==================== pc_sequencer
--- src/rtl/pc_sequencer.sv ---
// MIPS32 fetch program counter: selects the next byte-address PC from the sequential
// step, branch or jump targets, defers redirects across stalls and halts on misaligned targets.
module pc_sequencer #(
  parameter logic [31:0] RESET_PC = 32'h0000_0000,
  parameter int unsigned PC_STEP  = 4
) (
  input  logic        clk,
  input  logic        rst_n,
  input  logic        stall,
  input  logic        branch_taken,
  input  logic [31:0] branch_target,
  input  logic        jump,
  input  logic [25:0] jump_index,
  output logic [31:0] pc,
  output logic [31:0] pc_plus4,
  output logic        fetch_valid,
  output logic        flush,
  output logic        fault,
  output logic [1:0]  state_dbg
);

  typedef enum logic [1:0] {
    WAIT = 2'd0,
    RUN  = 2'd1,
    HALT = 2'd2
  } state_t;

  localparam logic [31:0] STEP = 32'(PC_STEP);

  state_t      state;
  logic        pending_valid;
  logic [31:0] pending_target;
  logic        redirect;
  logic [31:0] redirect_target;
  logic        apply;
  logic [31:0] apply_target;

  assign pc_plus4  = pc + STEP;
  assign state_dbg = state;

  // Jump beats branch; a fresh redirect beats the one parked during a stall.
  always_comb begin
    redirect        = jump | branch_taken;
    redirect_target = jump ? {pc_plus4[31:28], jump_index, 2'b00} : branch_target;
    apply           = redirect | pending_valid;
    apply_target    = redirect ? redirect_target : pending_target;
  end

  // fetch_valid qualifies pc: the fetch stage may only consume pc in cycles
  // where fetch_valid is high; there is no back-pressure other than stall.
  always_ff @(posedge clk or negedge rst_n) begin
    if (!rst_n) begin
      state          <= WAIT;
      pc             <= RESET_PC;
      fetch_valid    <= 1'b0;
      flush          <= 1'b0;
      fault          <= 1'b0;
      pending_valid  <= 1'b0;
      pending_target <= '0;
    end else begin
      flush <= 1'b0;
      case (state)
        WAIT: begin
          state       <= RUN;
          fetch_valid <= 1'b1;
        end
        RUN: begin
          if (stall) begin
            if (redirect) begin
              pending_valid  <= 1'b1;
              pending_target <= redirect_target;
            end
          end else begin
            pending_valid <= 1'b0;
            if (apply) begin
              // A misaligned target is never loaded; fetch stops until reset.
              if (apply_target[1:0] != 2'b00) begin
                state       <= HALT;
                fetch_valid <= 1'b0;
                fault       <= 1'b1;
              end else begin
                pc    <= apply_target;
                flush <= 1'b1;
              end
            end else begin
              pc <= pc_plus4;
            end
          end
        end
        HALT: begin
          fetch_valid <= 1'b0;
          fault       <= 1'b1;
        end
        default: begin
          state       <= HALT;
          fetch_valid <= 1'b0;
          fault       <= 1'b1;
        end
      endcase
    end
  end

endmodule

--- config.mk ---
export PLATFORM = sky130hd
export DESIGN_NAME = pc_sequencer
export DESIGN_NICKNAME = d
export VERILOG_FILES = /design/src/rtl/pc_sequencer.sv
export SDC_FILE = /design/constraint.sdc
export NUM_CORES = 1
export LEC_CHECK = 0
export CAP_MARGIN = 20
export CORE_MARGIN = 1.5
export CORE_UTILIZATION = 35
export CTS_CLUSTER_SIZE = 8
export DETAILED_ROUTE_END_ITERATION = 10
export PLACE_DENSITY_LB_ADDON = 0.12
export SLEW_MARGIN = 30
export SYNTH_ARGS = -nofsm -noshare
export SYNTH_HDL_FRONTEND = slang
export SYNTH_SLANG_ARGS = --single-unit
--- constraint.sdc ---
create_clock -name clk -period 4.93 [get_ports clk]
set_clock_uncertainty 0.1 [all_clocks]
set_input_delay 0.7395 -clock clk [delete_from_list [all_inputs] [get_ports clk]]
set_output_delay 0.7395 -clock clk [all_outputs]
set_load 0.02 [all_outputs]
Figure 1. A small window of the routed layout (pc_sequencer).
Bar = 10 um. Window x 42 to 72, y 42 to 72 um. Cells in gray, sequential cells in the stronger gray; small squares are vias.
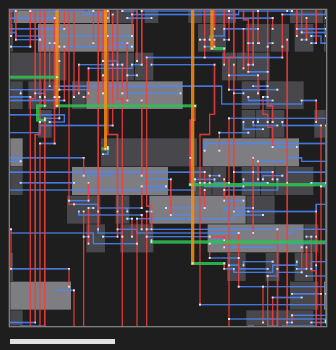
met4 -> orange
met3 -> green
met2 -> red
met1 -> blue
sequential cells in the window = 7
most frequent = nand2_1 (10), dfrtp_1 (7)
netlist names of flops here include = `pending_target` (5), `pc` (2)
cells with their middle in the window = 45

==> results.json <==
{
  "status": "complete, no violations",
  "crit_end": "pc_plus4[31]",
  "synth_chip_area_um2": 4350,
  "reg2reg_from": "state_dbg[1]$_DFFE_PN0P_",
  "met3_wirelength_um": 716,
  "antenna_left": 0,
  "ys_seq_share_pct": 40.3,
  "async_flop_share_pct": 100,
  "p_int_mw": 2.01,
  "diodes": 0,
  "overflow": 0,
  "clkCellAreaFrac_pct": 4.77,
  "dp_slack_ns": 1.68,
  "startpoint": "pc[4]$_DFFE_PN0P_",
  "rows": 40,
  "xor_share_pct": 5.64,
  "start_kind": "flip-flop",
  "seq_cell_count": 70,
  "routabilityCongestion": 0.832,
  "critical_path_arrival_ns": 2.75,
  "cellPowerDensity_nw_per_um2": 569,
  "common_cells": "nand2_1 (112), dfrtp_1 (70), o21ai_0 (40), nor2_1 (37), a21oi_1 (34)",
  "yosysWarnings": 0,
  "synth_cells": 521,
  "drive_gt1_share_pct": 6.33,
  "cts_resized": 0,
  "cts_buffers": 9,
  "vias_per_cell": 5.28,
  "grt_use_met1_pct": 30.1,
  "p_seq_share_pct": 33.6
}

==================== wb_arbiter
<file path="src/rtl/wb_arbiter.sv">
// Write-back arbiter: merges ALU results and FIFO-buffered load responses onto one
// register-file write port (1-cycle registered latency) and tracks pending-load registers.
module wb_arbiter #(
  parameter int DEPTH = 2
) (
  input  logic        clk_i,
  input  logic        rst_i,
  input  logic        alu_valid_i,
  input  logic [4:0]  alu_rd_add_i,
  input  logic [31:0] alu_data_i,
  output logic        alu_ready_o,
  input  logic        mem_valid_i,
  input  logic [4:0]  mem_rd_add_i,
  input  logic [31:0] mem_data_i,
  output logic        mem_ready_o,
  input  logic        issue_load_i,
  input  logic [4:0]  issue_rd_i,
  output logic [31:0] busy_o,
  output logic        we_o,
  output logic [4:0]  rd_add_o,
  output logic [31:0] rd_data_o
);

  localparam int AW = (DEPTH > 1) ? $clog2(DEPTH) : 1;

  logic [AW:0]   wptr_q, wptr_d, rptr_q, rptr_d;
  logic [4:0]    fifo_add_q [DEPTH];
  logic [31:0]   fifo_dat_q [DEPTH];
  logic [31:0]   busy_q, busy_d;
  logic          we_q, we_d;
  logic [4:0]    rd_add_q, rd_add_d;
  logic [31:0]   rd_data_q, rd_data_d;

  logic          full, empty, push, pop, sel_alu;
  logic [4:0]    head_add;
  logic [31:0]   head_dat;

  // Extra pointer MSB distinguishes full from empty when the index bits match.
  assign full  = (wptr_q[AW] != rptr_q[AW]) && (wptr_q[AW-1:0] == rptr_q[AW-1:0]);
  assign empty = (wptr_q == rptr_q);

  assign head_add = fifo_add_q[rptr_q[AW-1:0]];
  assign head_dat = fifo_dat_q[rptr_q[AW-1:0]];

  assign mem_ready_o = !full;
  assign alu_ready_o = !full;

  assign push    = mem_valid_i && !full;
  assign sel_alu = !full && alu_valid_i;
  assign pop     = full || (!alu_valid_i && !empty);

  always_comb begin
    wptr_d    = wptr_q + {{AW{1'b0}}, push};
    rptr_d    = rptr_q + {{AW{1'b0}}, pop};
    we_d      = 1'b0;
    rd_add_d  = 5'd0;
    rd_data_d = 32'd0;
    busy_d    = busy_q;
    if (sel_alu) begin
      we_d      = (alu_rd_add_i != 5'd0);
      rd_add_d  = alu_rd_add_i;
      rd_data_d = alu_data_i;
    end else if (pop) begin
      we_d      = (head_add != 5'd0);
      rd_add_d  = head_add;
      rd_data_d = head_dat;
      busy_d[head_add] = 1'b0;
    end
    // A new issue to the same register outranks the clear from a pop.
    if (issue_load_i && issue_rd_i != 5'd0) busy_d[issue_rd_i] = 1'b1;
    busy_d[0] = 1'b0;
  end

  always_ff @(posedge clk_i or posedge rst_i) begin
    if (rst_i) begin
      wptr_q    <= '0;
      rptr_q    <= '0;
      busy_q    <= '0;
      we_q      <= 1'b0;
      rd_add_q  <= 5'd0;
      rd_data_q <= 32'd0;
    end else begin
      wptr_q    <= wptr_d;
      rptr_q    <= rptr_d;
      busy_q    <= busy_d;
      we_q      <= we_d;
      rd_add_q  <= rd_add_d;
      rd_data_q <= rd_data_d;
    end
  end

  always_ff @(posedge clk_i) begin
    if (push) begin
      fifo_add_q[wptr_q[AW-1:0]] <= mem_rd_add_i;
      fifo_dat_q[wptr_q[AW-1:0]] <= mem_data_i;
    end
  end

  assign busy_o    = busy_q;
  assign we_o      = we_q;
  assign rd_add_o  = rd_add_q;
  assign rd_data_o = rd_data_q;

endmodule

</file>
<file path="config.mk">
export PLATFORM = sky130hd
export DESIGN_NAME = wb_arbiter
export DESIGN_NICKNAME = d
export VERILOG_FILES = /design/src/rtl/wb_arbiter.sv
export SDC_FILE = /design/constraint.sdc
export NUM_CORES = 1
export LEC_CHECK = 0
export CAP_MARGIN = 20
export CORE_MARGIN = 4
export CORE_UTILIZATION = 45
export CTS_CLUSTER_SIZE = 14
export DETAILED_ROUTE_END_ITERATION = 10
export PLACE_DENSITY = 0.75
export SLEW_MARGIN = 30
export SYNTH_ARGS = -nofsm -noshare
export SYNTH_HDL_FRONTEND = slang
export SYNTH_SLANG_ARGS = --single-unit
</file>
<file path="constraint.sdc">
create_clock -name clk_i -period 3.5 [get_ports clk_i]
set_input_delay 0.7 -clock clk_i [delete_from_list [all_inputs] [get_ports clk_i]]
set_output_delay 0.7 -clock clk_i [all_outputs]
set_load 0.1 [all_outputs]
</file>
==> results.json <==
{
  "ys_sh_mux_pct": 6.97,
  "comb_share_pct": 19.1,
  "hold_buffers": 0,
  "cts.path.max_buffers": 2,
  "status": "complete, no violations",
  "antenna_found_initial": 1,
  "critical_path_arrival_ns": 1.95,
  "regArea_um2": 4050,
  "firstDrtPassIters": 4,
  "maxSlewViolCount": 0,
  "busiest_layer": "met2",
  "maxCapViolations": 0,
  "htree_levels": 4,
  "postCtsSetupBuffers": 0,
  "port_buffers": 154,
  "largest_area_cell": "edfxtp_1",
  "met2_usage_pct": 30.6,
  "cp-end-kind": "primary output",
  "yosysWarnings": 0
}
Figure 2. Clock nets (wb_arbiter).
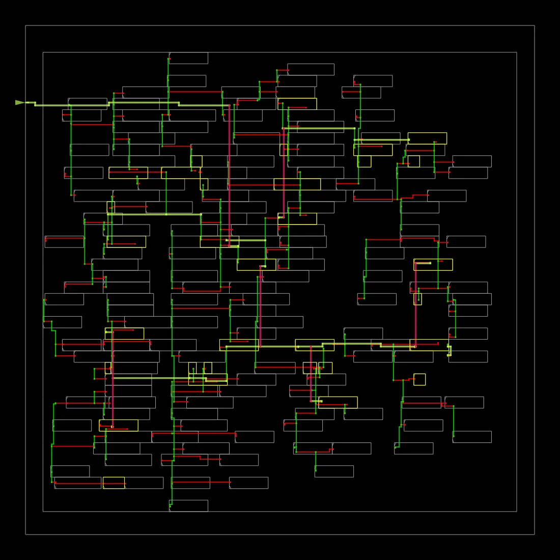
worst-skew pair later-pin latency: 0.41 ns
clock skew: 0.00553 ns
CTS Sinks: 147

Figure 3. Met4 routing (wb_arbiter).
Supply wires on this layer in gray.
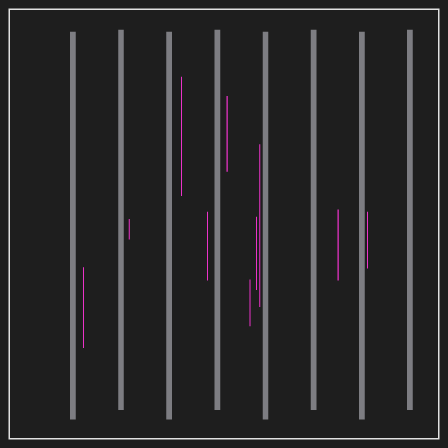
longest straight run = 45.6 um
wire length on this layer = 216 um
nets with wire on the layer = 6
main direction = vertical
share of all routed wire = 1.6%
total number of vias: 3788
final wirelength: 13.6 mm

Figure 4. Wiring by layer (wb_arbiter).
Two of the layers only.
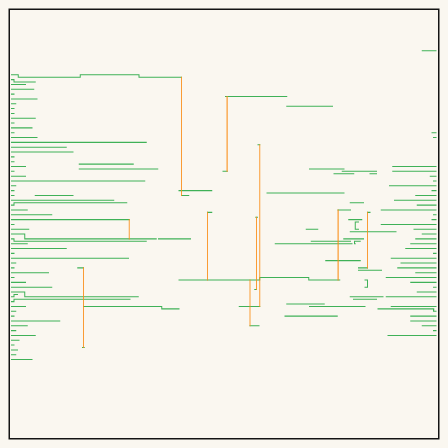
met3 -> green  # wire length 1270 um
met4 -> orange  # wire length 216 um
drt wl/cell: 19.0 um
GR Util All Layers: 19.2%


==================== door_access_ctrl
===== config.mk =====
export PLATFORM = sky130hd
export DESIGN_NAME = door_access_ctrl
export DESIGN_NICKNAME = d
export VERILOG_FILES = /design/src/rtl/door_access_pkg.sv /design/src/rtl/door_access_ctrl_rise_edge_det.sv /design/src/rtl/door_access_ctrl.sv
export SDC_FILE = /design/constraint.sdc
export NUM_CORES = 1
export LEC_CHECK = 0
export ABC_CLOCK_PERIOD_IN_PS = 2510
export CAP_MARGIN = 20
export CORE_MARGIN = 2
export CORE_UTILIZATION = 50
export CTS_CLUSTER_SIZE = 30
export DETAILED_ROUTE_END_ITERATION = 7
export GPL_ROUTABILITY_DRIVEN = 0
export GPL_TIMING_DRIVEN = 0
export PLACE_DENSITY_LB_ADDON = 0.05
export SETUP_SLACK_MARGIN = 0.2
export SLEW_MARGIN = 20
export SYNTH_ARGS = -nofsm -noshare
export SYNTH_HDL_FRONTEND = slang
export SYNTH_SLANG_ARGS = --single-unit

===== constraint.sdc =====
create_clock -name clk -period 2.51 [get_ports clk]
set_input_delay 0.3765 -clock clk [delete_from_list [all_inputs] [get_ports clk]]
set_output_delay 0.3765 -clock clk [all_outputs]
set_load 0.05 [all_outputs]

===== src/rtl/door_access_pkg.sv =====
// Shared types, default constants and width helpers for the keypad door controller.
package door_access_pkg;

  typedef enum logic [1:0] {
    ENTRY = 2'd0,
    MENU  = 2'd1,
    OPEN  = 2'd2,
    ALARM = 2'd3
  } door_state_e;

  localparam int                    DEF_PW_WIDTH       = 14;
  localparam logic [DEF_PW_WIDTH-1:0] DEF_PW           = 14'd1111;
  localparam int                    DEF_MAX_ATTEMPTS   = 3;
  localparam int                    DEF_UNLOCK_CYCLES  = 100;
  localparam int                    DEF_LOCKOUT_CYCLES = 1000;

  // Width of the consecutive-failure counter: must hold 0..max_attempts.
  function automatic int cnt_w(input int max_attempts);
    return $clog2(max_attempts + 1);
  endfunction

  // Width of the shared countdown timer: must hold 0..max(a,b)-1.
  function automatic int timer_w(input int a, input int b);
    int m;
    m = (a > b) ? a : b;
    return (m <= 1) ? 1 : $clog2(m);
  endfunction

endpackage


===== src/rtl/door_access_ctrl_rise_edge_det.sv =====
// Single-bit rising-edge qualifier: registered copy of the level, AND-NOT.
module rise_edge_det (
  input  logic clk,
  input  logic reset,
  input  logic level,
  output logic rise
);

  logic level_q;

  always_ff @(posedge clk) begin
    if (reset) level_q <= 1'b0;
    else       level_q <= level;
  end

  assign rise = level & ~level_q;

endmodule


===== src/rtl/door_access_ctrl.sv =====
// Keypad door controller: password check, menu, timed unlock, alarm.
// Optional timed alarm lockout is compiled in with `define DOOR_ALARM_LOCKOUT_EN.
module door_access_ctrl
  import door_access_pkg::*;
#(
  parameter int                  PW_WIDTH       = DEF_PW_WIDTH,
  parameter logic [PW_WIDTH-1:0] DEFAULT_PW     = DEF_PW,
  parameter int                  MAX_ATTEMPTS   = DEF_MAX_ATTEMPTS,
  parameter int                  UNLOCK_CYCLES  = DEF_UNLOCK_CYCLES,
  parameter int                  LOCKOUT_CYCLES = DEF_LOCKOUT_CYCLES
) (
  input  logic                              clk,
  input  logic                              reset,
  input  logic                              submit,
  input  logic [PW_WIDTH-1:0]               password_in,
  input  logic                              change_password,
  input  logic [PW_WIDTH-1:0]               new_password,
  input  logic                              unlock_button,
  input  logic                              ms_button,
  output logic                              unlock_signal,
  output logic                              lock_signal,
  output logic                              alarm_signal,
  output logic [cnt_w(MAX_ATTEMPTS)-1:0]    fail_count
);

  localparam int CNT_W = cnt_w(MAX_ATTEMPTS);
  localparam int TMR_W = timer_w(UNLOCK_CYCLES, LOCKOUT_CYCLES);
  localparam logic [TMR_W-1:0] UNLOCK_LOAD = TMR_W'(UNLOCK_CYCLES - 1);
  localparam logic [CNT_W-1:0] CNT_LIMIT   = CNT_W'(MAX_ATTEMPTS);
`ifdef DOOR_ALARM_LOCKOUT_EN
  localparam logic [TMR_W-1:0] LOCKOUT_LOAD = TMR_W'(LOCKOUT_CYCLES - 1);
`endif

  logic submit_rise, change_rise, unlock_rise, ms_rise;

  rise_edge_det u_submit_det (
    .clk   (clk),
    .reset (reset),
    .level (submit),
    .rise  (submit_rise)
  );

  rise_edge_det u_change_det (
    .clk   (clk),
    .reset (reset),
    .level (change_password),
    .rise  (change_rise)
  );

  rise_edge_det u_unlock_det (
    .clk   (clk),
    .reset (reset),
    .level (unlock_button),
    .rise  (unlock_rise)
  );

  rise_edge_det u_ms_det (
    .clk   (clk),
    .reset (reset),
    .level (ms_button),
    .rise  (ms_rise)
  );

  door_state_e         state_q, state_d;
  logic [TMR_W-1:0]    tmr_q, tmr_d;
  logic [CNT_W-1:0]    cnt_q, cnt_d;
  logic [CNT_W-1:0]    cnt_inc;
  logic [PW_WIDTH-1:0] pw_q, pw_d;

  assign cnt_inc = cnt_q + CNT_W'(1);

  // The relock and (optional) lockout countdowns share one timer: they are
  // never live at the same time since they belong to different states.
  always_comb begin
    state_d = state_q;
    tmr_d   = tmr_q;
    cnt_d   = cnt_q;
    pw_d    = pw_q;
    unique case (state_q)
      ENTRY: begin
        if (submit_rise) begin
          if (password_in == pw_q) begin
            state_d = MENU;
            cnt_d   = '0;
          end else begin
            cnt_d = cnt_inc;
            if (cnt_inc == CNT_LIMIT) begin
              state_d = ALARM;
`ifdef DOOR_ALARM_LOCKOUT_EN
              tmr_d   = LOCKOUT_LOAD;
`endif
            end
          end
        end
      end
      MENU: begin
        if (ms_rise) begin
          state_d = ENTRY;
        end else if (unlock_rise) begin
          state_d = OPEN;
          tmr_d   = UNLOCK_LOAD;
        end else if (change_rise) begin
          pw_d = new_password;
        end
      end
      OPEN: begin
        if (ms_rise) begin
          state_d = ENTRY;
          tmr_d   = '0;
        end else if (unlock_rise) begin
          tmr_d = UNLOCK_LOAD;
        end else if (tmr_q == '0) begin
          state_d = MENU;
        end else begin
          tmr_d = tmr_q - TMR_W'(1);
        end
      end
      ALARM: begin
`ifdef DOOR_ALARM_LOCKOUT_EN
        if (tmr_q == '0) begin
          state_d = ENTRY;
          cnt_d   = '0;
        end else begin
          tmr_d = tmr_q - TMR_W'(1);
        end
`endif
      end
      default: state_d = ENTRY;
    endcase
  end

  // Outputs decode the state register, so they trail a state change by one edge.
  always_ff @(posedge clk) begin
    if (reset) begin
      state_q       <= ENTRY;
      tmr_q         <= '0;
      cnt_q         <= '0;
      pw_q          <= DEFAULT_PW;
      unlock_signal <= 1'b0;
      lock_signal   <= 1'b1;
      alarm_signal  <= 1'b0;
    end else begin
      state_q       <= state_d;
      tmr_q         <= tmr_d;
      cnt_q         <= cnt_d;
      pw_q          <= pw_d;
      unlock_signal <= (state_q == OPEN);
      lock_signal   <= (state_q != OPEN);
      alarm_signal  <= (state_q == ALARM);
    end
  end

  assign fail_count = cnt_q;

endmodule

Figure 5. M1 wires (door_access_ctrl).
Supply wires on this layer in gray.
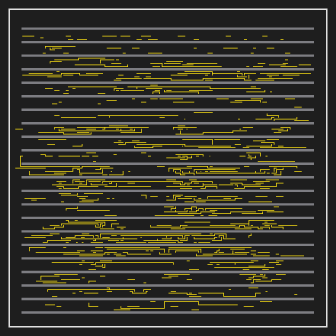
longest straight run = 20.2 um
nets with wire on the layer = 246
share of all routed wire = 43%
main direction = horizontal
total number of vias: 1483
met1 Usage GRT: 23.7%
final wirelength: 3.76 mm

Figure 6. Wiring by layer (door_access_ctrl).
Two of the layers only.
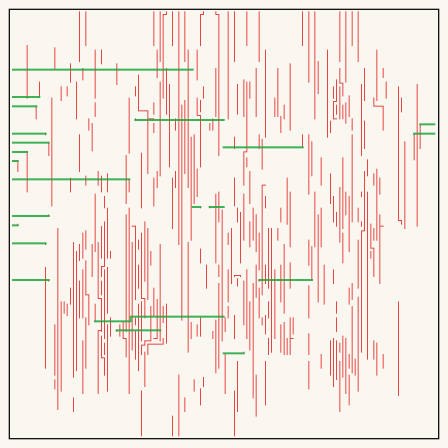
met3 -> green  # wire length 150 um
met2 -> red  # wire length 1930 um
GR Util All Layers: 20.5%
drt wl/cell: 13.4 um

Figure 7. I/O nets highlighted (door_access_ctrl).
Bar = 20 um.
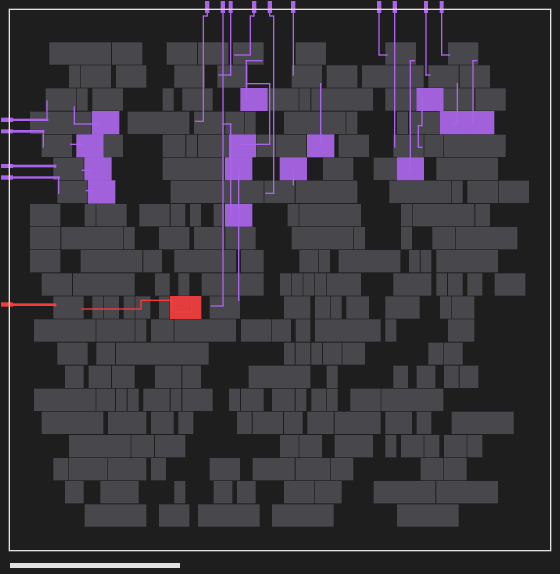
`change_password` -> red  # direction input, edge left, end cells 2, buffers 1, wire 20.9 um
`password_in` -> purple  # direction input, edge 10 top, 4 left, end cells 14, buffers 14, wire 252 um
I/O Buffers: 37
IO Pins: 39

==> results.json <==
{
  "status": "complete, no violations",
  "yosysTopAreaCellShare_pct": 39.5,
  "rsz0062_at_grt": "no",
  "seq_cell_count": 35,
  "n_clock_buffer": 5,
  "final-setup-viol-count": 0,
  "comb_cells": 139,
  "worstPathRequired_ns": 2.78,
  "period_used_pct": 85.1,
  "diodes": 0,
  "hold_buffers": 0,
  "ys_seq_share_pct": 39.5,
  "busiest_layer": "met2",
  "firstDrtPassIters": 4,
  "layout_top_cell": "clkdlybuf4s50_1",
  "ys_types": 47,
  "powerComb_uw": 333,
  "aoi_share_pct": 15.2,
  "dp_slack_ns": -0.0576,
  "p_leak_nw": 0.875,
  "sh_seq_area_pct": 30.3,
  "htree_levels": 2,
  "grt_pass1_vias": 1439
}

==================== int_controller
--- src/rtl/int_controller.sv ---
// Interrupt controller: synchronises IRQ lines, latches and masks pending requests, and hands
// the lowest-index active line to the sequencer. Optional level-sensitive mode: INT_LEVEL_SENSE_EN.
module int_controller #(
    parameter int NUM_IRQ = 8,
    parameter int VEC_W   = 3
) (
    input  logic               clk,
    input  logic               reset,
    input  logic [NUM_IRQ-1:0] irq,
    input  logic [NUM_IRQ-1:0] maskIn,
    input  logic               MASKld,
    input  logic               MASKclr,
    input  logic               INTld,
    input  logic               INTclr,
    input  logic               intDisable,
    input  logic               clrPend,
    input  logic               intReturn,
    output logic               intPending,
    output logic [VEC_W-1:0]   intVector,
    output logic               inService,
    output logic [NUM_IRQ-1:0] pendStatus
);

    if (NUM_IRQ < 2 || NUM_IRQ > 16 || (2 ** VEC_W) < NUM_IRQ) begin : g_bad_params
        $error("int_controller: NUM_IRQ must be 2..16 and fit in VEC_W bits");
    end

    typedef enum logic [0:0] {IDLE = 1'b0, SERVICE = 1'b1} state_t;

    state_t             state_q, state_d;
    logic [NUM_IRQ-1:0] s0_q, s1_q;
    logic [NUM_IRQ-1:0] pending_q, pending_d;
    logic [NUM_IRQ-1:0] mask_q, mask_d;
    logic               glob_en_q, glob_en_d;
    logic [VEC_W-1:0]   vector_q, vector_d;

    logic [NUM_IRQ-1:0] active_s;
    logic [NUM_IRQ-1:0] win_onehot_s;
    logic [VEC_W-1:0]   win_idx_s;
    logic               int_pending_s;
    logic               ack_s;

`ifndef INT_LEVEL_SENSE_EN
    logic [NUM_IRQ-1:0] prev_q;
    logic [NUM_IRQ-1:0] rise_s;
    assign rise_s = s1_q & ~prev_q;
`endif

    assign active_s      = pending_q & mask_q;
    assign int_pending_s = glob_en_q & (|active_s) & (state_q == IDLE);
    assign ack_s         = clrPend & int_pending_s;

    // Lowest index wins: scan downwards so the last hit is the smallest active bit.
    always_comb begin
        win_idx_s    = {VEC_W{1'b0}};
        win_onehot_s = {NUM_IRQ{1'b0}};
        for (int i = NUM_IRQ - 1; i >= 0; i--) begin
            if (active_s[i]) begin
                win_idx_s    = VEC_W'(i);
                win_onehot_s = {{(NUM_IRQ-1){1'b0}}, 1'b1} << i;
            end else begin
                win_idx_s    = win_idx_s;
                win_onehot_s = win_onehot_s;
            end
        end
    end

    // Next-state for pending, mask, enable, FSM and vector.
    always_comb begin
        state_d   = state_q;
        vector_d  = vector_q;
        mask_d    = mask_q;
        glob_en_d = glob_en_q;
`ifdef INT_LEVEL_SENSE_EN
        pending_d = s1_q;
`else
        // New rises are ORed in after the ack clear so a coincident rise is never lost.
        pending_d = (pending_q & ~(ack_s ? win_onehot_s : {NUM_IRQ{1'b0}})) | rise_s;
`endif
        if (MASKclr) begin
            mask_d = {NUM_IRQ{1'b0}};
        end else if (MASKld) begin
            mask_d = maskIn;
        end else begin
            mask_d = mask_q;
        end
        if (INTclr || intDisable) begin
            glob_en_d = 1'b0;
        end else if (INTld) begin
            glob_en_d = 1'b1;
        end else begin
            glob_en_d = glob_en_q;
        end
        case (state_q)
            IDLE: begin
                if (ack_s) begin
                    state_d  = SERVICE;
                    vector_d = win_idx_s;
                end else begin
                    state_d  = IDLE;
                end
            end
            SERVICE: begin
                if (intReturn) begin
                    state_d = IDLE;
                end else begin
                    state_d = SERVICE;
                end
            end
            default: begin
                state_d = IDLE;
            end
        endcase
    end

    // State registers with synchronous reset.
    always_ff @(posedge clk) begin
        if (reset) begin
            s0_q      <= {NUM_IRQ{1'b0}};
            s1_q      <= {NUM_IRQ{1'b0}};
            pending_q <= {NUM_IRQ{1'b0}};
            mask_q    <= {NUM_IRQ{1'b0}};
            glob_en_q <= 1'b0;
            state_q   <= IDLE;
            vector_q  <= {VEC_W{1'b0}};
        end else begin
            s0_q      <= irq;
            s1_q      <= s0_q;
            pending_q <= pending_d;
            mask_q    <= mask_d;
            glob_en_q <= glob_en_d;
            state_q   <= state_d;
            vector_q  <= vector_d;
        end
    end

`ifndef INT_LEVEL_SENSE_EN
    // Edge history for rise detection.
    always_ff @(posedge clk) begin
        if (reset) begin
            prev_q <= {NUM_IRQ{1'b0}};
        end else begin
            prev_q <= s1_q;
        end
    end
`endif

    assign intPending = int_pending_s;
    assign intVector  = vector_q;
    assign inService  = (state_q == SERVICE);
    assign pendStatus = pending_q;

endmodule
--- config.mk ---
export PLATFORM = sky130hd
export DESIGN_NAME = int_controller
export DESIGN_NICKNAME = d
export VERILOG_FILES = /design/src/rtl/int_controller.sv
export SDC_FILE = /design/constraint.sdc
export NUM_CORES = 1
export LEC_CHECK = 0
export CORE_UTILIZATION = 52
export DETAILED_ROUTE_END_ITERATION = 10
export PLACE_DENSITY = 0.8
export SETUP_SLACK_MARGIN = 0.4
export SLEW_MARGIN = 10
export SYNTH_ARGS = -nofsm -noshare
export SYNTH_HDL_FRONTEND = slang
export SYNTH_SLANG_ARGS = --single-unit
export TNS_END_PERCENT = 5
--- constraint.sdc ---
create_clock -name clk -period 4 [get_ports clk]
set_input_delay 0.8 -clock clk [delete_from_list [all_inputs] [get_ports clk]]
set_output_delay 0.8 -clock clk [all_outputs]
set_load 0.02 [all_outputs]
Figure 8. M1 wires (int_controller).
Supply wires on this layer in gray.
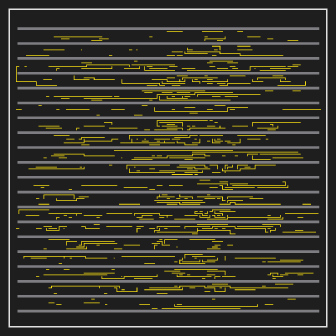
main direction = horizontal
wire length on this layer = 1380 um
final wirelength: 3.23 mm
total number of vias: 1241

==> results.json <==
{
  "port_buffers": 37,
  "clkLatencyLatePin_ns": 0.36,
  "seq_cell_count": 45,
  "highest_layer": "met4",
  "drc_errors": 2,
  "p_leak_nw": 0.818,
  "crit_end": "intPending",
  "yosys.area_share.adder_pct": 0,
  "violations": "design-rule violations",
  "grt_pass1_wl_mm": 5.23,
  "status": "complete, but fails checks",
  "syn_nets": 182,
  "layout_top_cell": "dfxtp_1",
  "tightest_slew_ns": 0.835,
  "met3_wirelength_um": 180,
  "critical_path_arrival_ns": 2.10,
  "area_leaders": "dfxtp_1 (56%), nor2b_1 (9.7%), mux2i_1 (4.9%)",
  "worst_slack_ns": 1.10
}

==================== mult_pipe_regs
Figure 9. M1 wires (mult_pipe_regs).
Supply wires on this layer in gray.
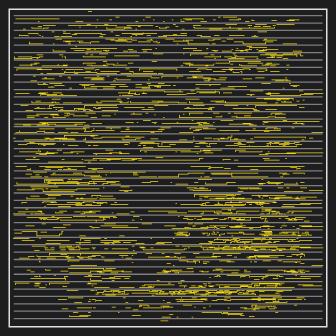
Figure 10. Wiring by layer (mult_pipe_regs).
Two of the layers only.
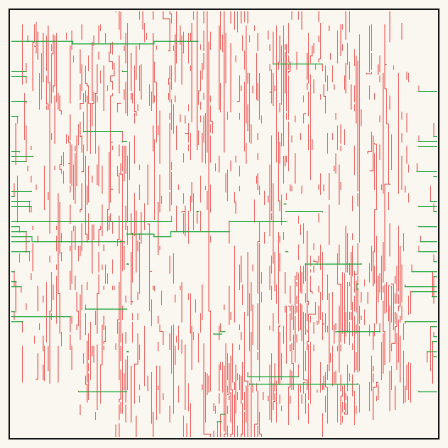
<file path="config.mk">
export PLATFORM = sky130hd
export DESIGN_NAME = mult_pipe_regs
export DESIGN_NICKNAME = d
export VERILOG_FILES = /design/src/rtl/mult_pipe_regs.sv
export SDC_FILE = /design/constraint.sdc
export NUM_CORES = 1
export LEC_CHECK = 0
export CAP_MARGIN = 25
export CORE_UTILIZATION = 55
export CTS_CLUSTER_DIAMETER = 120
export CTS_CLUSTER_SIZE = 25
export DETAILED_ROUTE_END_ITERATION = 16
export GPL_TIMING_DRIVEN = 0
export HOLD_SLACK_MARGIN = 0.1
export PLACE_DENSITY = 0.8
export SYNTH_ARGS = -nofsm -noshare
export SYNTH_HDL_FRONTEND = slang
export SYNTH_SLANG_ARGS = --single-unit
</file>
<file path="constraint.sdc">
create_clock -name clk -period 2.4 [get_ports clk]
set_clock_uncertainty 0.2 [all_clocks]
set_input_delay 0.6 -clock clk [delete_from_list [all_inputs] [get_ports clk]]
set_output_delay 0.6 -clock clk [all_outputs]
set_load 0.05 [all_outputs]
</file>
<file path="src/rtl/mult_pipe_regs.sv">
// Multiply-result pipeline of STAGES slots with valid/regwrite tracking, hazard lookup and occupancy; latency STAGES-1 edges.
// No ready/valid backpressure: we=0 freezes every slot and the outputs, flush squashes all slots, reset clears everything asynchronously.
module mult_pipe_regs #(
   parameter int REG_SIZE = 32,
   parameter int REG_ADDR = 5,
   parameter int STAGES   = 4
) (
   input  logic                         clk,
   input  logic                         reset,
   input  logic                         we,
   input  logic                         flush,
   input  logic                         in_valid,
   input  logic                         regwrite_mult_in,
   input  logic [REG_ADDR-1:0]          wreg_in,
   input  logic [REG_SIZE-1:0]          pre_result,
   input  logic                         pre_zero,
   input  logic                         pre_overflow,
   input  logic [REG_ADDR-1:0]          src_a,
   input  logic [REG_ADDR-1:0]          src_b,
   output logic                         out_valid,
   output logic                         regwrite_out,
   output logic                         zero,
   output logic                         overflow,
   output logic [REG_SIZE-1:0]          m_result,
   output logic [REG_ADDR-1:0]          dst_reg,
   output logic                         hazard,
   output logic [$clog2(STAGES+1)-1:0]  occupancy
);

   localparam int OCC_W = $clog2(STAGES + 1);

   generate
      if (STAGES < 2 || STAGES > 8) begin : g_bad_stages
         $error("mult_pipe_regs: STAGES must be within 2..8");
      end
   endgenerate

   logic [STAGES-1:0]   valid_q;
   logic [STAGES-1:0]   regwrite_q;
   logic [STAGES-1:0]   zero_q;
   logic [STAGES-1:0]   overflow_q;
   logic [REG_SIZE-1:0] result_q [STAGES];
   logic [REG_ADDR-1:0] dst_q    [STAGES];
   logic [OCC_W-1:0]    occ_q;
   logic [OCC_W-1:0]    occ_next;
   logic                hazard_c;

   // Entry and retire are both single-bit, so the count moves by at most one per advance.
   always_comb begin
      occ_next = occ_q + OCC_W'(in_valid) - OCC_W'(valid_q[STAGES-1]);
   end

   always_ff @(posedge clk or negedge reset) begin
      if (!reset) begin
         valid_q    <= '0;
         regwrite_q <= '0;
         zero_q     <= '0;
         overflow_q <= '0;
         occ_q      <= '0;
         for (int k = 0; k < STAGES; k++) begin
            result_q[k] <= '0;
            dst_q[k]    <= '0;
         end
      end else if (flush) begin
         valid_q    <= '0;
         regwrite_q <= '0;
         occ_q      <= '0;
      end else if (we) begin
         valid_q     <= {valid_q[STAGES-2:0], in_valid};
         regwrite_q  <= {regwrite_q[STAGES-2:0], regwrite_mult_in & in_valid};
         zero_q      <= {zero_q[STAGES-2:0], pre_zero};
         overflow_q  <= {overflow_q[STAGES-2:0], pre_overflow};
         result_q[0] <= pre_result;
         dst_q[0]    <= wreg_in;
         for (int k = 1; k < STAGES; k++) begin
            result_q[k] <= result_q[k-1];
            dst_q[k]    <= dst_q[k-1];
         end
         occ_q <= occ_next;
      end
   end

   // Register 0 is hardwired, so it never creates a dependency.
   always_comb begin
      hazard_c = 1'b0;
      for (int k = 0; k < STAGES; k++) begin
         if (valid_q[k] && regwrite_q[k] && (dst_q[k] != '0) &&
             ((dst_q[k] == src_a) || (dst_q[k] == src_b))) begin
            hazard_c = 1'b1;
         end
      end
   end

   assign out_valid    = valid_q[STAGES-1];
   assign regwrite_out = valid_q[STAGES-1] & regwrite_q[STAGES-1];
   assign zero         = zero_q[STAGES-1];
   assign overflow     = overflow_q[STAGES-1];
   assign m_result     = result_q[STAGES-1];
   assign dst_reg      = dst_q[STAGES-1];
   assign hazard       = hazard_c;
   assign occupancy    = occ_q;

   occ_bounded_a: assert property (@(posedge clk) disable iff (!reset)
      occ_q <= OCC_W'(STAGES));
   occ_tracks_valid_a: assert property (@(posedge clk) disable iff (!reset)
      occ_q == OCC_W'($countones(valid_q)));

endmodule

</file>
==> results.json <==
{
  "overflow": 0,
  "met3_wirelength_um": 479,
  "die_y_um": 116,
  "common_cells": "dfrtp_1 (167), mux2_1 (140), xnor2_1 (40), buf_4 (38), mux2_2 (16)",
  "path_max_fanout": 2,
  "highest_layer": "met4",
  "violations": "negative setup slack",
  "wl_met2_mm": 6.50,
  "start_kind": "flip-flop",
  "status": "complete, but fails checks",
  "regMostFlops": "result_q",
  "chipArea_um2": 13500,
  "critPathBufInv": 1,
  "hp-class": "flip-flop to flip-flop",
  "final-setup-viol-count": 1,
  "buf_share_pct": 17.1,
  "root_buffer": "clkbuf_16",
  "n_clock_buffer": 22,
  "firstDrtPassIters": 4,
  "worst_slack_ns": -0.292,
  "syn_area_um2": 7190,
  "critical_path_arrival_ns": 1.89,
  "postCtsSetupBuffers": 12,
  "cts.clk_slew.worst_paths_ns": 0.06,
  "crit_end": "hazard",
  "fin_area_um2": 9140,
  "met2_usage_pct": 34.5,
  "drc_errors": 0,
  "core_um2": 12700,
  "grt_max_degree": 100,
  "rsz0062_at_grt": "yes",
  "yosysTopAreaCellShare_pct": 58.1,
  "fill_cells": 866,
  "final_cell_mix": "dfrtp_1 (161), mux2_1 (140), buf_4 (50), clkdlybuf4s50_1 (43), dlygate4sd2_1 (39)",
  "grt_pass1_wl_mm": 20.5,
  "ys_types": 25,
  "reg2reg_slack_ns": 0.30,
  "cts_resized": 61
}
About Figure 9:
main direction = horizontal
longest straight run = 32.2 um
share of all routed wire = 42%
nets with wire on the layer = 606
final wirelength: 12.5 mm
total number of vias: 4078
met1 Usage GRT: 25.2%

About Figure 10:
met3 -> green  # wire length 480 um
met2 -> red  # wire length 6500 um
drt wl/cell: 15.7 um
GR Util All Layers: 20.4%


==================== reg_writeback_arbiter_flat
Figure 11. Clock nets (reg_writeback_arbiter_flat).
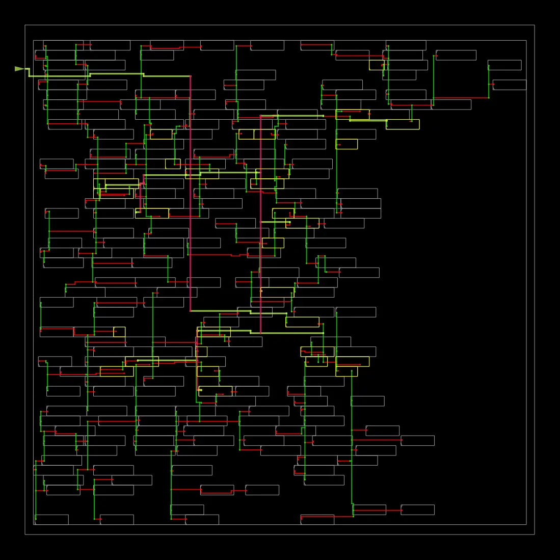
Figure 12. Wiring by layer (reg_writeback_arbiter_flat).
Two of the layers only.
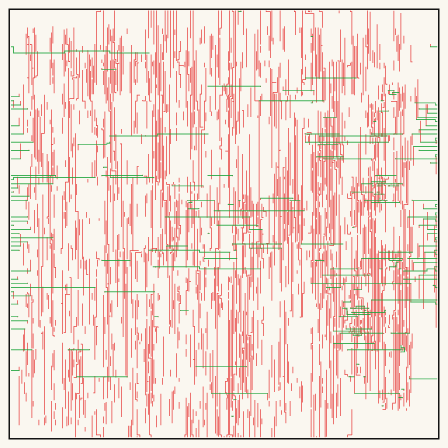
Figure 13. Met4 routing (reg_writeback_arbiter_flat).
Supply wires on this layer in gray.
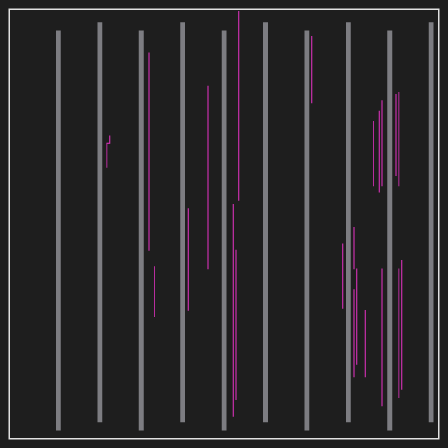
### src/rtl/reg_writeback_arbiter_if.sv
// rtl/reg_writeback_arbiter_if.sv - producer/register-file bundle for the write-back arbiter
interface reg_writeback_arbiter_if;
  // ALU result producer (valid/ready handshake)
  logic        alu_valid;
  logic [4:0]  alu_reg;
  logic [31:0] alu_data;
  logic        alu_ready;
  // load result producer (no back-pressure)
  logic        mem_valid;
  logic [4:0]  mem_reg;
  logic [31:0] mem_data;
  // register file write port
  logic        regWrite;
  logic [4:0]  write_reg;
  logic [31:0] write_data;
  // pending-write bitmap for decode stall logic
  logic [31:0] busy;

  // pipeline side: drives producer results, observes the write port
  modport master (
    output alu_valid, alu_reg, alu_data,
    output mem_valid, mem_reg, mem_data,
    input  alu_ready,
    input  regWrite, write_reg, write_data,
    input  busy
  );

  // arbiter side
  modport slave (
    input  alu_valid, alu_reg, alu_data,
    input  mem_valid, mem_reg, mem_data,
    output alu_ready,
    output regWrite, write_reg, write_data,
    output busy
  );
endinterface

### src/rtl/reg_writeback_arbiter.sv
// rtl/reg_writeback_arbiter.sv - register file write-port owner merging load and ALU results
module reg_writeback_arbiter #(
  parameter int DEPTH = 4
) (
  input logic                   clk,
  input logic                   reset_n,
  reg_writeback_arbiter_if.slave bus
);

  localparam int PW = (DEPTH > 1) ? $clog2(DEPTH) : 1;
  localparam int CW = PW + 1;
  localparam logic [CW-1:0] FULL_COUNT = CW'(DEPTH);

  // ALU result FIFO storage and bookkeeping
  logic [4:0]       fifo_reg  [DEPTH];
  logic [31:0]      fifo_data [DEPTH];
  logic [DEPTH-1:0] slot_valid;
  logic [PW-1:0]    rd_ptr;
  logic [PW-1:0]    wr_ptr;
  logic [CW-1:0]    count;

  // registered write port
  logic        wb_en;
  logic [4:0]  wb_reg;
  logic [31:0] wb_data;

  // per-cycle decisions
  logic alu_ready_c;
  logic alu_fire;
  logic alu_live;
  logic mem_live;
  logic fifo_empty;
  logic sel_mem;
  logic sel_pop;
  logic sel_byp;
  logic push;
  logic pop;
  logic [31:0] busy_c;

  // Ready depends on occupancy only, so a same-cycle pop never opens a slot early.
  always_comb begin
    alu_ready_c = (count != FULL_COUNT);
    fifo_empty  = (count == '0);
    alu_fire    = bus.alu_valid && alu_ready_c;
    // reg 0 results complete the handshake but are dropped on the floor
    alu_live    = alu_fire && (bus.alu_reg != 5'd0);
    mem_live    = bus.mem_valid && (bus.mem_reg != 5'd0);
  end

  // Priority: load, then FIFO head, then direct ALU bypass when nothing is queued.
  always_comb begin
    sel_mem = mem_live;
    sel_pop = !mem_live && !fifo_empty;
    sel_byp = !mem_live && fifo_empty && alu_live;
    pop     = sel_pop;
    // an ALU result that cannot go straight out waits its turn behind older entries
    push    = alu_live && !sel_byp;
  end

  // Output stage: one write per cycle, address/data hold when idle.
  always_ff @(posedge clk or negedge reset_n) begin
    if (!reset_n) begin
      wb_en   <= 1'b0;
      wb_reg  <= 5'd0;
      wb_data <= 32'd0;
    end else if (sel_mem) begin
      wb_en   <= 1'b1;
      wb_reg  <= bus.mem_reg;
      wb_data <= bus.mem_data;
    end else if (sel_pop) begin
      wb_en   <= 1'b1;
      wb_reg  <= fifo_reg[rd_ptr];
      wb_data <= fifo_data[rd_ptr];
    end else if (sel_byp) begin
      wb_en   <= 1'b1;
      wb_reg  <= bus.alu_reg;
      wb_data <= bus.alu_data;
    end else begin
      wb_en   <= 1'b0;
    end
  end

  // FIFO payload; contents need no reset because slot_valid and count gate every use.
  always_ff @(posedge clk) begin
    if (push) begin
      fifo_reg[wr_ptr]  <= bus.alu_reg;
      fifo_data[wr_ptr] <= bus.alu_data;
    end
  end

  // FIFO pointers, occupancy and per-slot valid bits used by the busy map.
  always_ff @(posedge clk or negedge reset_n) begin
    if (!reset_n) begin
      rd_ptr     <= '0;
      wr_ptr     <= '0;
      count      <= '0;
      slot_valid <= '0;
    end else begin
      if (pop) begin
        rd_ptr             <= rd_ptr + PW'(1);
        slot_valid[rd_ptr] <= 1'b0;
      end
      if (push) begin
        wr_ptr             <= wr_ptr + PW'(1);
        slot_valid[wr_ptr] <= 1'b1;
      end
      case ({push, pop})
        2'b10:   count <= count + CW'(1);
        2'b01:   count <= count - CW'(1);
        default: count <= count;
      endcase
    end
  end

  // Pending-write bitmap: queued entries plus the write currently on the port.
  always_comb begin
    busy_c = 32'd0;
    for (int i = 0; i < DEPTH; i++) begin
      if (slot_valid[i]) begin
        busy_c[fifo_reg[i]] = 1'b1;
      end
    end
    if (wb_en) begin
      busy_c[wb_reg] = 1'b1;
    end
    busy_c[0] = 1'b0;
  end

  // Drive the bundle outputs.
  always_comb begin
    bus.alu_ready  = alu_ready_c;
    bus.regWrite   = wb_en;
    bus.write_reg  = wb_reg;
    bus.write_data = wb_data;
    bus.busy       = busy_c;
  end

endmodule
### src/flat_wrapper.sv
// flat-port wrapper written by rule: the top's interface ports become plain ports
module reg_writeback_arbiter_flat 
#(
  parameter int DEPTH = 4
)
  (clk, reset_n, bus_alu_valid, bus_alu_reg, bus_alu_data, bus_mem_valid, bus_mem_reg, bus_mem_data, bus_alu_ready, bus_regWrite, bus_write_reg, bus_write_data, bus_busy);
  reg_writeback_arbiter_if bus_i ();
  input logic clk;
  input logic reset_n;
  input wire logic [$bits(bus_i.alu_valid)-1:0] bus_alu_valid;
  input wire logic [$bits(bus_i.alu_reg)-1:0] bus_alu_reg;
  input wire logic [$bits(bus_i.alu_data)-1:0] bus_alu_data;
  input wire logic [$bits(bus_i.mem_valid)-1:0] bus_mem_valid;
  input wire logic [$bits(bus_i.mem_reg)-1:0] bus_mem_reg;
  input wire logic [$bits(bus_i.mem_data)-1:0] bus_mem_data;
  output wire logic [$bits(bus_i.alu_ready)-1:0] bus_alu_ready;
  output wire logic [$bits(bus_i.regWrite)-1:0] bus_regWrite;
  output wire logic [$bits(bus_i.write_reg)-1:0] bus_write_reg;
  output wire logic [$bits(bus_i.write_data)-1:0] bus_write_data;
  output wire logic [$bits(bus_i.busy)-1:0] bus_busy;
  assign bus_i.alu_valid = bus_alu_valid;
  assign bus_i.alu_reg = bus_alu_reg;
  assign bus_i.alu_data = bus_alu_data;
  assign bus_i.mem_valid = bus_mem_valid;
  assign bus_i.mem_reg = bus_mem_reg;
  assign bus_i.mem_data = bus_mem_data;
  assign bus_alu_ready = bus_i.alu_ready;
  assign bus_regWrite = bus_i.regWrite;
  assign bus_write_reg = bus_i.write_reg;
  assign bus_write_data = bus_i.write_data;
  assign bus_busy = bus_i.busy;
  reg_writeback_arbiter #(.DEPTH(DEPTH)) u_core (.clk(clk), .reset_n(reset_n), .bus(bus_i));
endmodule
### config.mk
export PLATFORM = sky130hd
export DESIGN_NAME = reg_writeback_arbiter_flat
export DESIGN_NICKNAME = d
export VERILOG_FILES = /design/src/rtl/reg_writeback_arbiter_if.sv /design/src/rtl/reg_writeback_arbiter.sv /design/src/flat_wrapper.sv
export SDC_FILE = /design/constraint.sdc
export NUM_CORES = 1
export LEC_CHECK = 0
export CAP_MARGIN = 20
export CORE_MARGIN = 2
export CORE_UTILIZATION = 53
export DETAILED_ROUTE_END_ITERATION = 10
export HOLD_SLACK_MARGIN = 0.12
export PLACE_DENSITY_LB_ADDON = 0.08
export SLEW_MARGIN = 20
export SYNTH_ARGS = -nofsm -noshare
export SYNTH_HDL_FRONTEND = slang
export SYNTH_SLANG_ARGS = --single-unit
### constraint.sdc
create_clock -name clk -period 3.4 [get_ports clk]
set_input_delay 0.68 -clock clk [delete_from_list [all_inputs] [get_ports clk]]
set_output_delay 0.68 -clock clk [all_outputs]
set_load 0.05 [all_outputs]
==> results.json <==
{
  "status": "complete, no violations",
  "max_freq_mhz": 297,
  "drive_gt1_share_pct": 26.4,
  "synth_flops": 197,
  "rows": 49,
  "dp_slack_ns": 0.101,
  "cts_resized": 0,
  "ys_seq_share_pct": 57.6,
  "grt_pass1_wl_mm": 38.5,
  "relSlewSlack_pct": 45.6,
  "postCtsSetupBuffers": 0,
  "path_class": "flip-flop to primary output",
  "maxSlewViolCount": 0,
  "critical_path.top_delay_family": "buffers and inverters",
  "period_used_pct": 99.1,
  "worstPathRequired_ns": 2.72,
  "area_leaders": "edfxtp_1 (45%), dfrtp_1 (12%), mux2_2 (7.8%)",
  "place_area_um2": 11700,
  "logic_family": "multiplexers",
  "power_frac_comb_pct": 46.2,
  "io_pins": 149,
  "antenna_left": 0,
  "xor_share_pct": 0.445,
  "cp-end-kind": "primary output",
  "fin_skew_ns": 0.0125,
  "clkLatencyLatePin_ns": 0.43,
  "switching_share_pct": 39.5,
  "core_um2": 18100,
  "tightest_slew_ns": 0.816,
  "htree_levels": 4,
  "overflow": 0,
  "reg2reg_from": "u_core.count[2]$_DFFE_PN0P_",
  "cts.clk_slew.worst_paths_ns": 0.08,
  "grt_pass1_vias": 6686,
  "n_all_buffers": 180,
  "regArea_um2": 5670,
  "synth_cells": 650,
  "power_switching_mw": 4.22
}
## Picture notes: Figure 11
sequential cell count: 197
CTS Sinks: 197
CTS buffer count: 17
clk pwr: 2.02 mW
Clock Buffer Count: 17

## Picture notes: Figure 12
met2 -> red  # wire length 12400 um
met3 -> green  # wire length 1380 um
final wirelength: 24.9 mm
GR Util All Layers: 25.9%
drt wl/cell: 23.7 um

## Picture notes: Figure 13
longest straight run = 69.4 um
nets with wire on the layer = 20
total number of vias: 6537


==================== line_fetcher
===== src/rtl/line_fetcher_pkg.sv =====
// Shared definitions for the line fetcher: geometry, FSM states and the
// line-address helper.
package line_fetcher_pkg;

   localparam int LF_FULL_WIDTH = 512;
   localparam int LF_WIDTH      = 64;
   localparam int LF_ADDR_WIDTH = 64;
   localparam int LF_CNT_WIDTH  = 32;
   localparam int LF_OFF_BITS   = $clog2(LF_FULL_WIDTH / 8);
   localparam int LF_IDX_BITS   = $clog2(LF_FULL_WIDTH / LF_WIDTH);

   typedef enum logic [1:0] {
      ST_IDLE,
      ST_ISSUE,
      ST_WAIT,
      ST_OUT
   } lf_state_e;

   // Clears the byte offset within a memory line.
   function automatic logic [LF_ADDR_WIDTH-1:0] line_addr(input logic [LF_ADDR_WIDTH-1:0] addr);
      logic [LF_ADDR_WIDTH-1:0] mask;
      mask = '1;
      mask[LF_OFF_BITS-1:0] = '0;
      return addr & mask;
   endfunction

endpackage


===== src/rtl/line_fetcher_sat_counter.sv =====
// Statistics counter that sticks at all-ones instead of wrapping.
module sat_counter
   import line_fetcher_pkg::*;
#(
   parameter int W = LF_CNT_WIDTH
) (
   input  logic         clk,
   input  logic         rst,
   input  logic         inc,
   output logic [W-1:0] count
);

   always_ff @(posedge clk) begin
      if (rst) begin
         count <= '0;
      end else if (inc && (count != '1)) begin
         count <= count + 1'b1;
      end
   end

endmodule


===== src/rtl/line_fetcher.sv =====
// Fetches the 512-bit line enclosing a 64-bit element address, with a
// one-line buffer so repeated accesses to the same line skip memory.
module line_fetcher
   import line_fetcher_pkg::*;
#(
   parameter int FULL_WIDTH = LF_FULL_WIDTH,
   parameter int WIDTH      = LF_WIDTH,
   parameter int ADDR_WIDTH = LF_ADDR_WIDTH,
   parameter int IDX_BITS   = $clog2(FULL_WIDTH / WIDTH),
   parameter int OFF_BITS   = $clog2(FULL_WIDTH / 8)
) (
   input  logic                  clk,
   input  logic                  rst,
   input  logic                  req_valid,
   input  logic [ADDR_WIDTH-1:0] req_addr,
   output logic                  req_ready,
   input  logic                  flush,
   output logic                  mem_rd_valid,
   output logic [ADDR_WIDTH-1:0] mem_rd_addr,
   input  logic                  mem_rd_ready,
   input  logic                  mem_resp_valid,
   input  logic [FULL_WIDTH-1:0] mem_resp_data,
   output logic                  out_valid,
   output logic [FULL_WIDTH-1:0] out_line,
   output logic [IDX_BITS-1:0]   out_idx,
   input  logic                  out_ready,
   output logic [31:0]           hit_count,
   output logic [31:0]           miss_count
);

   lf_state_e             state, state_nx;
   logic [ADDR_WIDTH-1:0] req_line;
   logic [IDX_BITS-1:0]   req_idx;
   logic [ADDR_WIDTH-1:0] line_tag;
   logic [FULL_WIDTH-1:0] line_data;
   logic                  tag_valid;
   logic                  flush_pending;
   logic                  accept, hit, miss, resp_take;

   // A flush in the same cycle as a request forces that request to miss.
   assign accept    = (state == ST_IDLE) && req_valid;
   assign hit       = accept && tag_valid && !flush && (line_tag == line_addr(req_addr));
   assign miss      = accept && !hit;
   assign resp_take = (state == ST_WAIT) && mem_resp_valid;

   always_comb begin
      state_nx     = state;
      req_ready    = 1'b0;
      mem_rd_valid = 1'b0;
      mem_rd_addr  = '0;
      out_valid    = 1'b0;
      out_line     = '0;
      out_idx      = '0;
      case (state)
         ST_IDLE: begin
            req_ready = !rst;
            if (req_valid) state_nx = hit ? ST_OUT : ST_ISSUE;
         end
         ST_ISSUE: begin
            mem_rd_valid = 1'b1;
            mem_rd_addr  = req_line;
            if (mem_rd_ready) state_nx = ST_WAIT;
         end
         ST_WAIT: begin
            if (mem_resp_valid) state_nx = ST_OUT;
         end
         ST_OUT: begin
            out_valid = 1'b1;
            out_line  = line_data;
            out_idx   = req_idx;
            if (out_ready) state_nx = ST_IDLE;
         end
         default: state_nx = ST_IDLE;
      endcase
   end

   always_ff @(posedge clk) begin
      if (rst) begin
         state         <= ST_IDLE;
         tag_valid     <= 1'b0;
         flush_pending <= 1'b0;
      end else begin
         state <= state_nx;
         if (flush) tag_valid <= 1'b0;
         if (flush && (state != ST_IDLE)) flush_pending <= 1'b1;
         if ((state == ST_OUT) && out_ready) flush_pending <= 1'b0;
         // A flush seen anywhere during the fetch leaves the buffer invalid.
         if (resp_take) tag_valid <= !(flush_pending || flush);
      end
   end

   always_ff @(posedge clk) begin
      if (accept) begin
         req_line <= line_addr(req_addr);
         req_idx  <= req_addr[OFF_BITS-1 -: IDX_BITS];
      end
      if (resp_take) begin
         line_data <= mem_resp_data;
         line_tag  <= req_line;
      end
   end

   sat_counter #(.W(32)) u_hit_cnt (
      .clk   (clk),
      .rst   (rst),
      .inc   (hit),
      .count (hit_count)
   );

   sat_counter #(.W(32)) u_miss_cnt (
      .clk   (clk),
      .rst   (rst),
      .inc   (miss),
      .count (miss_count)
   );

endmodule


===== config.mk =====
export PLATFORM = sky130hd
export DESIGN_NAME = line_fetcher
export DESIGN_NICKNAME = d
export VERILOG_FILES = /design/src/rtl/line_fetcher_pkg.sv /design/src/rtl/line_fetcher_sat_counter.sv /design/src/rtl/line_fetcher.sv
export SDC_FILE = /design/constraint.sdc
export NUM_CORES = 1
export LEC_CHECK = 0
export ABC_AREA = 1
export ABC_CLOCK_PERIOD_IN_PS = 33700
export CAP_MARGIN = 15
export CORE_AREA = 5 5 470 472
export CTS_CLUSTER_DIAMETER = 150
export CTS_CLUSTER_SIZE = 14
export DETAILED_ROUTE_END_ITERATION = 8
export DIE_AREA = 0 0 475 477
export PLACE_DENSITY_LB_ADDON = 0.12
export SETUP_SLACK_MARGIN = 0.15
export SKIP_LAST_GASP = 1
export SLEW_MARGIN = 30
export SYNTH_ARGS = -nofsm -noshare
export SYNTH_HDL_FRONTEND = slang
export SYNTH_SLANG_ARGS = --single-unit
export TNS_END_PERCENT = 100

===== constraint.sdc =====
create_clock -name clk -period 33.7 [get_ports clk]
set_input_delay 6.74 -clock clk [delete_from_list [all_inputs] [get_ports clk]]
set_output_delay 6.74 -clock clk [all_outputs]
set_load 0.02 [all_outputs]

Figure 14. M1 wires (line_fetcher).
Supply wires on this layer in gray.
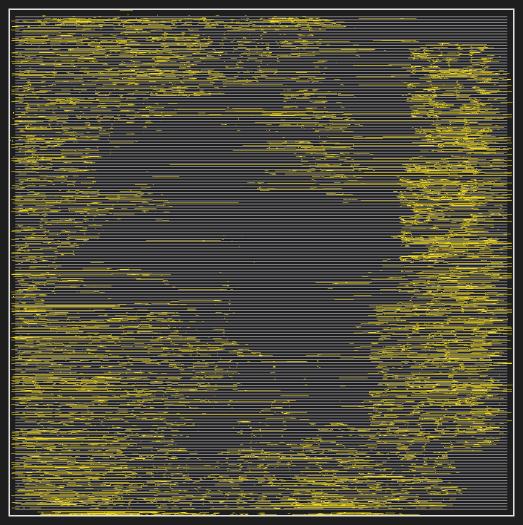
main direction = horizontal
nets with wire on the layer = 4555
total number of vias: 24399
met1 Usage GRT: 14.0%
final wirelength: 173 mm

Figure 15. Wiring by layer (line_fetcher).
Two of the layers only.
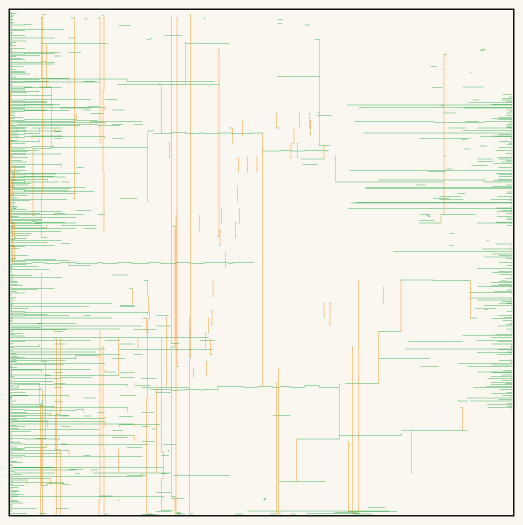
met3 -> green  # wire length 17000 um
met4 -> orange  # wire length 7120 um
GR Util All Layers: 14.6%
drt wl/cell: 24.0 um

==> results.json <==
{
  "status": "complete, no violations",
  "dp_hpwl_mm": 141,
  "reg_top3": "line_data (512), line_tag (58), req_line (58)",
  "area_leaders": "edfxtp_1 (63%), nand2_1 (12%), inv_1 (10%)",
  "largest_cell_class": "sequential cells",
  "area_growth_pct": 57.8,
  "core_um2": 216000,
  "ys_types": 38,
  "ys_seq_share_pct": 67.9,
  "worst_slack_ns": 19.02,
  "nWellTaps": 2854,
  "wl_met2_mm": 90.1,
  "flop_cell": "edfxtp_1",
  "highest_layer": "met5",
  "final_core_util_pct": 21.9,
  "yosysTopAreaCellShare_pct": 63.3,
  "hold_path_depth": 1,
  "root_buffer": "clkbuf_16",
  "yosys_cells": 3060,
  "path_max_fanout": 4,
  "critical_path.top_delay_family": "buffers and inverters",
  "io_pins": 1229,
  "critPathBufInv": 2,
  "antenna_left": 0
}

==================== alu_sequencer
Figure 16. Wiring by layer (alu_sequencer).
Two of the layers only.
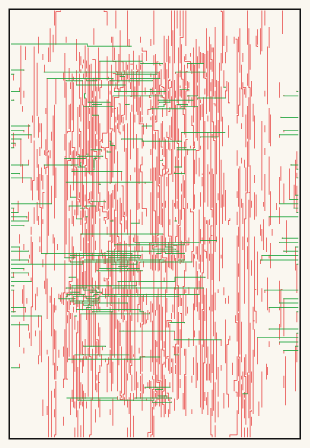
Figure 17. Clock nets (alu_sequencer).
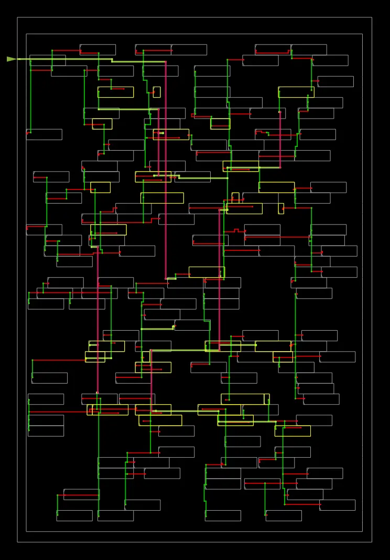
Figure 18. Met4 routing (alu_sequencer).
Supply wires on this layer in gray.
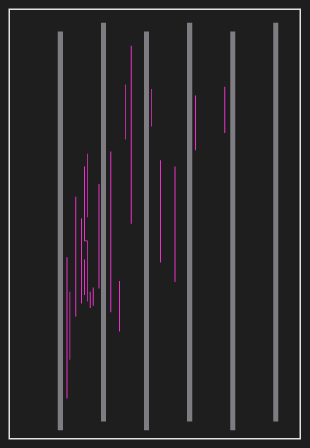
<file path="config.mk">
export PLATFORM = sky130hd
export DESIGN_NAME = alu_sequencer
export DESIGN_NICKNAME = d
export VERILOG_FILES = /design/src/rtl/alu_seq_pkg.sv /design/src/rtl/alu_seq_regfile.sv /design/src/rtl/alu_sequencer.sv
export SDC_FILE = /design/constraint.sdc
export NUM_CORES = 1
export LEC_CHECK = 0
export CAP_MARGIN = 5
export CORE_ASPECT_RATIO = 1.5
export CORE_MARGIN = 2
export CORE_UTILIZATION = 52
export DETAILED_ROUTE_END_ITERATION = 16
export GPL_TIMING_DRIVEN = 0
export PLACE_DENSITY_LB_ADDON = 0.12
export SLEW_MARGIN = 20
export SYNTH_ARGS = -nofsm -noshare
export SYNTH_HDL_FRONTEND = slang
export SYNTH_HIERARCHICAL = 1
export SYNTH_SLANG_ARGS = --single-unit
</file>
<file path="constraint.sdc">
create_clock -name clk -period 4.1 [get_ports clk]
set_input_delay 0.615 -clock clk [delete_from_list [all_inputs] [get_ports clk]]
set_output_delay 0.615 -clock clk [all_outputs]
set_load 0.01 [all_outputs]
</file>
<file path="src/rtl/alu_seq_pkg.sv">
// alu_seq_pkg: shared state encoding, ALU opcode map and default width for alu_sequencer.
package alu_seq_pkg;
  localparam int WIDTH_DEF = 16;
  typedef enum logic [1:0] {IDLE = 2'd0, EXEC = 2'd1, CAPT = 2'd2} state_t;
  localparam logic [2:0] OP_ADD   = 3'd0;
  localparam logic [2:0] OP_DBLA  = 3'd1;
  localparam logic [2:0] OP_INCB  = 3'd2;
  localparam logic [2:0] OP_BSUBQ = 3'd3;
  localparam logic [2:0] OP_AND   = 3'd4;
  localparam logic [2:0] OP_OR    = 3'd5;
  localparam logic [2:0] OP_NOTB  = 3'd6;
  localparam logic [2:0] OP_ZERO  = 3'd7;
endpackage

</file>
<file path="src/rtl/alu_seq_regfile.sv">
// alu_seq_regfile: NREGS x WIDTH register file, two async read ports,
// one write path where the ALU writeback beats a direct load to the same register.
module alu_seq_regfile #(
  parameter int WIDTH = 16,
  parameter int NREGS = 4,
  localparam int RA_W = $clog2(NREGS)
) (
  input  logic             clk,
  input  logic             rst,
  input  logic [RA_W-1:0]  i_ra_addr,
  input  logic [RA_W-1:0]  i_rb_addr,
  output logic [WIDTH-1:0] o_ra_data,
  output logic [WIDTH-1:0] o_rb_data,
  input  logic             i_wb_en,
  input  logic [RA_W-1:0]  i_wb_addr,
  input  logic [WIDTH-1:0] i_wb_data,
  input  logic             i_ld_en,
  input  logic [RA_W-1:0]  i_ld_addr,
  input  logic [WIDTH-1:0] i_ld_data
);
  logic [WIDTH-1:0] r_regs [NREGS];
  assign o_ra_data = r_regs[i_ra_addr];
  assign o_rb_data = r_regs[i_rb_addr];
  always_ff @(posedge clk or posedge rst) begin
    if (rst) r_regs <= '{default: '0};
    else
      for (int i = 0; i < NREGS; i++)
        if (i_wb_en && i_wb_addr == RA_W'(i)) r_regs[i] <= i_wb_data;
        else if (i_ld_en && i_ld_addr == RA_W'(i)) r_regs[i] <= i_ld_data;
  end
endmodule

</file>
<file path="src/rtl/alu_sequencer.sv">
// alu_sequencer: issues one instruction at a time to an external combinational ALU and writes back.
// ALU_SEQ_OUTREG_EN adds a CAPT state that registers the ALU outputs before writeback.
module alu_sequencer
  import alu_seq_pkg::*;
#(
  parameter int WIDTH = WIDTH_DEF,
  parameter int NREGS = 4,
  localparam int RA_W = $clog2(NREGS)
) (
  input  logic             clk,
  input  logic             rst,
  input  logic             instr_valid,
  output logic             instr_ready,
  input  logic [2:0]       instr_op,
  input  logic [RA_W-1:0]  instr_rd,
  input  logic [RA_W-1:0]  instr_ra,
  input  logic [RA_W-1:0]  instr_rb,
  input  logic             instr_cin,
  input  logic             ld_en,
  input  logic [RA_W-1:0]  ld_addr,
  input  logic [WIDTH-1:0] ld_data,
  output logic [WIDTH-1:0] alu_a,
  output logic [WIDTH-1:0] alu_b,
  output logic             alu_c,
  output logic [2:0]       alu_opcode,
  input  logic [WIDTH-1:0] alu_w,
  input  logic             alu_zer,
  input  logic             alu_neg,
  output logic [WIDTH-1:0] result,
  output logic             zer_flag,
  output logic             neg_flag,
  output logic             done
);
  state_t           r_state, w_next;
  logic [2:0]       r_op;
  logic [RA_W-1:0]  r_rd;
  logic             r_cin, r_zer, r_neg, r_done;
  logic [WIDTH-1:0] r_opa, r_opb, r_result;
  logic [WIDTH-1:0] w_ra_data, w_rb_data, w_wb_data;
  logic             w_accept, w_wb_en, w_wb_zer, w_wb_neg;
  assign w_accept = instr_valid && r_state == IDLE;
`ifdef ALU_SEQ_OUTREG_EN
  logic [WIDTH-1:0] r_cap_w;
  logic             r_cap_zer, r_cap_neg;
  assign w_wb_en   = r_state == CAPT;
  assign w_wb_data = r_cap_w;
  assign w_wb_zer  = r_cap_zer;
  assign w_wb_neg  = r_cap_neg;
  always_ff @(posedge clk or posedge rst) begin
    if (rst) begin
      r_cap_w   <= '0;
      r_cap_zer <= 1'b0;
      r_cap_neg <= 1'b0;
    end else if (r_state == EXEC) begin
      r_cap_w   <= alu_w;
      r_cap_zer <= alu_zer;
      r_cap_neg <= alu_neg;
    end
  end
  always_comb
    w_next = r_state == IDLE ? (instr_valid ? EXEC : IDLE) : r_state == EXEC ? CAPT : IDLE;
`else
  assign w_wb_en   = r_state == EXEC;
  assign w_wb_data = alu_w;
  assign w_wb_zer  = alu_zer;
  assign w_wb_neg  = alu_neg;
  always_comb
    w_next = (r_state == IDLE && instr_valid) ? EXEC : IDLE;
`endif
  always_ff @(posedge clk or posedge rst) begin
    if (rst) r_state <= IDLE;
    else r_state <= w_next;
  end
  // Operand latches double as the ALU drive registers, so alu_* hold between instructions.
  always_ff @(posedge clk or posedge rst) begin
    if (rst) begin
      r_op     <= '0;
      r_rd     <= '0;
      r_cin    <= 1'b0;
      r_opa    <= '0;
      r_opb    <= '0;
      r_result <= '0;
      r_zer    <= 1'b0;
      r_neg    <= 1'b0;
      r_done   <= 1'b0;
    end else begin
      r_done <= w_wb_en;
      if (w_accept) begin
        r_op  <= instr_op;
        r_rd  <= instr_rd;
        r_cin <= instr_cin;
        r_opa <= w_ra_data;
        r_opb <= w_rb_data;
      end
      if (w_wb_en) begin
        r_result <= w_wb_data;
        r_zer    <= w_wb_zer;
        r_neg    <= w_wb_neg;
      end
    end
  end
  alu_seq_regfile #(.WIDTH(WIDTH), .NREGS(NREGS)) u_regfile (
    .clk       (clk),
    .rst       (rst),
    .i_ra_addr (instr_ra),
    .i_rb_addr (instr_rb),
    .o_ra_data (w_ra_data),
    .o_rb_data (w_rb_data),
    .i_wb_en   (w_wb_en),
    .i_wb_addr (r_rd),
    .i_wb_data (w_wb_data),
    .i_ld_en   (ld_en),
    .i_ld_addr (ld_addr),
    .i_ld_data (ld_data)
  );
  assign instr_ready = r_state == IDLE;
  assign alu_a       = r_opa;
  assign alu_b       = r_opb;
  assign alu_c       = r_cin;
  assign alu_opcode  = r_op;
  assign result      = r_result;
  assign zer_flag    = r_zer;
  assign neg_flag    = r_neg;
  assign done        = r_done;
endmodule

</file>
==> results.json <==
{
  "drive_gt1_share_pct": 23.5,
  "comb_cells": 357,
  "status": "complete, no violations",
  "antenna_left": 0,
  "place_area_um2": 7130,
  "worst_slack_ns": 1.56,
  "grt_use_met1_pct": 35.1,
  "met2_usage_pct": 48.5,
  "syn_nets": 574,
  "reg2reg_from": "r_state[0]$_DFF_PP0_",
  "diodes": 0,
  "drc_errors": 0,
  "met3_wirelength_mm": 1.44,
  "final_core_util_pct": 70.3,
  "period_minus_slack_ns": 2.54,
  "detail_route.iter0.violations": 572,
  "synth-simple-area-share_pct": 14.0,
  "dp_hpwl_mm": 11.6,
  "highest_layer": "met4",
  "grt_pass1_vias": 4851,
  "power.share.clock_pct": 34.7,
  "hold_start": "alu_a[4]$_DFFE_PP0P_",
  "worstPathRequired_ns": 3.48,
  "core_um2": 11100,
  "area_leaders": "dfrtp_1 (51%), mux4_2 (12%), mux2_2 (8.9%)",
  "cts_resized": 0,
  "n_clock_buffer": 25,
  "die_y_um": 135,
  "comb_area_um2": 2620,
  "period_used_pct": 62.0
}
## Picture notes: Figure 16
met3 -> green  # wire length 1440 um
met2 -> red  # wire length 8630 um
total number of vias: 4796
GR Util All Layers: 28.7%
final wirelength: 16.9 mm

## Picture notes: Figure 17
clock skew: 0.00729 ns
worst-skew pair later-pin latency: 0.41 ns

## Picture notes: Figure 18
nets with wire on the layer = 15
share of all routed wire = 2.9%
main direction = vertical
wire length on this layer = 495 um


==================== matmul_operand_fetch_flat
[src/rtl/matmul_operand_fetch_if.sv]
// Operand-fetch bundle: consumer control, scratchpad read port and
// the operand stream back to the matmul calculation stage.
interface matmul_operand_fetch_if #(
    parameter int BUS_WIDTH  = 16,
    parameter int ADDR_WIDTH = 32
);
    logic                  start_i;
    logic                  mode_i;
    logic                  get_matA_i;
    logic                  get_matB_i;
    logic                  get_matC_i;
    logic                  mem_rd_o;
    logic [ADDR_WIDTH-1:0] mem_addr_o;
    logic [BUS_WIDTH-1:0]  mem_rdata_i;
    logic [BUS_WIDTH-1:0]  data_o;
    logic                  data_valid_o;
    logic                  finished_a_o;
    logic                  finished_b_o;
    logic                  finished_c_o;
    logic                  busy_o;

    modport master (
        output start_i, mode_i, get_matA_i, get_matB_i, get_matC_i,
        output mem_rdata_i,
        input  mem_rd_o, mem_addr_o, data_o, data_valid_o,
        input  finished_a_o, finished_b_o, finished_c_o, busy_o
    );

    modport slave (
        input  start_i, mode_i, get_matA_i, get_matB_i, get_matC_i,
        input  mem_rdata_i,
        output mem_rd_o, mem_addr_o, data_o, data_valid_o,
        output finished_a_o, finished_b_o, finished_c_o, busy_o
    );
endinterface

[src/rtl/matmul_operand_fetch.sv]
// Operand loader: fetches A, B then C rows from the scratchpad and
// streams them to the matmul stage, one bus word per cycle.
module matmul_operand_fetch #(
    parameter int DATA_WIDTH = 8,
    parameter int BUS_WIDTH  = 16,
    parameter int ADDR_WIDTH = 32
) (
    input logic                   clk_i,
    input logic                   rst_ni,
    matmul_operand_fetch_if.slave bus
);
    localparam int MAX_DIM = BUS_WIDTH / DATA_WIDTH;
    localparam int IDX_W   = 2 * $clog2(MAX_DIM);
    localparam int N_C     = MAX_DIM * MAX_DIM;
    localparam int CNT_W   = $clog2(N_C + 1);

    localparam logic [4:0] CODE_A = 5'b00100;
    localparam logic [4:0] CODE_B = 5'b01000;
    localparam logic [4:0] CODE_C = 5'b10000;

    typedef enum logic [2:0] {
        IDLE,
        FETCH_A,
        FETCH_B,
        FETCH_C,
        DONE
    } state_t;

    state_t           state_q, state_d;
    logic [CNT_W-1:0] iss_q, iss_d;
    logic [CNT_W-1:0] ret_q, ret_d;
    logic             valid_q;
    logic             zero_q;
    logic             mode_q;
    logic             fin_a_q, fin_b_q, fin_c_q;

    logic             fetching;
    logic             get;
    logic [4:0]       code;
    logic [CNT_W-1:0] n_beats;
    logic             issue;
    logic             zero_beat;
    logic             last_beat;
    logic             rd;

    always_comb begin
        fetching = 1'b0;
        get      = 1'b0;
        code     = '0;
        n_beats  = '0;
        unique case (state_q)
            FETCH_A: begin
                fetching = 1'b1;
                get      = bus.get_matA_i;
                code     = CODE_A;
                n_beats  = CNT_W'(MAX_DIM);
            end
            FETCH_B: begin
                fetching = 1'b1;
                get      = bus.get_matB_i;
                code     = CODE_B;
                n_beats  = CNT_W'(MAX_DIM);
            end
            FETCH_C: begin
                fetching = 1'b1;
                get      = bus.get_matC_i;
                code     = CODE_C;
                n_beats  = CNT_W'(N_C);
            end
            default: ;
        endcase
        issue     = fetching && get && (iss_q < n_beats);
        zero_beat = (state_q == FETCH_C) && !mode_q;
        last_beat = fetching && valid_q && (ret_q == n_beats - CNT_W'(1));
        rd        = issue && !zero_beat;
    end

    always_comb begin
        state_d = state_q;
        iss_d   = iss_q;
        ret_d   = ret_q;
        if (issue)   iss_d = iss_q + CNT_W'(1);
        if (valid_q) ret_d = ret_q + CNT_W'(1);
        unique case (state_q)
            IDLE:    if (bus.start_i) state_d = FETCH_A;
            FETCH_A: if (last_beat)   state_d = FETCH_B;
            FETCH_B: if (last_beat)   state_d = FETCH_C;
            FETCH_C: if (last_beat)   state_d = DONE;
            default: ;
        endcase
        if (last_beat) begin
            iss_d = '0;
            ret_d = '0;
        end
        // Dropping start aborts from any state, in-flight return included
        if (!bus.start_i) begin
            state_d = IDLE;
            iss_d   = '0;
            ret_d   = '0;
        end
    end

    always_ff @(posedge clk_i or negedge rst_ni) begin
        if (!rst_ni) begin
            state_q <= IDLE;
            iss_q   <= '0;
            ret_q   <= '0;
            valid_q <= 1'b0;
            zero_q  <= 1'b0;
            mode_q  <= 1'b0;
            fin_a_q <= 1'b0;
            fin_b_q <= 1'b0;
            fin_c_q <= 1'b0;
        end else begin
            state_q <= state_d;
            iss_q   <= iss_d;
            ret_q   <= ret_d;
            if (!bus.start_i) begin
                valid_q <= 1'b0;
                zero_q  <= 1'b0;
                mode_q  <= 1'b0;
                fin_a_q <= 1'b0;
                fin_b_q <= 1'b0;
                fin_c_q <= 1'b0;
            end else begin
                valid_q <= issue;
                zero_q  <= issue && zero_beat;
                if (state_q == FETCH_B && last_beat) mode_q  <= bus.mode_i;
                if (state_q == FETCH_A && last_beat) fin_a_q <= 1'b1;
                if (state_q == FETCH_B && last_beat) fin_b_q <= 1'b1;
                if (state_q == FETCH_C && last_beat) fin_c_q <= 1'b1;
            end
        end
    end

    always_comb begin
        bus.mem_addr_o = '0;
        if (rd) begin
            bus.mem_addr_o[4:0]         = code;
            bus.mem_addr_o[5 +: IDX_W]  = iss_q[IDX_W-1:0];
        end
    end

    assign bus.mem_rd_o     = rd;
    assign bus.data_valid_o = valid_q;
    assign bus.data_o       = (valid_q && !zero_q) ? bus.mem_rdata_i : '0;
    assign bus.finished_a_o = fin_a_q;
    assign bus.finished_b_o = fin_b_q;
    assign bus.finished_c_o = fin_c_q;
    assign bus.busy_o       = fetching;
endmodule

[src/flat_wrapper.sv]
// flat-port wrapper written by rule: the top's interface ports become plain ports
module matmul_operand_fetch_flat 
#(
    parameter int DATA_WIDTH = 8,
    parameter int BUS_WIDTH  = 16,
    parameter int ADDR_WIDTH = 32
)
  (clk_i, rst_ni, bus_start_i, bus_mode_i, bus_get_matA_i, bus_get_matB_i, bus_get_matC_i, bus_mem_rdata_i, bus_mem_rd_o, bus_mem_addr_o, bus_data_o, bus_data_valid_o, bus_finished_a_o, bus_finished_b_o, bus_finished_c_o, bus_busy_o);
  matmul_operand_fetch_if #(.BUS_WIDTH(BUS_WIDTH), .ADDR_WIDTH(ADDR_WIDTH)) bus_i ();
  input logic clk_i;
  input logic rst_ni;
  input wire logic [$bits(bus_i.start_i)-1:0] bus_start_i;
  input wire logic [$bits(bus_i.mode_i)-1:0] bus_mode_i;
  input wire logic [$bits(bus_i.get_matA_i)-1:0] bus_get_matA_i;
  input wire logic [$bits(bus_i.get_matB_i)-1:0] bus_get_matB_i;
  input wire logic [$bits(bus_i.get_matC_i)-1:0] bus_get_matC_i;
  input wire logic [$bits(bus_i.mem_rdata_i)-1:0] bus_mem_rdata_i;
  output wire logic [$bits(bus_i.mem_rd_o)-1:0] bus_mem_rd_o;
  output wire logic [$bits(bus_i.mem_addr_o)-1:0] bus_mem_addr_o;
  output wire logic [$bits(bus_i.data_o)-1:0] bus_data_o;
  output wire logic [$bits(bus_i.data_valid_o)-1:0] bus_data_valid_o;
  output wire logic [$bits(bus_i.finished_a_o)-1:0] bus_finished_a_o;
  output wire logic [$bits(bus_i.finished_b_o)-1:0] bus_finished_b_o;
  output wire logic [$bits(bus_i.finished_c_o)-1:0] bus_finished_c_o;
  output wire logic [$bits(bus_i.busy_o)-1:0] bus_busy_o;
  assign bus_i.start_i = bus_start_i;
  assign bus_i.mode_i = bus_mode_i;
  assign bus_i.get_matA_i = bus_get_matA_i;
  assign bus_i.get_matB_i = bus_get_matB_i;
  assign bus_i.get_matC_i = bus_get_matC_i;
  assign bus_i.mem_rdata_i = bus_mem_rdata_i;
  assign bus_mem_rd_o = bus_i.mem_rd_o;
  assign bus_mem_addr_o = bus_i.mem_addr_o;
  assign bus_data_o = bus_i.data_o;
  assign bus_data_valid_o = bus_i.data_valid_o;
  assign bus_finished_a_o = bus_i.finished_a_o;
  assign bus_finished_b_o = bus_i.finished_b_o;
  assign bus_finished_c_o = bus_i.finished_c_o;
  assign bus_busy_o = bus_i.busy_o;
  matmul_operand_fetch #(.DATA_WIDTH(DATA_WIDTH), .BUS_WIDTH(BUS_WIDTH), .ADDR_WIDTH(ADDR_WIDTH)) u_core (.clk_i(clk_i), .rst_ni(rst_ni), .bus(bus_i));
endmodule
[config.mk]
export PLATFORM = sky130hd
export DESIGN_NAME = matmul_operand_fetch_flat
export DESIGN_NICKNAME = d
export VERILOG_FILES = /design/src/rtl/matmul_operand_fetch_if.sv /design/src/rtl/matmul_operand_fetch.sv /design/src/flat_wrapper.sv
export SDC_FILE = /design/constraint.sdc
export NUM_CORES = 1
export LEC_CHECK = 0
export CORE_MARGIN = 5
export CORE_UTILIZATION = 37
export CTS_CLUSTER_SIZE = 28
export DETAILED_ROUTE_END_ITERATION = 10
export MAX_ROUTING_LAYER = met4
export PLACE_DENSITY = 0.78
export RECOVER_POWER = 100
export REMOVE_ABC_BUFFERS = 1
export SKIP_LAST_GASP = 1
export SLEW_MARGIN = 5
export SYNTH_ARGS = -nofsm -noshare
export SYNTH_HDL_FRONTEND = slang
export SYNTH_SLANG_ARGS = --single-unit
[constraint.sdc]
create_clock -name clk_i -period 2.9 [get_ports clk_i]
set_input_delay 0.29 -clock clk_i [delete_from_list [all_inputs] [get_ports clk_i]]
set_output_delay 0.29 -clock clk_i [all_outputs]
set_load 0.05 [all_outputs]
Figure 19. Wiring by layer (matmul_operand_fetch_flat).
Two of the layers only.
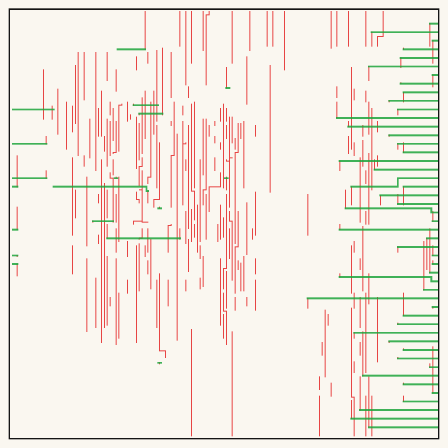
met3 -> green  # wire length 418 um
met2 -> red  # wire length 1430 um
final wirelength: 3.14 mm
GR Util All Layers: 14.3%
drt wl/cell: 13.2 um
total number of vias: 1119

Figure 20. Clock nets (matmul_operand_fetch_flat).
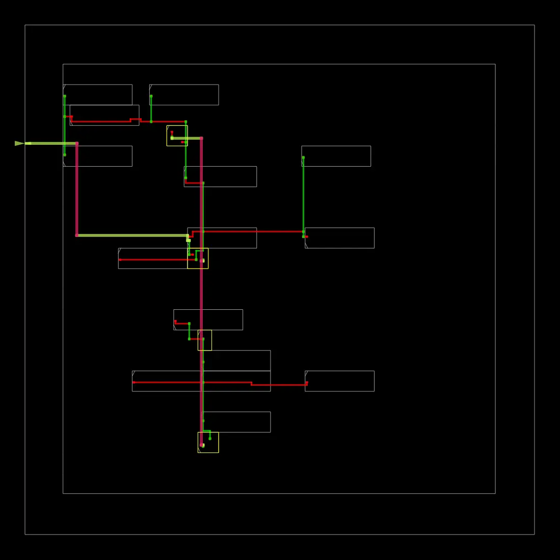
sequential cell count: 15
clk pwr: 124 uW
CTS buffer count: 3

Figure 21. I/O nets highlighted (matmul_operand_fetch_flat).
Bar = 20 um.
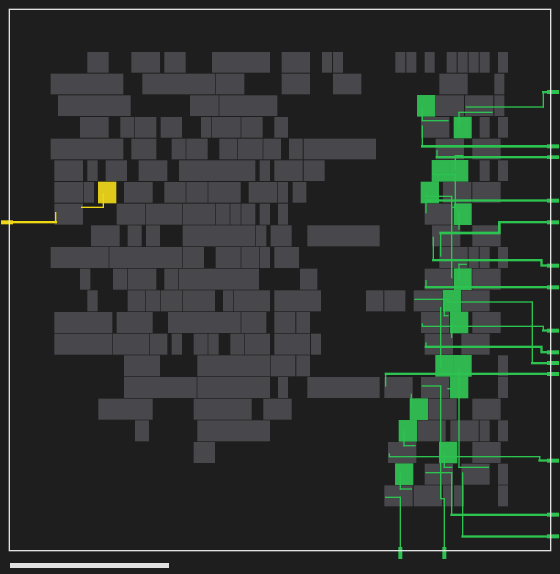
`bus_get_matA_i` -> yellow  # direction input, edge left, end cells 1, buffers 1, wire 10.9 um
`bus_mem_rdata_i` -> green  # direction input, edge 14 right, 2 bottom, end cells 16, buffers 16, wire 365 um
I/O Buffers: 49
IO Pins: 77

==> results.json <==
{
  "status": "complete, no violations",
  "n_all_buffers": 54,
  "busiest_layer": "met2",
  "maxSlewViolCount": 0,
  "routabilityCongestion": 0.896,
  "inverters": 3,
  "startpoint": "u_core.state_q[1]$_DFFE_PN0P_",
  "die_y_um": 67.8,
  "cts.clk_slew.worst_paths_ns": 0.10,
  "critical_path.top_delay_family": "simple AND/OR/NAND/NOR gates",
  "reg2reg_slack_ns": 0.41,
  "overflow": 0,
  "htree_levels": 1,
  "layout_top_cell": "clkdlybuf4s50_1",
  "dp_slack_ns": 0.201,
  "ys_sh_mux_pct": 2.43,
  "power_uw": 503
}

==================== div_issue_ctrl
Figure 22. A small window of the routed layout (div_issue_ctrl).
Bar = 10 um. Window x 36 to 66, y 36 to 66 um. Cells in gray, sequential cells in the stronger gray; small squares are vias.
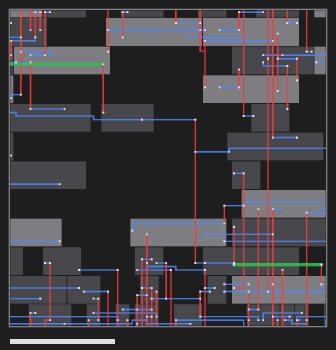
Figure 23. M1 wires (div_issue_ctrl).
Supply wires on this layer in gray.
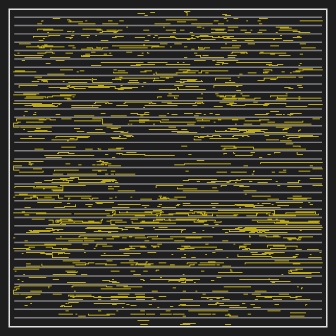
$ cat src/rtl/div_issue_ctrl_pkg.sv
// Shared widths, funct3 encodings and FSM states for the divide issue controller.
// Also used by the optional DIV_FASTPATH_EN special-case path.
package div_issue_ctrl_pkg;

   localparam int unsigned REG_BUS_W      = 32;
   localparam int unsigned REG_ADDR_BUS_W = 5;

   localparam logic [2:0] DIV_OP_DIV  = 3'b100;
   localparam logic [2:0] DIV_OP_DIVU = 3'b101;
   localparam logic [2:0] DIV_OP_REM  = 3'b110;
   localparam logic [2:0] DIV_OP_REMU = 3'b111;

   typedef enum logic [1:0] {
      ST_IDLE = 2'd0,
      ST_RUN  = 2'd1,
      ST_DONE = 2'd2
   } div_state_e;

   function automatic logic op_is_rem(input logic [2:0] op);
      return op[1];
   endfunction

   function automatic logic op_is_unsigned(input logic [2:0] op);
      return op[0];
   endfunction

endpackage

$ cat src/rtl/div_fastpath.sv
// Combinational detector/result generator for divide-by-zero and signed overflow.
// Compiled only when DIV_FASTPATH_EN is defined.
`ifdef DIV_FASTPATH_EN
module div_fastpath
   import div_issue_ctrl_pkg::*;
#(
   parameter int unsigned XLEN = REG_BUS_W
) (
   input  logic [2:0]      op_i,
   input  logic [XLEN-1:0] dividend_i,
   input  logic [XLEN-1:0] divisor_i,
   output logic            hit_o,
   output logic [XLEN-1:0] res_o
);

   localparam logic [XLEN-1:0] MIN_NEG = {1'b1, {(XLEN-1){1'b0}}};

   logic div_by_zero;
   logic ovf;

   always_comb begin
      div_by_zero = (divisor_i == '0);
      ovf         = !op_is_unsigned(op_i) && (dividend_i == MIN_NEG) && (divisor_i == '1);
      hit_o       = div_by_zero | ovf;
      res_o       = '0;
      if (div_by_zero) begin
         res_o = op_is_rem(op_i) ? dividend_i : '1;
      end else if (ovf) begin
         res_o = op_is_rem(op_i) ? '0 : MIN_NEG;
      end
   end

endmodule
`endif

$ cat src/rtl/div_issue_ctrl.sv
// EX-stage controller launching the iterative divider and writing back its result.
// Define DIV_FASTPATH_EN to resolve divide-by-zero/overflow without the divider.
module div_issue_ctrl
   import div_issue_ctrl_pkg::*;
#(
   parameter int unsigned XLEN   = REG_BUS_W,
   parameter int unsigned REG_AW = REG_ADDR_BUS_W
) (
   input  logic              clk,
   input  logic              rst,
   input  logic              ex_valid_i,
   input  logic              is_div_i,
   input  logic [2:0]        op_i,
   input  logic [XLEN-1:0]   rs1_data_i,
   input  logic [XLEN-1:0]   rs2_data_i,
   input  logic [REG_AW-1:0] rd_addr_i,
   input  logic              flush_i,
   output logic              div_start_o,
   output logic [XLEN-1:0]   div_dividend_o,
   output logic [XLEN-1:0]   div_divisor_o,
   output logic [2:0]        div_op_o,
   output logic [REG_AW-1:0] div_waddr_o,
   input  logic [XLEN-1:0]   div_res_i,
   input  logic              div_ready_i,
   input  logic              div_busy_i,
   input  logic [REG_AW-1:0] div_waddr_ri,
   output logic              hold_o,
   output logic              wb_we_o,
   output logic [REG_AW-1:0] wb_waddr_o,
   output logic [XLEN-1:0]   wb_wdata_o
);

   div_state_e        state_q, state_d;
   logic              start_q, start_d;
   logic [XLEN-1:0]   dividend_q, dividend_d;
   logic [XLEN-1:0]   divisor_q, divisor_d;
   logic [2:0]        op_q, op_d;
   logic [REG_AW-1:0] waddr_q, waddr_d;
   logic              we_q, we_d;
   logic [REG_AW-1:0] wb_waddr_q, wb_waddr_d;
   logic [XLEN-1:0]   wb_wdata_q, wb_wdata_d;

   logic              issue;
   logic              fp_take;
   logic [XLEN-1:0]   fp_res;

   assign issue = ex_valid_i & is_div_i & ~flush_i;

`ifdef DIV_FASTPATH_EN
   div_fastpath #(
      .XLEN(XLEN)
   ) u_fastpath (
      .op_i       (op_i),
      .dividend_i (rs1_data_i),
      .divisor_i  (rs2_data_i),
      .hit_o      (fp_take),
      .res_o      (fp_res)
   );
`else
   assign fp_take = 1'b0;
   assign fp_res  = '0;
`endif

   always_comb begin
      state_d    = state_q;
      start_d    = start_q;
      dividend_d = dividend_q;
      divisor_d  = divisor_q;
      op_d       = op_q;
      waddr_d    = waddr_q;
      we_d       = 1'b0;
      wb_waddr_d = wb_waddr_q;
      wb_wdata_d = wb_wdata_q;
      hold_o     = 1'b0;

      unique case (state_q)
         ST_IDLE: begin
            hold_o = issue | div_busy_i;
            if (issue && !div_busy_i) begin
               if (fp_take) begin
                  wb_wdata_d = fp_res;
                  wb_waddr_d = rd_addr_i;
                  we_d       = (rd_addr_i != '0);
                  state_d    = ST_DONE;
               end else begin
                  dividend_d = rs1_data_i;
                  divisor_d  = rs2_data_i;
                  op_d       = op_i;
                  waddr_d    = rd_addr_i;
                  start_d    = 1'b1;
                  state_d    = ST_RUN;
               end
            end
         end
         ST_RUN: begin
            hold_o = 1'b1;
            // Flush takes priority over a simultaneous ready: the result is dropped.
            if (flush_i) begin
               start_d = 1'b0;
               state_d = ST_IDLE;
            end else if (div_ready_i && (div_waddr_ri == waddr_q)) begin
               wb_wdata_d = div_res_i;
               wb_waddr_d = waddr_q;
               we_d       = (waddr_q != '0);
               start_d    = 1'b0;
               state_d    = ST_DONE;
            end
         end
         ST_DONE: begin
            state_d = ST_IDLE;
         end
         default: begin
            start_d = 1'b0;
            state_d = ST_IDLE;
         end
      endcase
   end

   always_ff @(posedge clk or negedge rst) begin
      if (!rst) begin
         state_q    <= ST_IDLE;
         start_q    <= 1'b0;
         dividend_q <= '0;
         divisor_q  <= '0;
         op_q       <= '0;
         waddr_q    <= '0;
         we_q       <= 1'b0;
         wb_waddr_q <= '0;
         wb_wdata_q <= '0;
      end else begin
         state_q    <= state_d;
         start_q    <= start_d;
         dividend_q <= dividend_d;
         divisor_q  <= divisor_d;
         op_q       <= op_d;
         waddr_q    <= waddr_d;
         we_q       <= we_d;
         wb_waddr_q <= wb_waddr_d;
         wb_wdata_q <= wb_wdata_d;
      end
   end

   assign div_start_o    = start_q;
   assign div_dividend_o = dividend_q;
   assign div_divisor_o  = divisor_q;
   assign div_op_o       = op_q;
   assign div_waddr_o    = waddr_q;
   assign wb_we_o        = we_q;
   assign wb_waddr_o     = wb_waddr_q;
   assign wb_wdata_o     = wb_wdata_q;

endmodule

$ cat config.mk
export PLATFORM = sky130hd
export DESIGN_NAME = div_issue_ctrl
export DESIGN_NICKNAME = d
export VERILOG_FILES = /design/src/rtl/div_issue_ctrl_pkg.sv /design/src/rtl/div_fastpath.sv /design/src/rtl/div_issue_ctrl.sv
export SDC_FILE = /design/constraint.sdc
export NUM_CORES = 1
export LEC_CHECK = 0
export CAP_MARGIN = 20
export CORE_UTILIZATION = 42
export DETAILED_ROUTE_END_ITERATION = 10
export PLACE_DENSITY_LB_ADDON = 0.15
export SLEW_MARGIN = 25
export SYNTH_ARGS = -nofsm -noshare
export SYNTH_HDL_FRONTEND = slang
export SYNTH_HIERARCHICAL = 1
export SYNTH_SLANG_ARGS = --single-unit
$ cat constraint.sdc
create_clock -name clk -period 3.6 [get_ports clk]
set_input_delay 0.72 -clock clk [delete_from_list [all_inputs] [get_ports clk]]
set_output_delay 0.72 -clock clk [all_outputs]
set_load 0.02 [all_outputs]
==> results.json <==
{
  "status": "complete, no violations",
  "reg2reg_slack_ns": 1.66,
  "regArea_um2": 2830,
  "cellPowerDensity_nw_per_um2": 575,
  "xor_share_pct": 1.02,
  "met3_wirelength_mm": 1.10,
  "maxCapViolations": 0,
  "antenna_found_initial": 0,
  "met3_usage_pct": 9.36,
  "sh_seq_area_pct": 39.2,
  "grt_max_degree": 80,
  "period_used_pct": 80.1,
  "clock-sinks": 113,
  "dp_slack_ns": 0.721,
  "warnings": 26,
  "drive_gt1_share_pct": 28.1,
  "cts_tree": "done",
  "power_frac_comb_pct": 26.5,
  "power_mw": 4.15,
  "common_cells": "dfrtp_1 (113), mux2_2 (107), buf_2 (5), nand2_1 (5), xnor2_1 (5)",
  "ys_types": 20,
  "rsz0062_at_grt": "no",
  "yosys.area_share.adder_pct": 0,
  "power_switching_mw": 1.13,
  "syn_nets": 373
}
Notes on Figure 22 above:
met3 -> green
met2 -> red
met1 -> blue
netlist names of flops here include = `div_divisor_o` (4), `state_q` (2)
sequential cells in the window = 8
most frequent = dfrtp_1 (8), clkbuf_16 (6)
cells with their middle in the window = 33

Notes on Figure 23 above:
wire length on this layer = 3860 um
longest straight run = 32.2 um
final wirelength: 10.7 mm
met1 Usage GRT: 22.5%
total number of vias: 3031


==================== jk_ubus_slave_mem_flat
Figure 24. Wiring by layer (jk_ubus_slave_mem_flat).
Two of the layers only.
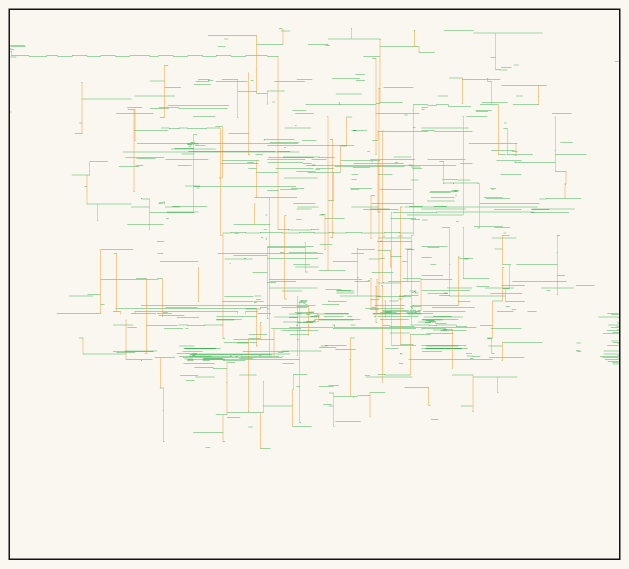
Figure 25. A small window of the routed layout (jk_ubus_slave_mem_flat).
Bar = 10 um. Window x 271 to 301, y 243 to 273 um. Cells in gray, sequential cells in the stronger gray; small squares are vias.
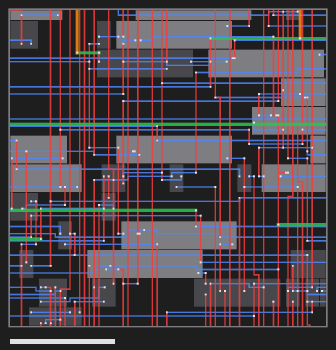
[config.mk]
export PLATFORM = sky130hd
export DESIGN_NAME = jk_ubus_slave_mem_flat
export DESIGN_NICKNAME = d
export VERILOG_FILES = /design/src/rtl/jk_ubus_pkg.sv /design/src/rtl/jk_ubus_slave_mem_if.sv /design/src/rtl/jk_ubus_slave_mem_array.sv /design/src/rtl/jk_ubus_slave_mem.sv /design/src/flat_wrapper.sv
export SDC_FILE = /design/constraint.sdc
export NUM_CORES = 2
export LEC_CHECK = 0
export CAP_MARGIN = 20
export CORE_ASPECT_RATIO = 0.9
export CORE_MARGIN = 2
export CORE_UTILIZATION = 28
export CTS_CLUSTER_SIZE = 40
export DETAILED_ROUTE_END_ITERATION = 8
export PLACE_DENSITY = 0.47
export SYNTH_ARGS = -nofsm -noshare
export SYNTH_HDL_FRONTEND = slang
export SYNTH_SLANG_ARGS = --single-unit
export TNS_END_PERCENT = 50
[constraint.sdc]
create_clock -name clk -period 7.11 [get_ports clk]
set_clock_uncertainty 0.15 [all_clocks]
set_input_delay 1.422 -clock clk [delete_from_list [all_inputs] [get_ports clk]]
set_output_delay 1.422 -clock clk [all_outputs]
set_load 0.05 [all_outputs]
[src/rtl/jk_ubus_pkg.sv]
// Shared types and constants for the jk UBUS slave memory responder.
package jk_ubus_pkg;

  typedef enum logic [1:0] {
    SIZE_1 = 2'b00,
    SIZE_2 = 2'b01,
    SIZE_4 = 2'b10,
    SIZE_8 = 2'b11
  } ubus_size_e;

  typedef enum logic [1:0] {
    IDLE = 2'd0,
    WAIT = 2'd1,
    DATA = 2'd2
  } slave_state_e;

  localparam logic [15:0] LFSR_SEED = 16'hACE1;
  // Fibonacci taps 16,14,13,11 expressed as bit positions 15,13,12,10
  localparam logic [15:0] LFSR_TAPS = 16'hB400;

  function automatic logic [3:0] size_to_bytes(input ubus_size_e s);
    logic [3:0] n;
    unique case (s)
      SIZE_1:  n = 4'd1;
      SIZE_2:  n = 4'd2;
      SIZE_4:  n = 4'd4;
      SIZE_8:  n = 4'd8;
      default: n = 4'd1;
    endcase
    return n;
  endfunction

endpackage

[src/rtl/jk_ubus_slave_mem_if.sv]
// UBUS slave-side signal bundle; the master modport drives the address/data phases.
interface jk_ubus_slave_mem_if #(
  parameter int unsigned ADDR_W = 16,
  parameter int unsigned DATA_W = 8
);

  logic [ADDR_W-1:0] addr;
  logic [1:0]        size;
  logic              read;
  logic              write;
  logic              bip;
  logic [DATA_W-1:0] data_in;
  logic [DATA_W-1:0] data_out;
  logic              data_oe;
  logic              wait_state;
  logic              error;
  logic              prot_err;

  modport master (
    output addr, size, read, write, bip, data_in,
    input  data_out, data_oe, wait_state, error, prot_err
  );

  modport slave (
    input  addr, size, read, write, bip, data_in,
    output data_out, data_oe, wait_state, error, prot_err
  );

endinterface

[src/rtl/jk_ubus_slave_mem_array.sv]
// Single-port byte RAM: synchronous write, asynchronous read, no reset (macro-swappable).
module jk_ubus_slave_mem_array #(
  parameter int unsigned DEPTH  = 256,
  parameter int unsigned DATA_W = 8,
  parameter int unsigned AW     = $clog2(DEPTH)
) (
  input  logic              clk,
  input  logic              we,
  input  logic [AW-1:0]     addr,
  input  logic [DATA_W-1:0] wdata,
  output logic [DATA_W-1:0] rdata
);

  logic [DATA_W-1:0] mem [DEPTH];

  always_ff @(posedge clk) begin
    if (we) begin
      mem[addr] <= wdata;
    end
  end

  assign rdata = mem[addr];

endmodule

[src/rtl/jk_ubus_slave_mem.sv]
// UBUS slave responder with local byte memory, wait-state insertion and window/protocol checks.
// Optional: define JK_UBUS_SLAVE_RAND_WAIT_EN for LFSR-driven random wait counts (0..3).
module jk_ubus_slave_mem
  import jk_ubus_pkg::*;
#(
  parameter int unsigned       ADDR_W      = 16,
  parameter int unsigned       DATA_W      = 8,
  parameter logic [ADDR_W-1:0] BASE_ADDR   = '0,
  parameter int unsigned       DEPTH       = 256,
  parameter int unsigned       WAIT_CYCLES = 0
) (
  input  logic                clk,
  input  logic                reset,
  jk_ubus_slave_mem_if.slave  bus
);

  localparam int unsigned OFF_W = $clog2(DEPTH);

  slave_state_e      state;
  slave_state_e      state_nx;

  logic [OFF_W-1:0]  offset;
  logic [2:0]        beat;
  logic [2:0]        last_beat;
  logic [3:0]        wcnt;
  logic [3:0]        wait_len;
  logic              dir_rd;
  logic              oob;
  logic              prot_q;

  logic [ADDR_W:0]   rel;
  logic [ADDR_W:0]   span_end;
  logic [3:0]        nbytes;
  logic              hit;
  logic              accept;
  logic              clash;
  logic              stray;
  logic              bip_bad;
  logic              is_last;

  logic [OFF_W-1:0]  mem_addr;
  logic              mem_we;
  logic [DATA_W-1:0] mem_rdata;

  // Address decode; a sub-BASE address wraps to a huge rel, so rel<DEPTH alone decides the hit
  always_comb begin
    rel      = {1'b0, bus.addr} - {1'b0, BASE_ADDR};
    hit      = rel < (ADDR_W+1)'(DEPTH);
    nbytes   = size_to_bytes(ubus_size_e'(bus.size));
    span_end = rel + (ADDR_W+1)'(nbytes) - (ADDR_W+1)'(1);
    accept   = (bus.read ^ bus.write) && hit;
    is_last  = beat == last_beat;
    clash    = bus.read & bus.write;
    stray    = (state != IDLE) && (bus.read | bus.write);
    bip_bad  = (state == DATA) && (bus.bip != !is_last);
  end

`ifdef JK_UBUS_SLAVE_RAND_WAIT_EN
  logic [15:0] lfsr;

  always_ff @(posedge clk or negedge reset) begin
    if (!reset) begin
      lfsr <= LFSR_SEED;
    end else begin
      lfsr <= {lfsr[14:0], ^(lfsr & LFSR_TAPS)};
    end
  end

  assign wait_len = {2'b00, lfsr[1:0]};
`else
  assign wait_len = 4'(WAIT_CYCLES);
`endif

  always_ff @(posedge clk or negedge reset) begin
    if (!reset) begin
      state <= IDLE;
    end else begin
      state <= state_nx;
    end
  end

  always_comb begin
    state_nx = state;
    unique case (state)
      IDLE: begin
        if (accept) begin
          state_nx = (wait_len != '0) ? WAIT : DATA;
        end
      end
      WAIT: begin
        if (wcnt == '0) begin
          state_nx = DATA;
        end
      end
      DATA: begin
        if (is_last) begin
          state_nx = IDLE;
        end else begin
          state_nx = (wait_len != '0) ? WAIT : DATA;
        end
      end
      default: state_nx = IDLE;
    endcase
  end

  always_ff @(posedge clk or negedge reset) begin
    if (!reset) begin
      offset    <= '0;
      beat      <= '0;
      last_beat <= '0;
      wcnt      <= '0;
      dir_rd    <= 1'b0;
      oob       <= 1'b0;
    end else begin
      unique case (state)
        IDLE: begin
          if (accept) begin
            offset    <= rel[OFF_W-1:0];
            last_beat <= 3'(nbytes - 4'd1);
            dir_rd    <= bus.read;
            oob       <= span_end >= (ADDR_W+1)'(DEPTH);
            beat      <= '0;
            wcnt      <= wait_len - 4'd1;
          end
        end
        WAIT: wcnt <= wcnt - 4'd1;
        DATA: begin
          if (!is_last) begin
            beat <= beat + 3'd1;
            wcnt <= wait_len - 4'd1;
          end
        end
        default: ;
      endcase
    end
  end

  always_ff @(posedge clk or negedge reset) begin
    if (!reset) begin
      prot_q <= 1'b0;
    end else if (((state == IDLE) && clash) || stray || bip_bad) begin
      prot_q <= 1'b1;
    end
  end

  always_comb begin
    mem_addr = offset + OFF_W'(beat);
    mem_we   = (state == DATA) && !dir_rd && !oob;
  end

  jk_ubus_slave_mem_array #(
    .DEPTH  (DEPTH),
    .DATA_W (DATA_W),
    .AW     (OFF_W)
  ) u_array (
    .clk   (clk),
    .we    (mem_we),
    .addr  (mem_addr),
    .wdata (bus.data_in),
    .rdata (mem_rdata)
  );

  always_comb begin
    bus.wait_state = state == WAIT;
    bus.data_oe    = (state == DATA) && dir_rd;
    bus.error      = (state == DATA) && oob;
    bus.data_out   = ((state == DATA) && dir_rd && !oob) ? mem_rdata : '0;
    bus.prot_err   = prot_q;
  end

endmodule

[src/flat_wrapper.sv]
// flat-port wrapper written by rule: the top's interface ports become plain ports
module jk_ubus_slave_mem_flat import jk_ubus_pkg::*;
#(
  parameter int unsigned       ADDR_W      = 16,
  parameter int unsigned       DATA_W      = 8,
  parameter logic [ADDR_W-1:0] BASE_ADDR   = '0,
  parameter int unsigned       DEPTH       = 256,
  parameter int unsigned       WAIT_CYCLES = 0
)
  (clk, reset, bus_addr, bus_size, bus_read, bus_write, bus_bip, bus_data_in, bus_data_out, bus_data_oe, bus_wait_state, bus_error, bus_prot_err);
  jk_ubus_slave_mem_if #(.ADDR_W(ADDR_W), .DATA_W(DATA_W)) bus_i ();
  input  logic clk;
  input  logic reset;
  input wire logic [$bits(bus_i.addr)-1:0] bus_addr;
  input wire logic [$bits(bus_i.size)-1:0] bus_size;
  input wire logic [$bits(bus_i.read)-1:0] bus_read;
  input wire logic [$bits(bus_i.write)-1:0] bus_write;
  input wire logic [$bits(bus_i.bip)-1:0] bus_bip;
  input wire logic [$bits(bus_i.data_in)-1:0] bus_data_in;
  output wire logic [$bits(bus_i.data_out)-1:0] bus_data_out;
  output wire logic [$bits(bus_i.data_oe)-1:0] bus_data_oe;
  output wire logic [$bits(bus_i.wait_state)-1:0] bus_wait_state;
  output wire logic [$bits(bus_i.error)-1:0] bus_error;
  output wire logic [$bits(bus_i.prot_err)-1:0] bus_prot_err;
  assign bus_i.addr = bus_addr;
  assign bus_i.size = bus_size;
  assign bus_i.read = bus_read;
  assign bus_i.write = bus_write;
  assign bus_i.bip = bus_bip;
  assign bus_i.data_in = bus_data_in;
  assign bus_data_out = bus_i.data_out;
  assign bus_data_oe = bus_i.data_oe;
  assign bus_wait_state = bus_i.wait_state;
  assign bus_error = bus_i.error;
  assign bus_prot_err = bus_i.prot_err;
  jk_ubus_slave_mem #(.ADDR_W(ADDR_W), .DATA_W(DATA_W), .BASE_ADDR(BASE_ADDR), .DEPTH(DEPTH), .WAIT_CYCLES(WAIT_CYCLES)) u_core (.clk(clk), .reset(reset), .bus(bus_i));
endmodule
==> results.json <==
{
  "comb_cells": 1446,
  "status": "complete, no violations",
  "stdcell_count": 8007,
  "cts_resized": 6,
  "firstDrtPassIters": 5,
  "yosysWarnings": 0,
  "power.share.clock_pct": 25.3,
  "max_freq_mhz": 141,
  "rsz0062_at_grt": "yes",
  "fp.dieW_um": 572,
  "cellPowerDensity_nw_per_um2": 468,
  "comb_share_pct": 19.4,
  "final_cell_mix": "edfxtp_1 (2048), mux4_2 (591), nor2_1 (313), clkbuf_16 (223), nand2_1 (160)",
  "synth-edff-count": 2048,
  "worstPathRequired_ns": 5.54,
  "p_clk_mw": 11.1,
  "detail_route.iter0.violations": 3946
}
## Picture notes: Figure 24
met4 -> orange  # wire length 5070 um
met3 -> green  # wire length 12700 um
final wirelength: 227 mm
GR Util All Layers: 15.3%
drt wl/cell: 28.4 um
total number of vias: 39222

## Picture notes: Figure 25
met1 -> blue
met3 -> green
met4 -> orange
met2 -> red
cells with their middle in the window = 23
sequential cells in the window = 8
netlist names of flops here include = `u_core.u_array.mem` (8)
most frequent = edfxtp_1 (8), nand2_1 (5)


==================== encoder_4to2
**src/rtl/encoder_pkg.sv**
```systemverilog
// Shared widths, index constants and result payload for the 4-to-2 encoder.
package encoder_pkg;

  localparam int unsigned IDX_W = 2;
  localparam int unsigned N_IN  = 4;

  localparam logic [IDX_W-1:0] IDX_D0 = 2'b00;
  localparam logic [IDX_W-1:0] IDX_D1 = 2'b01;
  localparam logic [IDX_W-1:0] IDX_D2 = 2'b10;
  localparam logic [IDX_W-1:0] IDX_D3 = 2'b11;

  typedef struct packed {
    logic [IDX_W-1:0] idx;
    logic             any;
    logic             multi;
  } enc_res_t;

endpackage

```
**src/rtl/encoder_4to2_core.sv**
```systemverilog
// Combinational priority encoder: highest set request wins, plus any/multi flags.
module encoder_4to2_core
  import encoder_pkg::*;
(
  input  logic [N_IN-1:0] i_req,
  output enc_res_t        o_res_c
);

  always_comb begin
    o_res_c = '0;
    if (i_req[3])      o_res_c.idx = IDX_D3;
    else if (i_req[2]) o_res_c.idx = IDX_D2;
    else if (i_req[1]) o_res_c.idx = IDX_D1;
    else               o_res_c.idx = IDX_D0;
    o_res_c.any = |i_req;
    // Any pair of simultaneously set requests means multi-hot.
    for (int i = 0; i < int'(N_IN); i++) begin
      for (int j = i + 1; j < int'(N_IN); j++) begin
        o_res_c.multi = o_res_c.multi | (i_req[i] & i_req[j]);
      end
    end
  end

endmodule

```
**src/rtl/encoder_4to2.sv**
```systemverilog
// Registered 4-to-2 priority encoder with valid and multi-hot error flags.
module encoder_4to2
  import encoder_pkg::*;
(
  input  logic clk,
  input  logic rst_n,
  input  logic D0,
  input  logic D1,
  input  logic D2,
  input  logic D3,
  output logic x,
  output logic y,
  output logic valid,
  output logic multi_err
);

  logic [N_IN-1:0] w_req;
  enc_res_t        w_res;
  enc_res_t        r_res;

  assign w_req = {D3, D2, D1, D0};

  encoder_4to2_core u_core (
    .i_req   (w_req),
    .o_res_c (w_res)
  );

  // Synchronous reset discards the inputs sampled on the same edge.
  always_ff @(posedge clk) begin
    if (!rst_n) r_res <= '0;
    else        r_res <= w_res;
  end

  assign x         = r_res.idx[1];
  assign y         = r_res.idx[0];
  assign valid     = r_res.any;
  assign multi_err = r_res.multi;

endmodule

```
**config.mk**
```make
export PLATFORM = sky130hd
export DESIGN_NAME = encoder_4to2
export DESIGN_NICKNAME = d
export VERILOG_FILES = /design/src/rtl/encoder_pkg.sv /design/src/rtl/encoder_4to2_core.sv /design/src/rtl/encoder_4to2.sv
export SDC_FILE = /design/constraint.sdc
export NUM_CORES = 1
export LEC_CHECK = 0
export CORE_AREA = 2 2 39 41
export DETAILED_ROUTE_END_ITERATION = 8
export DIE_AREA = 0 0 41 43
export HOLD_SLACK_MARGIN = 0.02
export PLACE_DENSITY = 0.3
export RECOVER_POWER = 100
export SYNTH_ARGS = -nofsm -noshare
export SYNTH_HDL_FRONTEND = slang
export SYNTH_SLANG_ARGS = --single-unit
```
**constraint.sdc**
```tcl
create_clock -name clk -period 1.02 [get_ports clk]
set_input_delay 0.204 -clock clk [delete_from_list [all_inputs] [get_ports clk]]
set_output_delay 0.204 -clock clk [all_outputs]
set_load 0.05 [all_outputs]
```
Figure 26. Wiring by layer (encoder_4to2).
Two of the layers only.
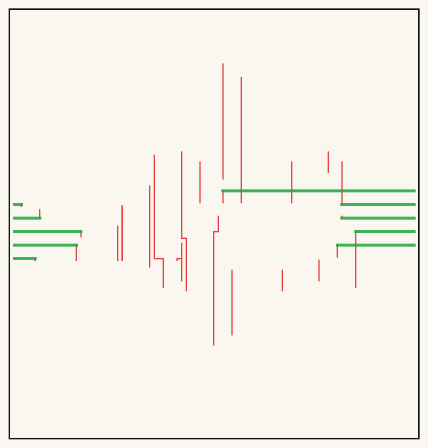
met3 -> green  # wire length 65.5 um
met2 -> red  # wire length 124 um
drt wl/cell: 7.45 um
final wirelength: 298 um
total number of vias: 131

==> results.json <==
{
  "clkCellAreaFrac_pct": 8.18,
  "hold_end": "valid$_SDFF_PN0_",
  "diodes": 0,
  "worst_slack_ns": 0.0694,
  "met2_usage_pct": 5.00,
  "stdcell_count": 40,
  "yosys_cells": 11,
  "max_freq_mhz": 1050,
  "cts_buffers": 3,
  "fill_cells": 156,
  "met3_wirelength_um": 65,
  "cp_num_cells": 1,
  "path_max_fanout": 1,
  "critical_path.top_delay_family": "flip-flops",
  "ys_seq_share_pct": 59.3,
  "grt_pass1_vias": 136,
  "p_leak_nw": 0.122,
  "p_seq_share_pct": 37.4,
  "root_buffer": "clkbuf_4",
  "syn_area_um2": 135,
  "irDropWorstVdd_v": 0.000275,
  "firstDrtPassIters": 1,
  "status": "complete, no violations",
  "max_stage_delay_ns": 0.30,
  "cp-end-kind": "primary output",
  "die_y_um": 43,
  "power_switching_uw": 117,
  "maxSlewViolCount": 0,
  "critPathBufInv": 1
}
Figure 27. Cell area per tile (encoder_4to2).
Bar = 10 um. The die is cut into 8 by 9 equal tiles; white is low, dark blue is high, 0 to 100% covered.
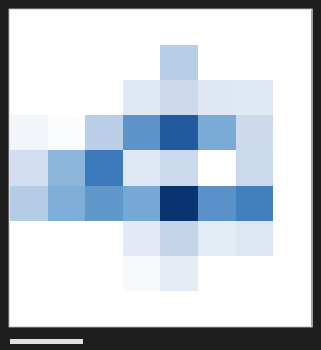
nearly empty tiles = 57%
emptiest ninth of the die = top left
fullest tile = 99%
Final Util: 19.9%
Placeable Area: 1380 um2


==================== para_streamer_layer7
Figure 28. Clock nets (para_streamer_layer7).
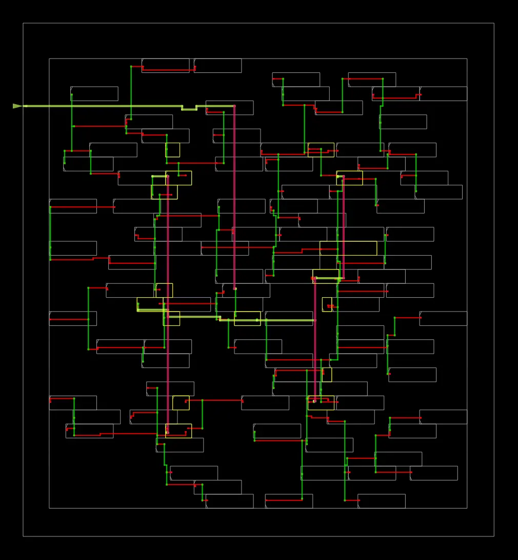
## src/rtl/para_streamer_layer7_pkg.sv

```systemverilog
// Shared types for the layer-7 parameter streamer: mode/valid encodings,
// segment and FSM enums, and the buffered word record (data + segment tag).
package para_streamer_layer7_pkg;

  localparam int PARA_WIDTH = 16;

  localparam logic LOAD_PARA = 1'b1;
  localparam logic CALC      = 1'b0;
  localparam logic DATAVALID = 1'b1;
  localparam logic RSTVALID  = 1'b0;

  typedef enum logic [2:0] {
    SEG_RSIGN = 3'd0,
    SEG_BN_A  = 3'd1,
    SEG_BN_B  = 3'd2,
    SEG_BETA  = 3'd3,
    SEG_GAMMA = 3'd4,
    SEG_ZETA  = 3'd5
  } seg_e;

  typedef enum logic [1:0] {
    ST_IDLE,
    ST_STREAM,
    ST_DRAIN,
    ST_DONE
  } state_e;

  typedef struct packed {
    seg_e                          seg;
    logic signed [PARA_WIDTH-1:0]  data;
  } para_word_t;

  // Saturates at the last segment so a stray extra step can never wrap to rsign.
  function automatic seg_e seg_next(input seg_e s);
    return (s == SEG_ZETA) ? SEG_ZETA : seg_e'(s + 3'd1);
  endfunction

endpackage

```

## src/rtl/para_skid_buf.sv

```systemverilog
// Two-entry word buffer (head + skid) holding returned reads not yet emitted,
// plus the read-issue credit derived from occupancy and in-flight reads.
module para_skid_buf
  import para_streamer_layer7_pkg::*;
(
  input  logic       clk,
  input  logic       rst_n,
  input  logic       push,
  input  para_word_t push_word,
  input  logic       pop,
  input  logic       in_flight,
  input  logic       emit,
  output para_word_t head_word,
  output logic       empty,
  output logic       credit
);

  logic [1:0] cnt_q, cnt_d;
  para_word_t ent0_q, ent0_d, ent1_q, ent1_d;
  logic       full;
  logic [2:0] load;

  assign full      = (cnt_q == 2'd2);
  assign empty     = (cnt_q == 2'd0);
  assign head_word = ent0_q;

  // Words that will still be owed a slot after this cycle's emit.
  assign load   = {1'b0, cnt_q} + {2'b0, in_flight} - {2'b0, emit};
  assign credit = (load < 3'd2);

  always_comb begin
    cnt_d  = cnt_q;
    ent0_d = ent0_q;
    ent1_d = ent1_q;
    if (pop) begin
      ent0_d = ent1_q;
      cnt_d  = cnt_q - 2'd1;
    end
    if (push && !(full && !pop)) begin
      if (cnt_d == 2'd0) ent0_d = push_word;
      else               ent1_d = push_word;
      cnt_d = cnt_d + 2'd1;
    end
  end

  always_ff @(posedge clk or negedge rst_n) begin
    if (!rst_n) begin
      cnt_q  <= 2'd0;
      ent0_q <= '0;
      ent1_q <= '0;
    end else begin
      cnt_q  <= cnt_d;
      ent0_q <= ent0_d;
      ent1_q <= ent1_d;
    end
  end

endmodule

```

## src/rtl/para_streamer_layer7.sv

```systemverilog
// Streams the packed layer-7 parameter image from a synchronous memory as a
// serial word stream (rsign, bn_a, bn_b, beta, gamma, zeta) with stall support.
module para_streamer_layer7
  import para_streamer_layer7_pkg::*;
#(
  parameter int FM_DEPTH    = 256,
  parameter int CHANNEL_NUM = 512,
  parameter int ADDR_WIDTH  = 12,
  parameter int BASE_ADDR   = 0
) (
  input  logic                         clk,
  input  logic                         rst_n,
  input  logic                         start,
  input  logic                         stall,
  output logic                         mem_rd_en,
  output logic [ADDR_WIDTH-1:0]        mem_addr,
  input  logic [PARA_WIDTH-1:0]        mem_rd_data,
  output logic                         mode,
  output logic                         data_e_para,
  output logic signed [PARA_WIDTH-1:0] para_out,
  output logic [2:0]                   seg_o,
  output logic                         busy,
  output logic                         done
);

  localparam int TOTAL = FM_DEPTH + 5 * CHANNEL_NUM;
  localparam int CNT_W = $clog2(TOTAL + 1);
  localparam int SEG_MAX = (FM_DEPTH > CHANNEL_NUM) ? FM_DEPTH : CHANNEL_NUM;
  localparam int SEG_W = $clog2(SEG_MAX + 1);

  localparam logic [CNT_W-1:0]      TOTAL_C = CNT_W'(TOTAL);
  localparam logic [CNT_W-1:0]      LAST_C  = CNT_W'(TOTAL - 1);
  localparam logic [SEG_W-1:0]      FM_C    = SEG_W'(FM_DEPTH);
  localparam logic [SEG_W-1:0]      CH_C    = SEG_W'(CHANNEL_NUM);
  localparam logic [SEG_W-1:0]      ONE_C   = SEG_W'(1);
  localparam logic [ADDR_WIDTH-1:0] BASE_C  = ADDR_WIDTH'(BASE_ADDR);

  state_e           state_q;
  logic             busy_q, done_q, mode_q;
  logic [CNT_W-1:0] rd_idx_q;
  seg_e             rd_seg_q;
  logic [SEG_W-1:0] seg_left_q;

  logic                         rd_vld_q, rd_vld_d;
  seg_e                         ret_seg_q, ret_seg_d;
  logic                         data_e_q, data_e_d;
  logic signed [PARA_WIDTH-1:0] para_q, para_d;
  seg_e                         seg_q, seg_d;

  logic       issue, emit, buf_push, buf_pop, buf_empty, credit;
  para_word_t buf_head, ret_word, head;

  assign issue     = (state_q == ST_STREAM) & ~stall & (rd_idx_q < TOTAL_C) & credit;
  assign mem_rd_en = issue;
  assign mem_addr  = BASE_C + ADDR_WIDTH'(rd_idx_q);

  // Returning data bypasses the buffer when it is empty, giving 1 word/cycle.
  always_comb begin
    ret_word.seg  = ret_seg_q;
    ret_word.data = mem_rd_data;
    head      = buf_empty ? ret_word : buf_head;
    emit      = ~stall & (~buf_empty | rd_vld_q);
    buf_pop   = emit & ~buf_empty;
    buf_push  = rd_vld_q & ~(emit & buf_empty);
    rd_vld_d  = issue;
    ret_seg_d = issue ? rd_seg_q : ret_seg_q;
    data_e_d  = emit ? DATAVALID : RSTVALID;
    para_d    = emit ? head.data : para_q;
    seg_d     = emit ? head.seg : seg_q;
  end

  para_skid_buf u_buf (
    .clk       (clk),
    .rst_n     (rst_n),
    .push      (buf_push),
    .push_word (ret_word),
    .pop       (buf_pop),
    .in_flight (rd_vld_q),
    .emit      (emit),
    .head_word (buf_head),
    .empty     (buf_empty),
    .credit    (credit)
  );

  always_ff @(posedge clk or negedge rst_n) begin
    if (!rst_n) begin
      rd_vld_q  <= 1'b0;
      ret_seg_q <= SEG_RSIGN;
      data_e_q  <= RSTVALID;
      para_q    <= '0;
      seg_q     <= SEG_RSIGN;
    end else begin
      rd_vld_q  <= rd_vld_d;
      ret_seg_q <= ret_seg_d;
      data_e_q  <= data_e_d;
      para_q    <= para_d;
      seg_q     <= seg_d;
    end
  end

  always_ff @(posedge clk or negedge rst_n) begin
    if (!rst_n) begin
      state_q    <= ST_IDLE;
      busy_q     <= 1'b0;
      done_q     <= 1'b0;
      mode_q     <= CALC;
      rd_idx_q   <= '0;
      rd_seg_q   <= SEG_RSIGN;
      seg_left_q <= FM_C;
    end else begin
      case (state_q)
        ST_IDLE: begin
          done_q <= 1'b0;
          if (start) begin
            state_q    <= ST_STREAM;
            busy_q     <= 1'b1;
            mode_q     <= LOAD_PARA;
            rd_idx_q   <= '0;
            rd_seg_q   <= SEG_RSIGN;
            seg_left_q <= FM_C;
          end
        end
        ST_STREAM: begin
          if (issue) begin
            rd_idx_q <= rd_idx_q + 1'b1;
            // Per-segment down-counter replaces a k/CHANNEL_NUM divide.
            if (seg_left_q == ONE_C) begin
              rd_seg_q   <= seg_next(rd_seg_q);
              seg_left_q <= CH_C;
            end else begin
              seg_left_q <= seg_left_q - ONE_C;
            end
            if (rd_idx_q == LAST_C) state_q <= ST_DRAIN;
          end
        end
        ST_DRAIN: begin
          if (buf_empty && !rd_vld_q) begin
            state_q <= ST_DONE;
            busy_q  <= 1'b0;
            done_q  <= 1'b1;
          end
        end
        default: begin
          state_q <= ST_IDLE;
          done_q  <= 1'b0;
          mode_q  <= CALC;
        end
      endcase
    end
  end

  assign mode        = mode_q;
  assign data_e_para = data_e_q;
  assign para_out    = para_q;
  assign seg_o       = seg_q;
  assign busy        = busy_q;
  assign done        = done_q;

endmodule

```

## config.mk

```make
export PLATFORM = sky130hd
export DESIGN_NAME = para_streamer_layer7
export DESIGN_NICKNAME = d
export VERILOG_FILES = /design/src/rtl/para_streamer_layer7_pkg.sv /design/src/rtl/para_skid_buf.sv /design/src/rtl/para_streamer_layer7.sv
export SDC_FILE = /design/constraint.sdc
export NUM_CORES = 1
export LEC_CHECK = 0
export CORE_ASPECT_RATIO = 1.1
export CORE_MARGIN = 5
export CORE_UTILIZATION = 62
export CTS_BUF_LIST = sky130_fd_sc_hd__clkbuf_8
export CTS_CLUSTER_SIZE = 16
export DETAILED_ROUTE_END_ITERATION = 6
export HOLD_SLACK_MARGIN = 0.08
export PLACE_DENSITY = 0.88
export SYNTH_ARGS = -nofsm -noshare
export SYNTH_HDL_FRONTEND = slang
export SYNTH_SLANG_ARGS = --single-unit
```

## constraint.sdc

```tcl
create_clock -name clk -period 6.1 [get_ports clk]
set_input_delay 1.22 -clock clk [delete_from_list [all_inputs] [get_ports clk]]
set_output_delay 1.22 -clock clk [all_outputs]
set_load 0.05 [all_outputs]
```

==> results.json <==
{
  "startpoint": "stall",
  "synth-simple-area-share_pct": 12.1,
  "n_all_buffers": 60,
  "syn_nets": 457,
  "cp-end-kind": "primary output",
  "layout_top_cell": "dfrtp_1",
  "hold_end": "para_out[8]$_DFFE_PN0P_",
  "ys_types": 51,
  "grt_pass1_wl_mm": 16.2,
  "status": "complete, no violations",
  "syn_area_um2": 4500,
  "postCtsSetupBuffers": 0,
  "drc_errors": 0,
  "ys_sh_mux_pct": 14.4,
  "track_usage_pct": 21.7,
  "path_max_fanout": 9,
  "fp.dieW_um": 91.2,
  "ys_seq_share_pct": 52.3,
  "dpl.cell_count": 549,
  "wl_met2_mm": 4.85
}
About Figure 28:
CTS Sinks: 94
worst-skew pair later-pin latency: 0.36 ns
Clock Buffer Count: 9
CTS buffer count: 9
sequential cell count: 94



==> gallery <==
Wiring by layer.
Two of the layers only.
Plate I
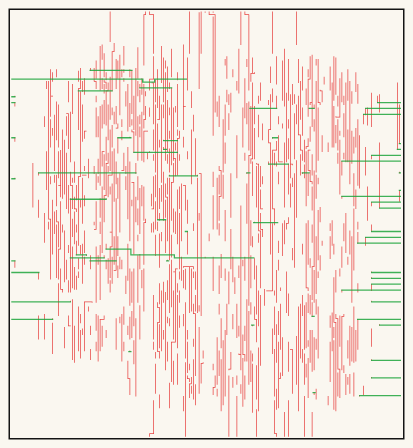
Plate II
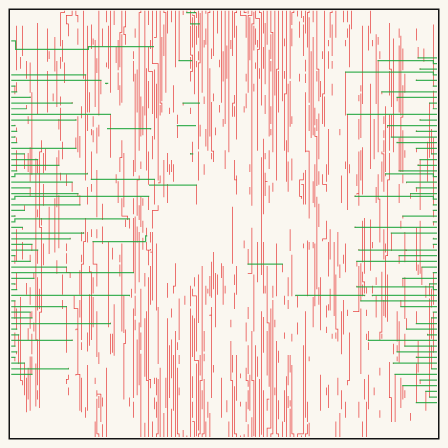
Plate III
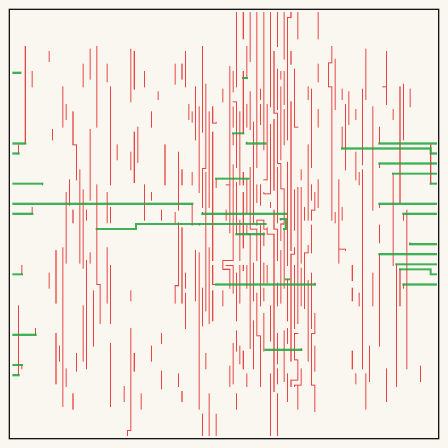
Plate IV
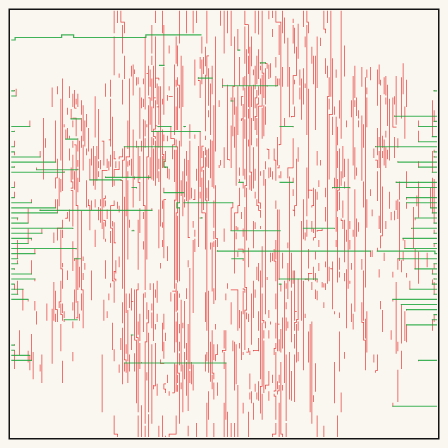
Of these, most wire: Plate IV
Plate II is div_issue_ctrl.
Plate I is para_streamer_layer7.
Plate III is int_controller.
Plate IV is pc_sequencer.

Key to Plate III:
met3 -> green  # wire length 180 um
met2 -> red  # wire length 1600 um


==> notes/layouts.md <==
Pictures saved along the way, in no particular order.

Clock nets.
picture 1
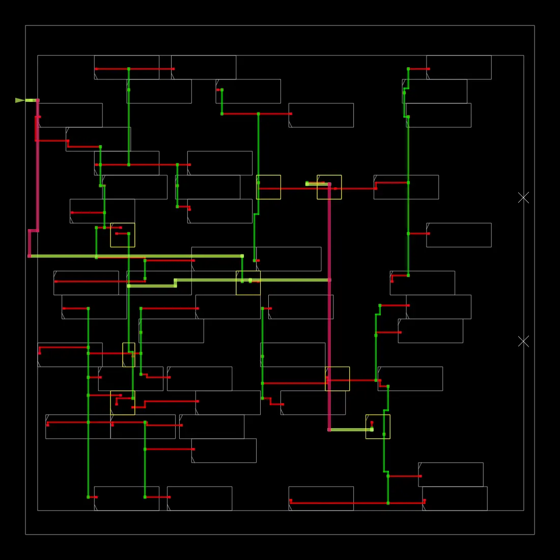
picture 2
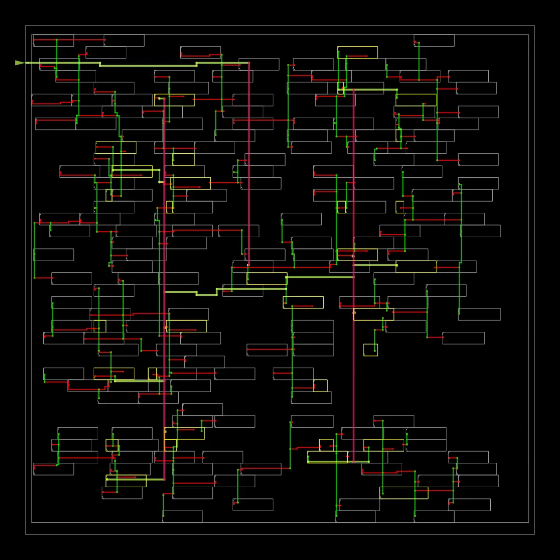
picture 3
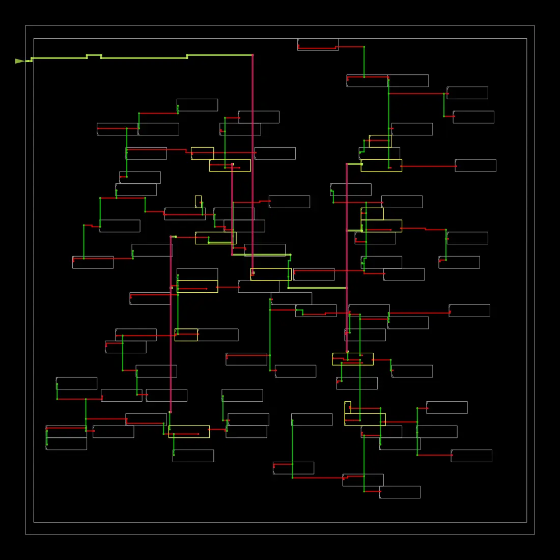
picture 4
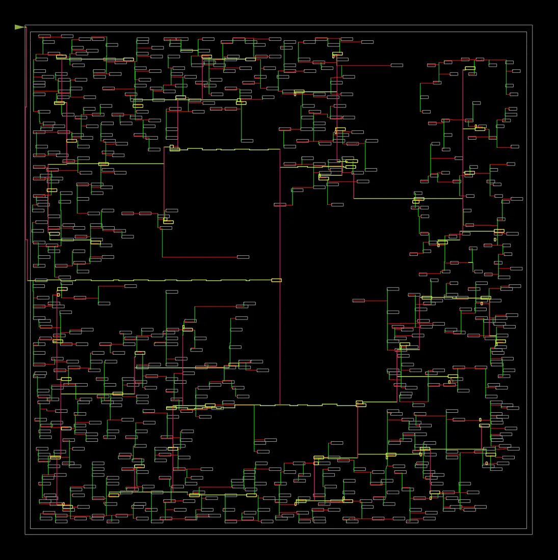
picture 5
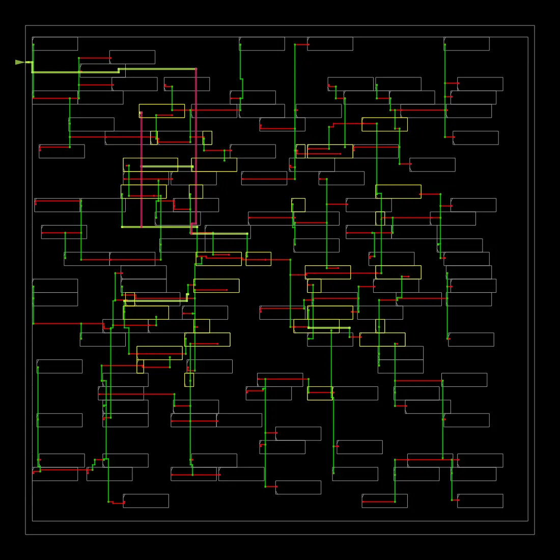
picture 6
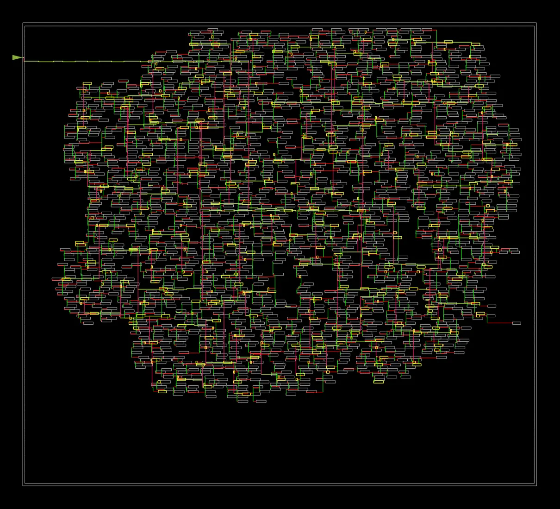
picture 3: pc_sequencer
picture 5: div_issue_ctrl
picture 6: jk_ubus_slave_mem_flat
picture 1: int_controller
picture 2: mult_pipe_regs
picture 4: line_fetcher
- fewest clock buffers: picture 1
- most sequential cells: picture 6

Power is estimated from default activity; no workload was simulated.
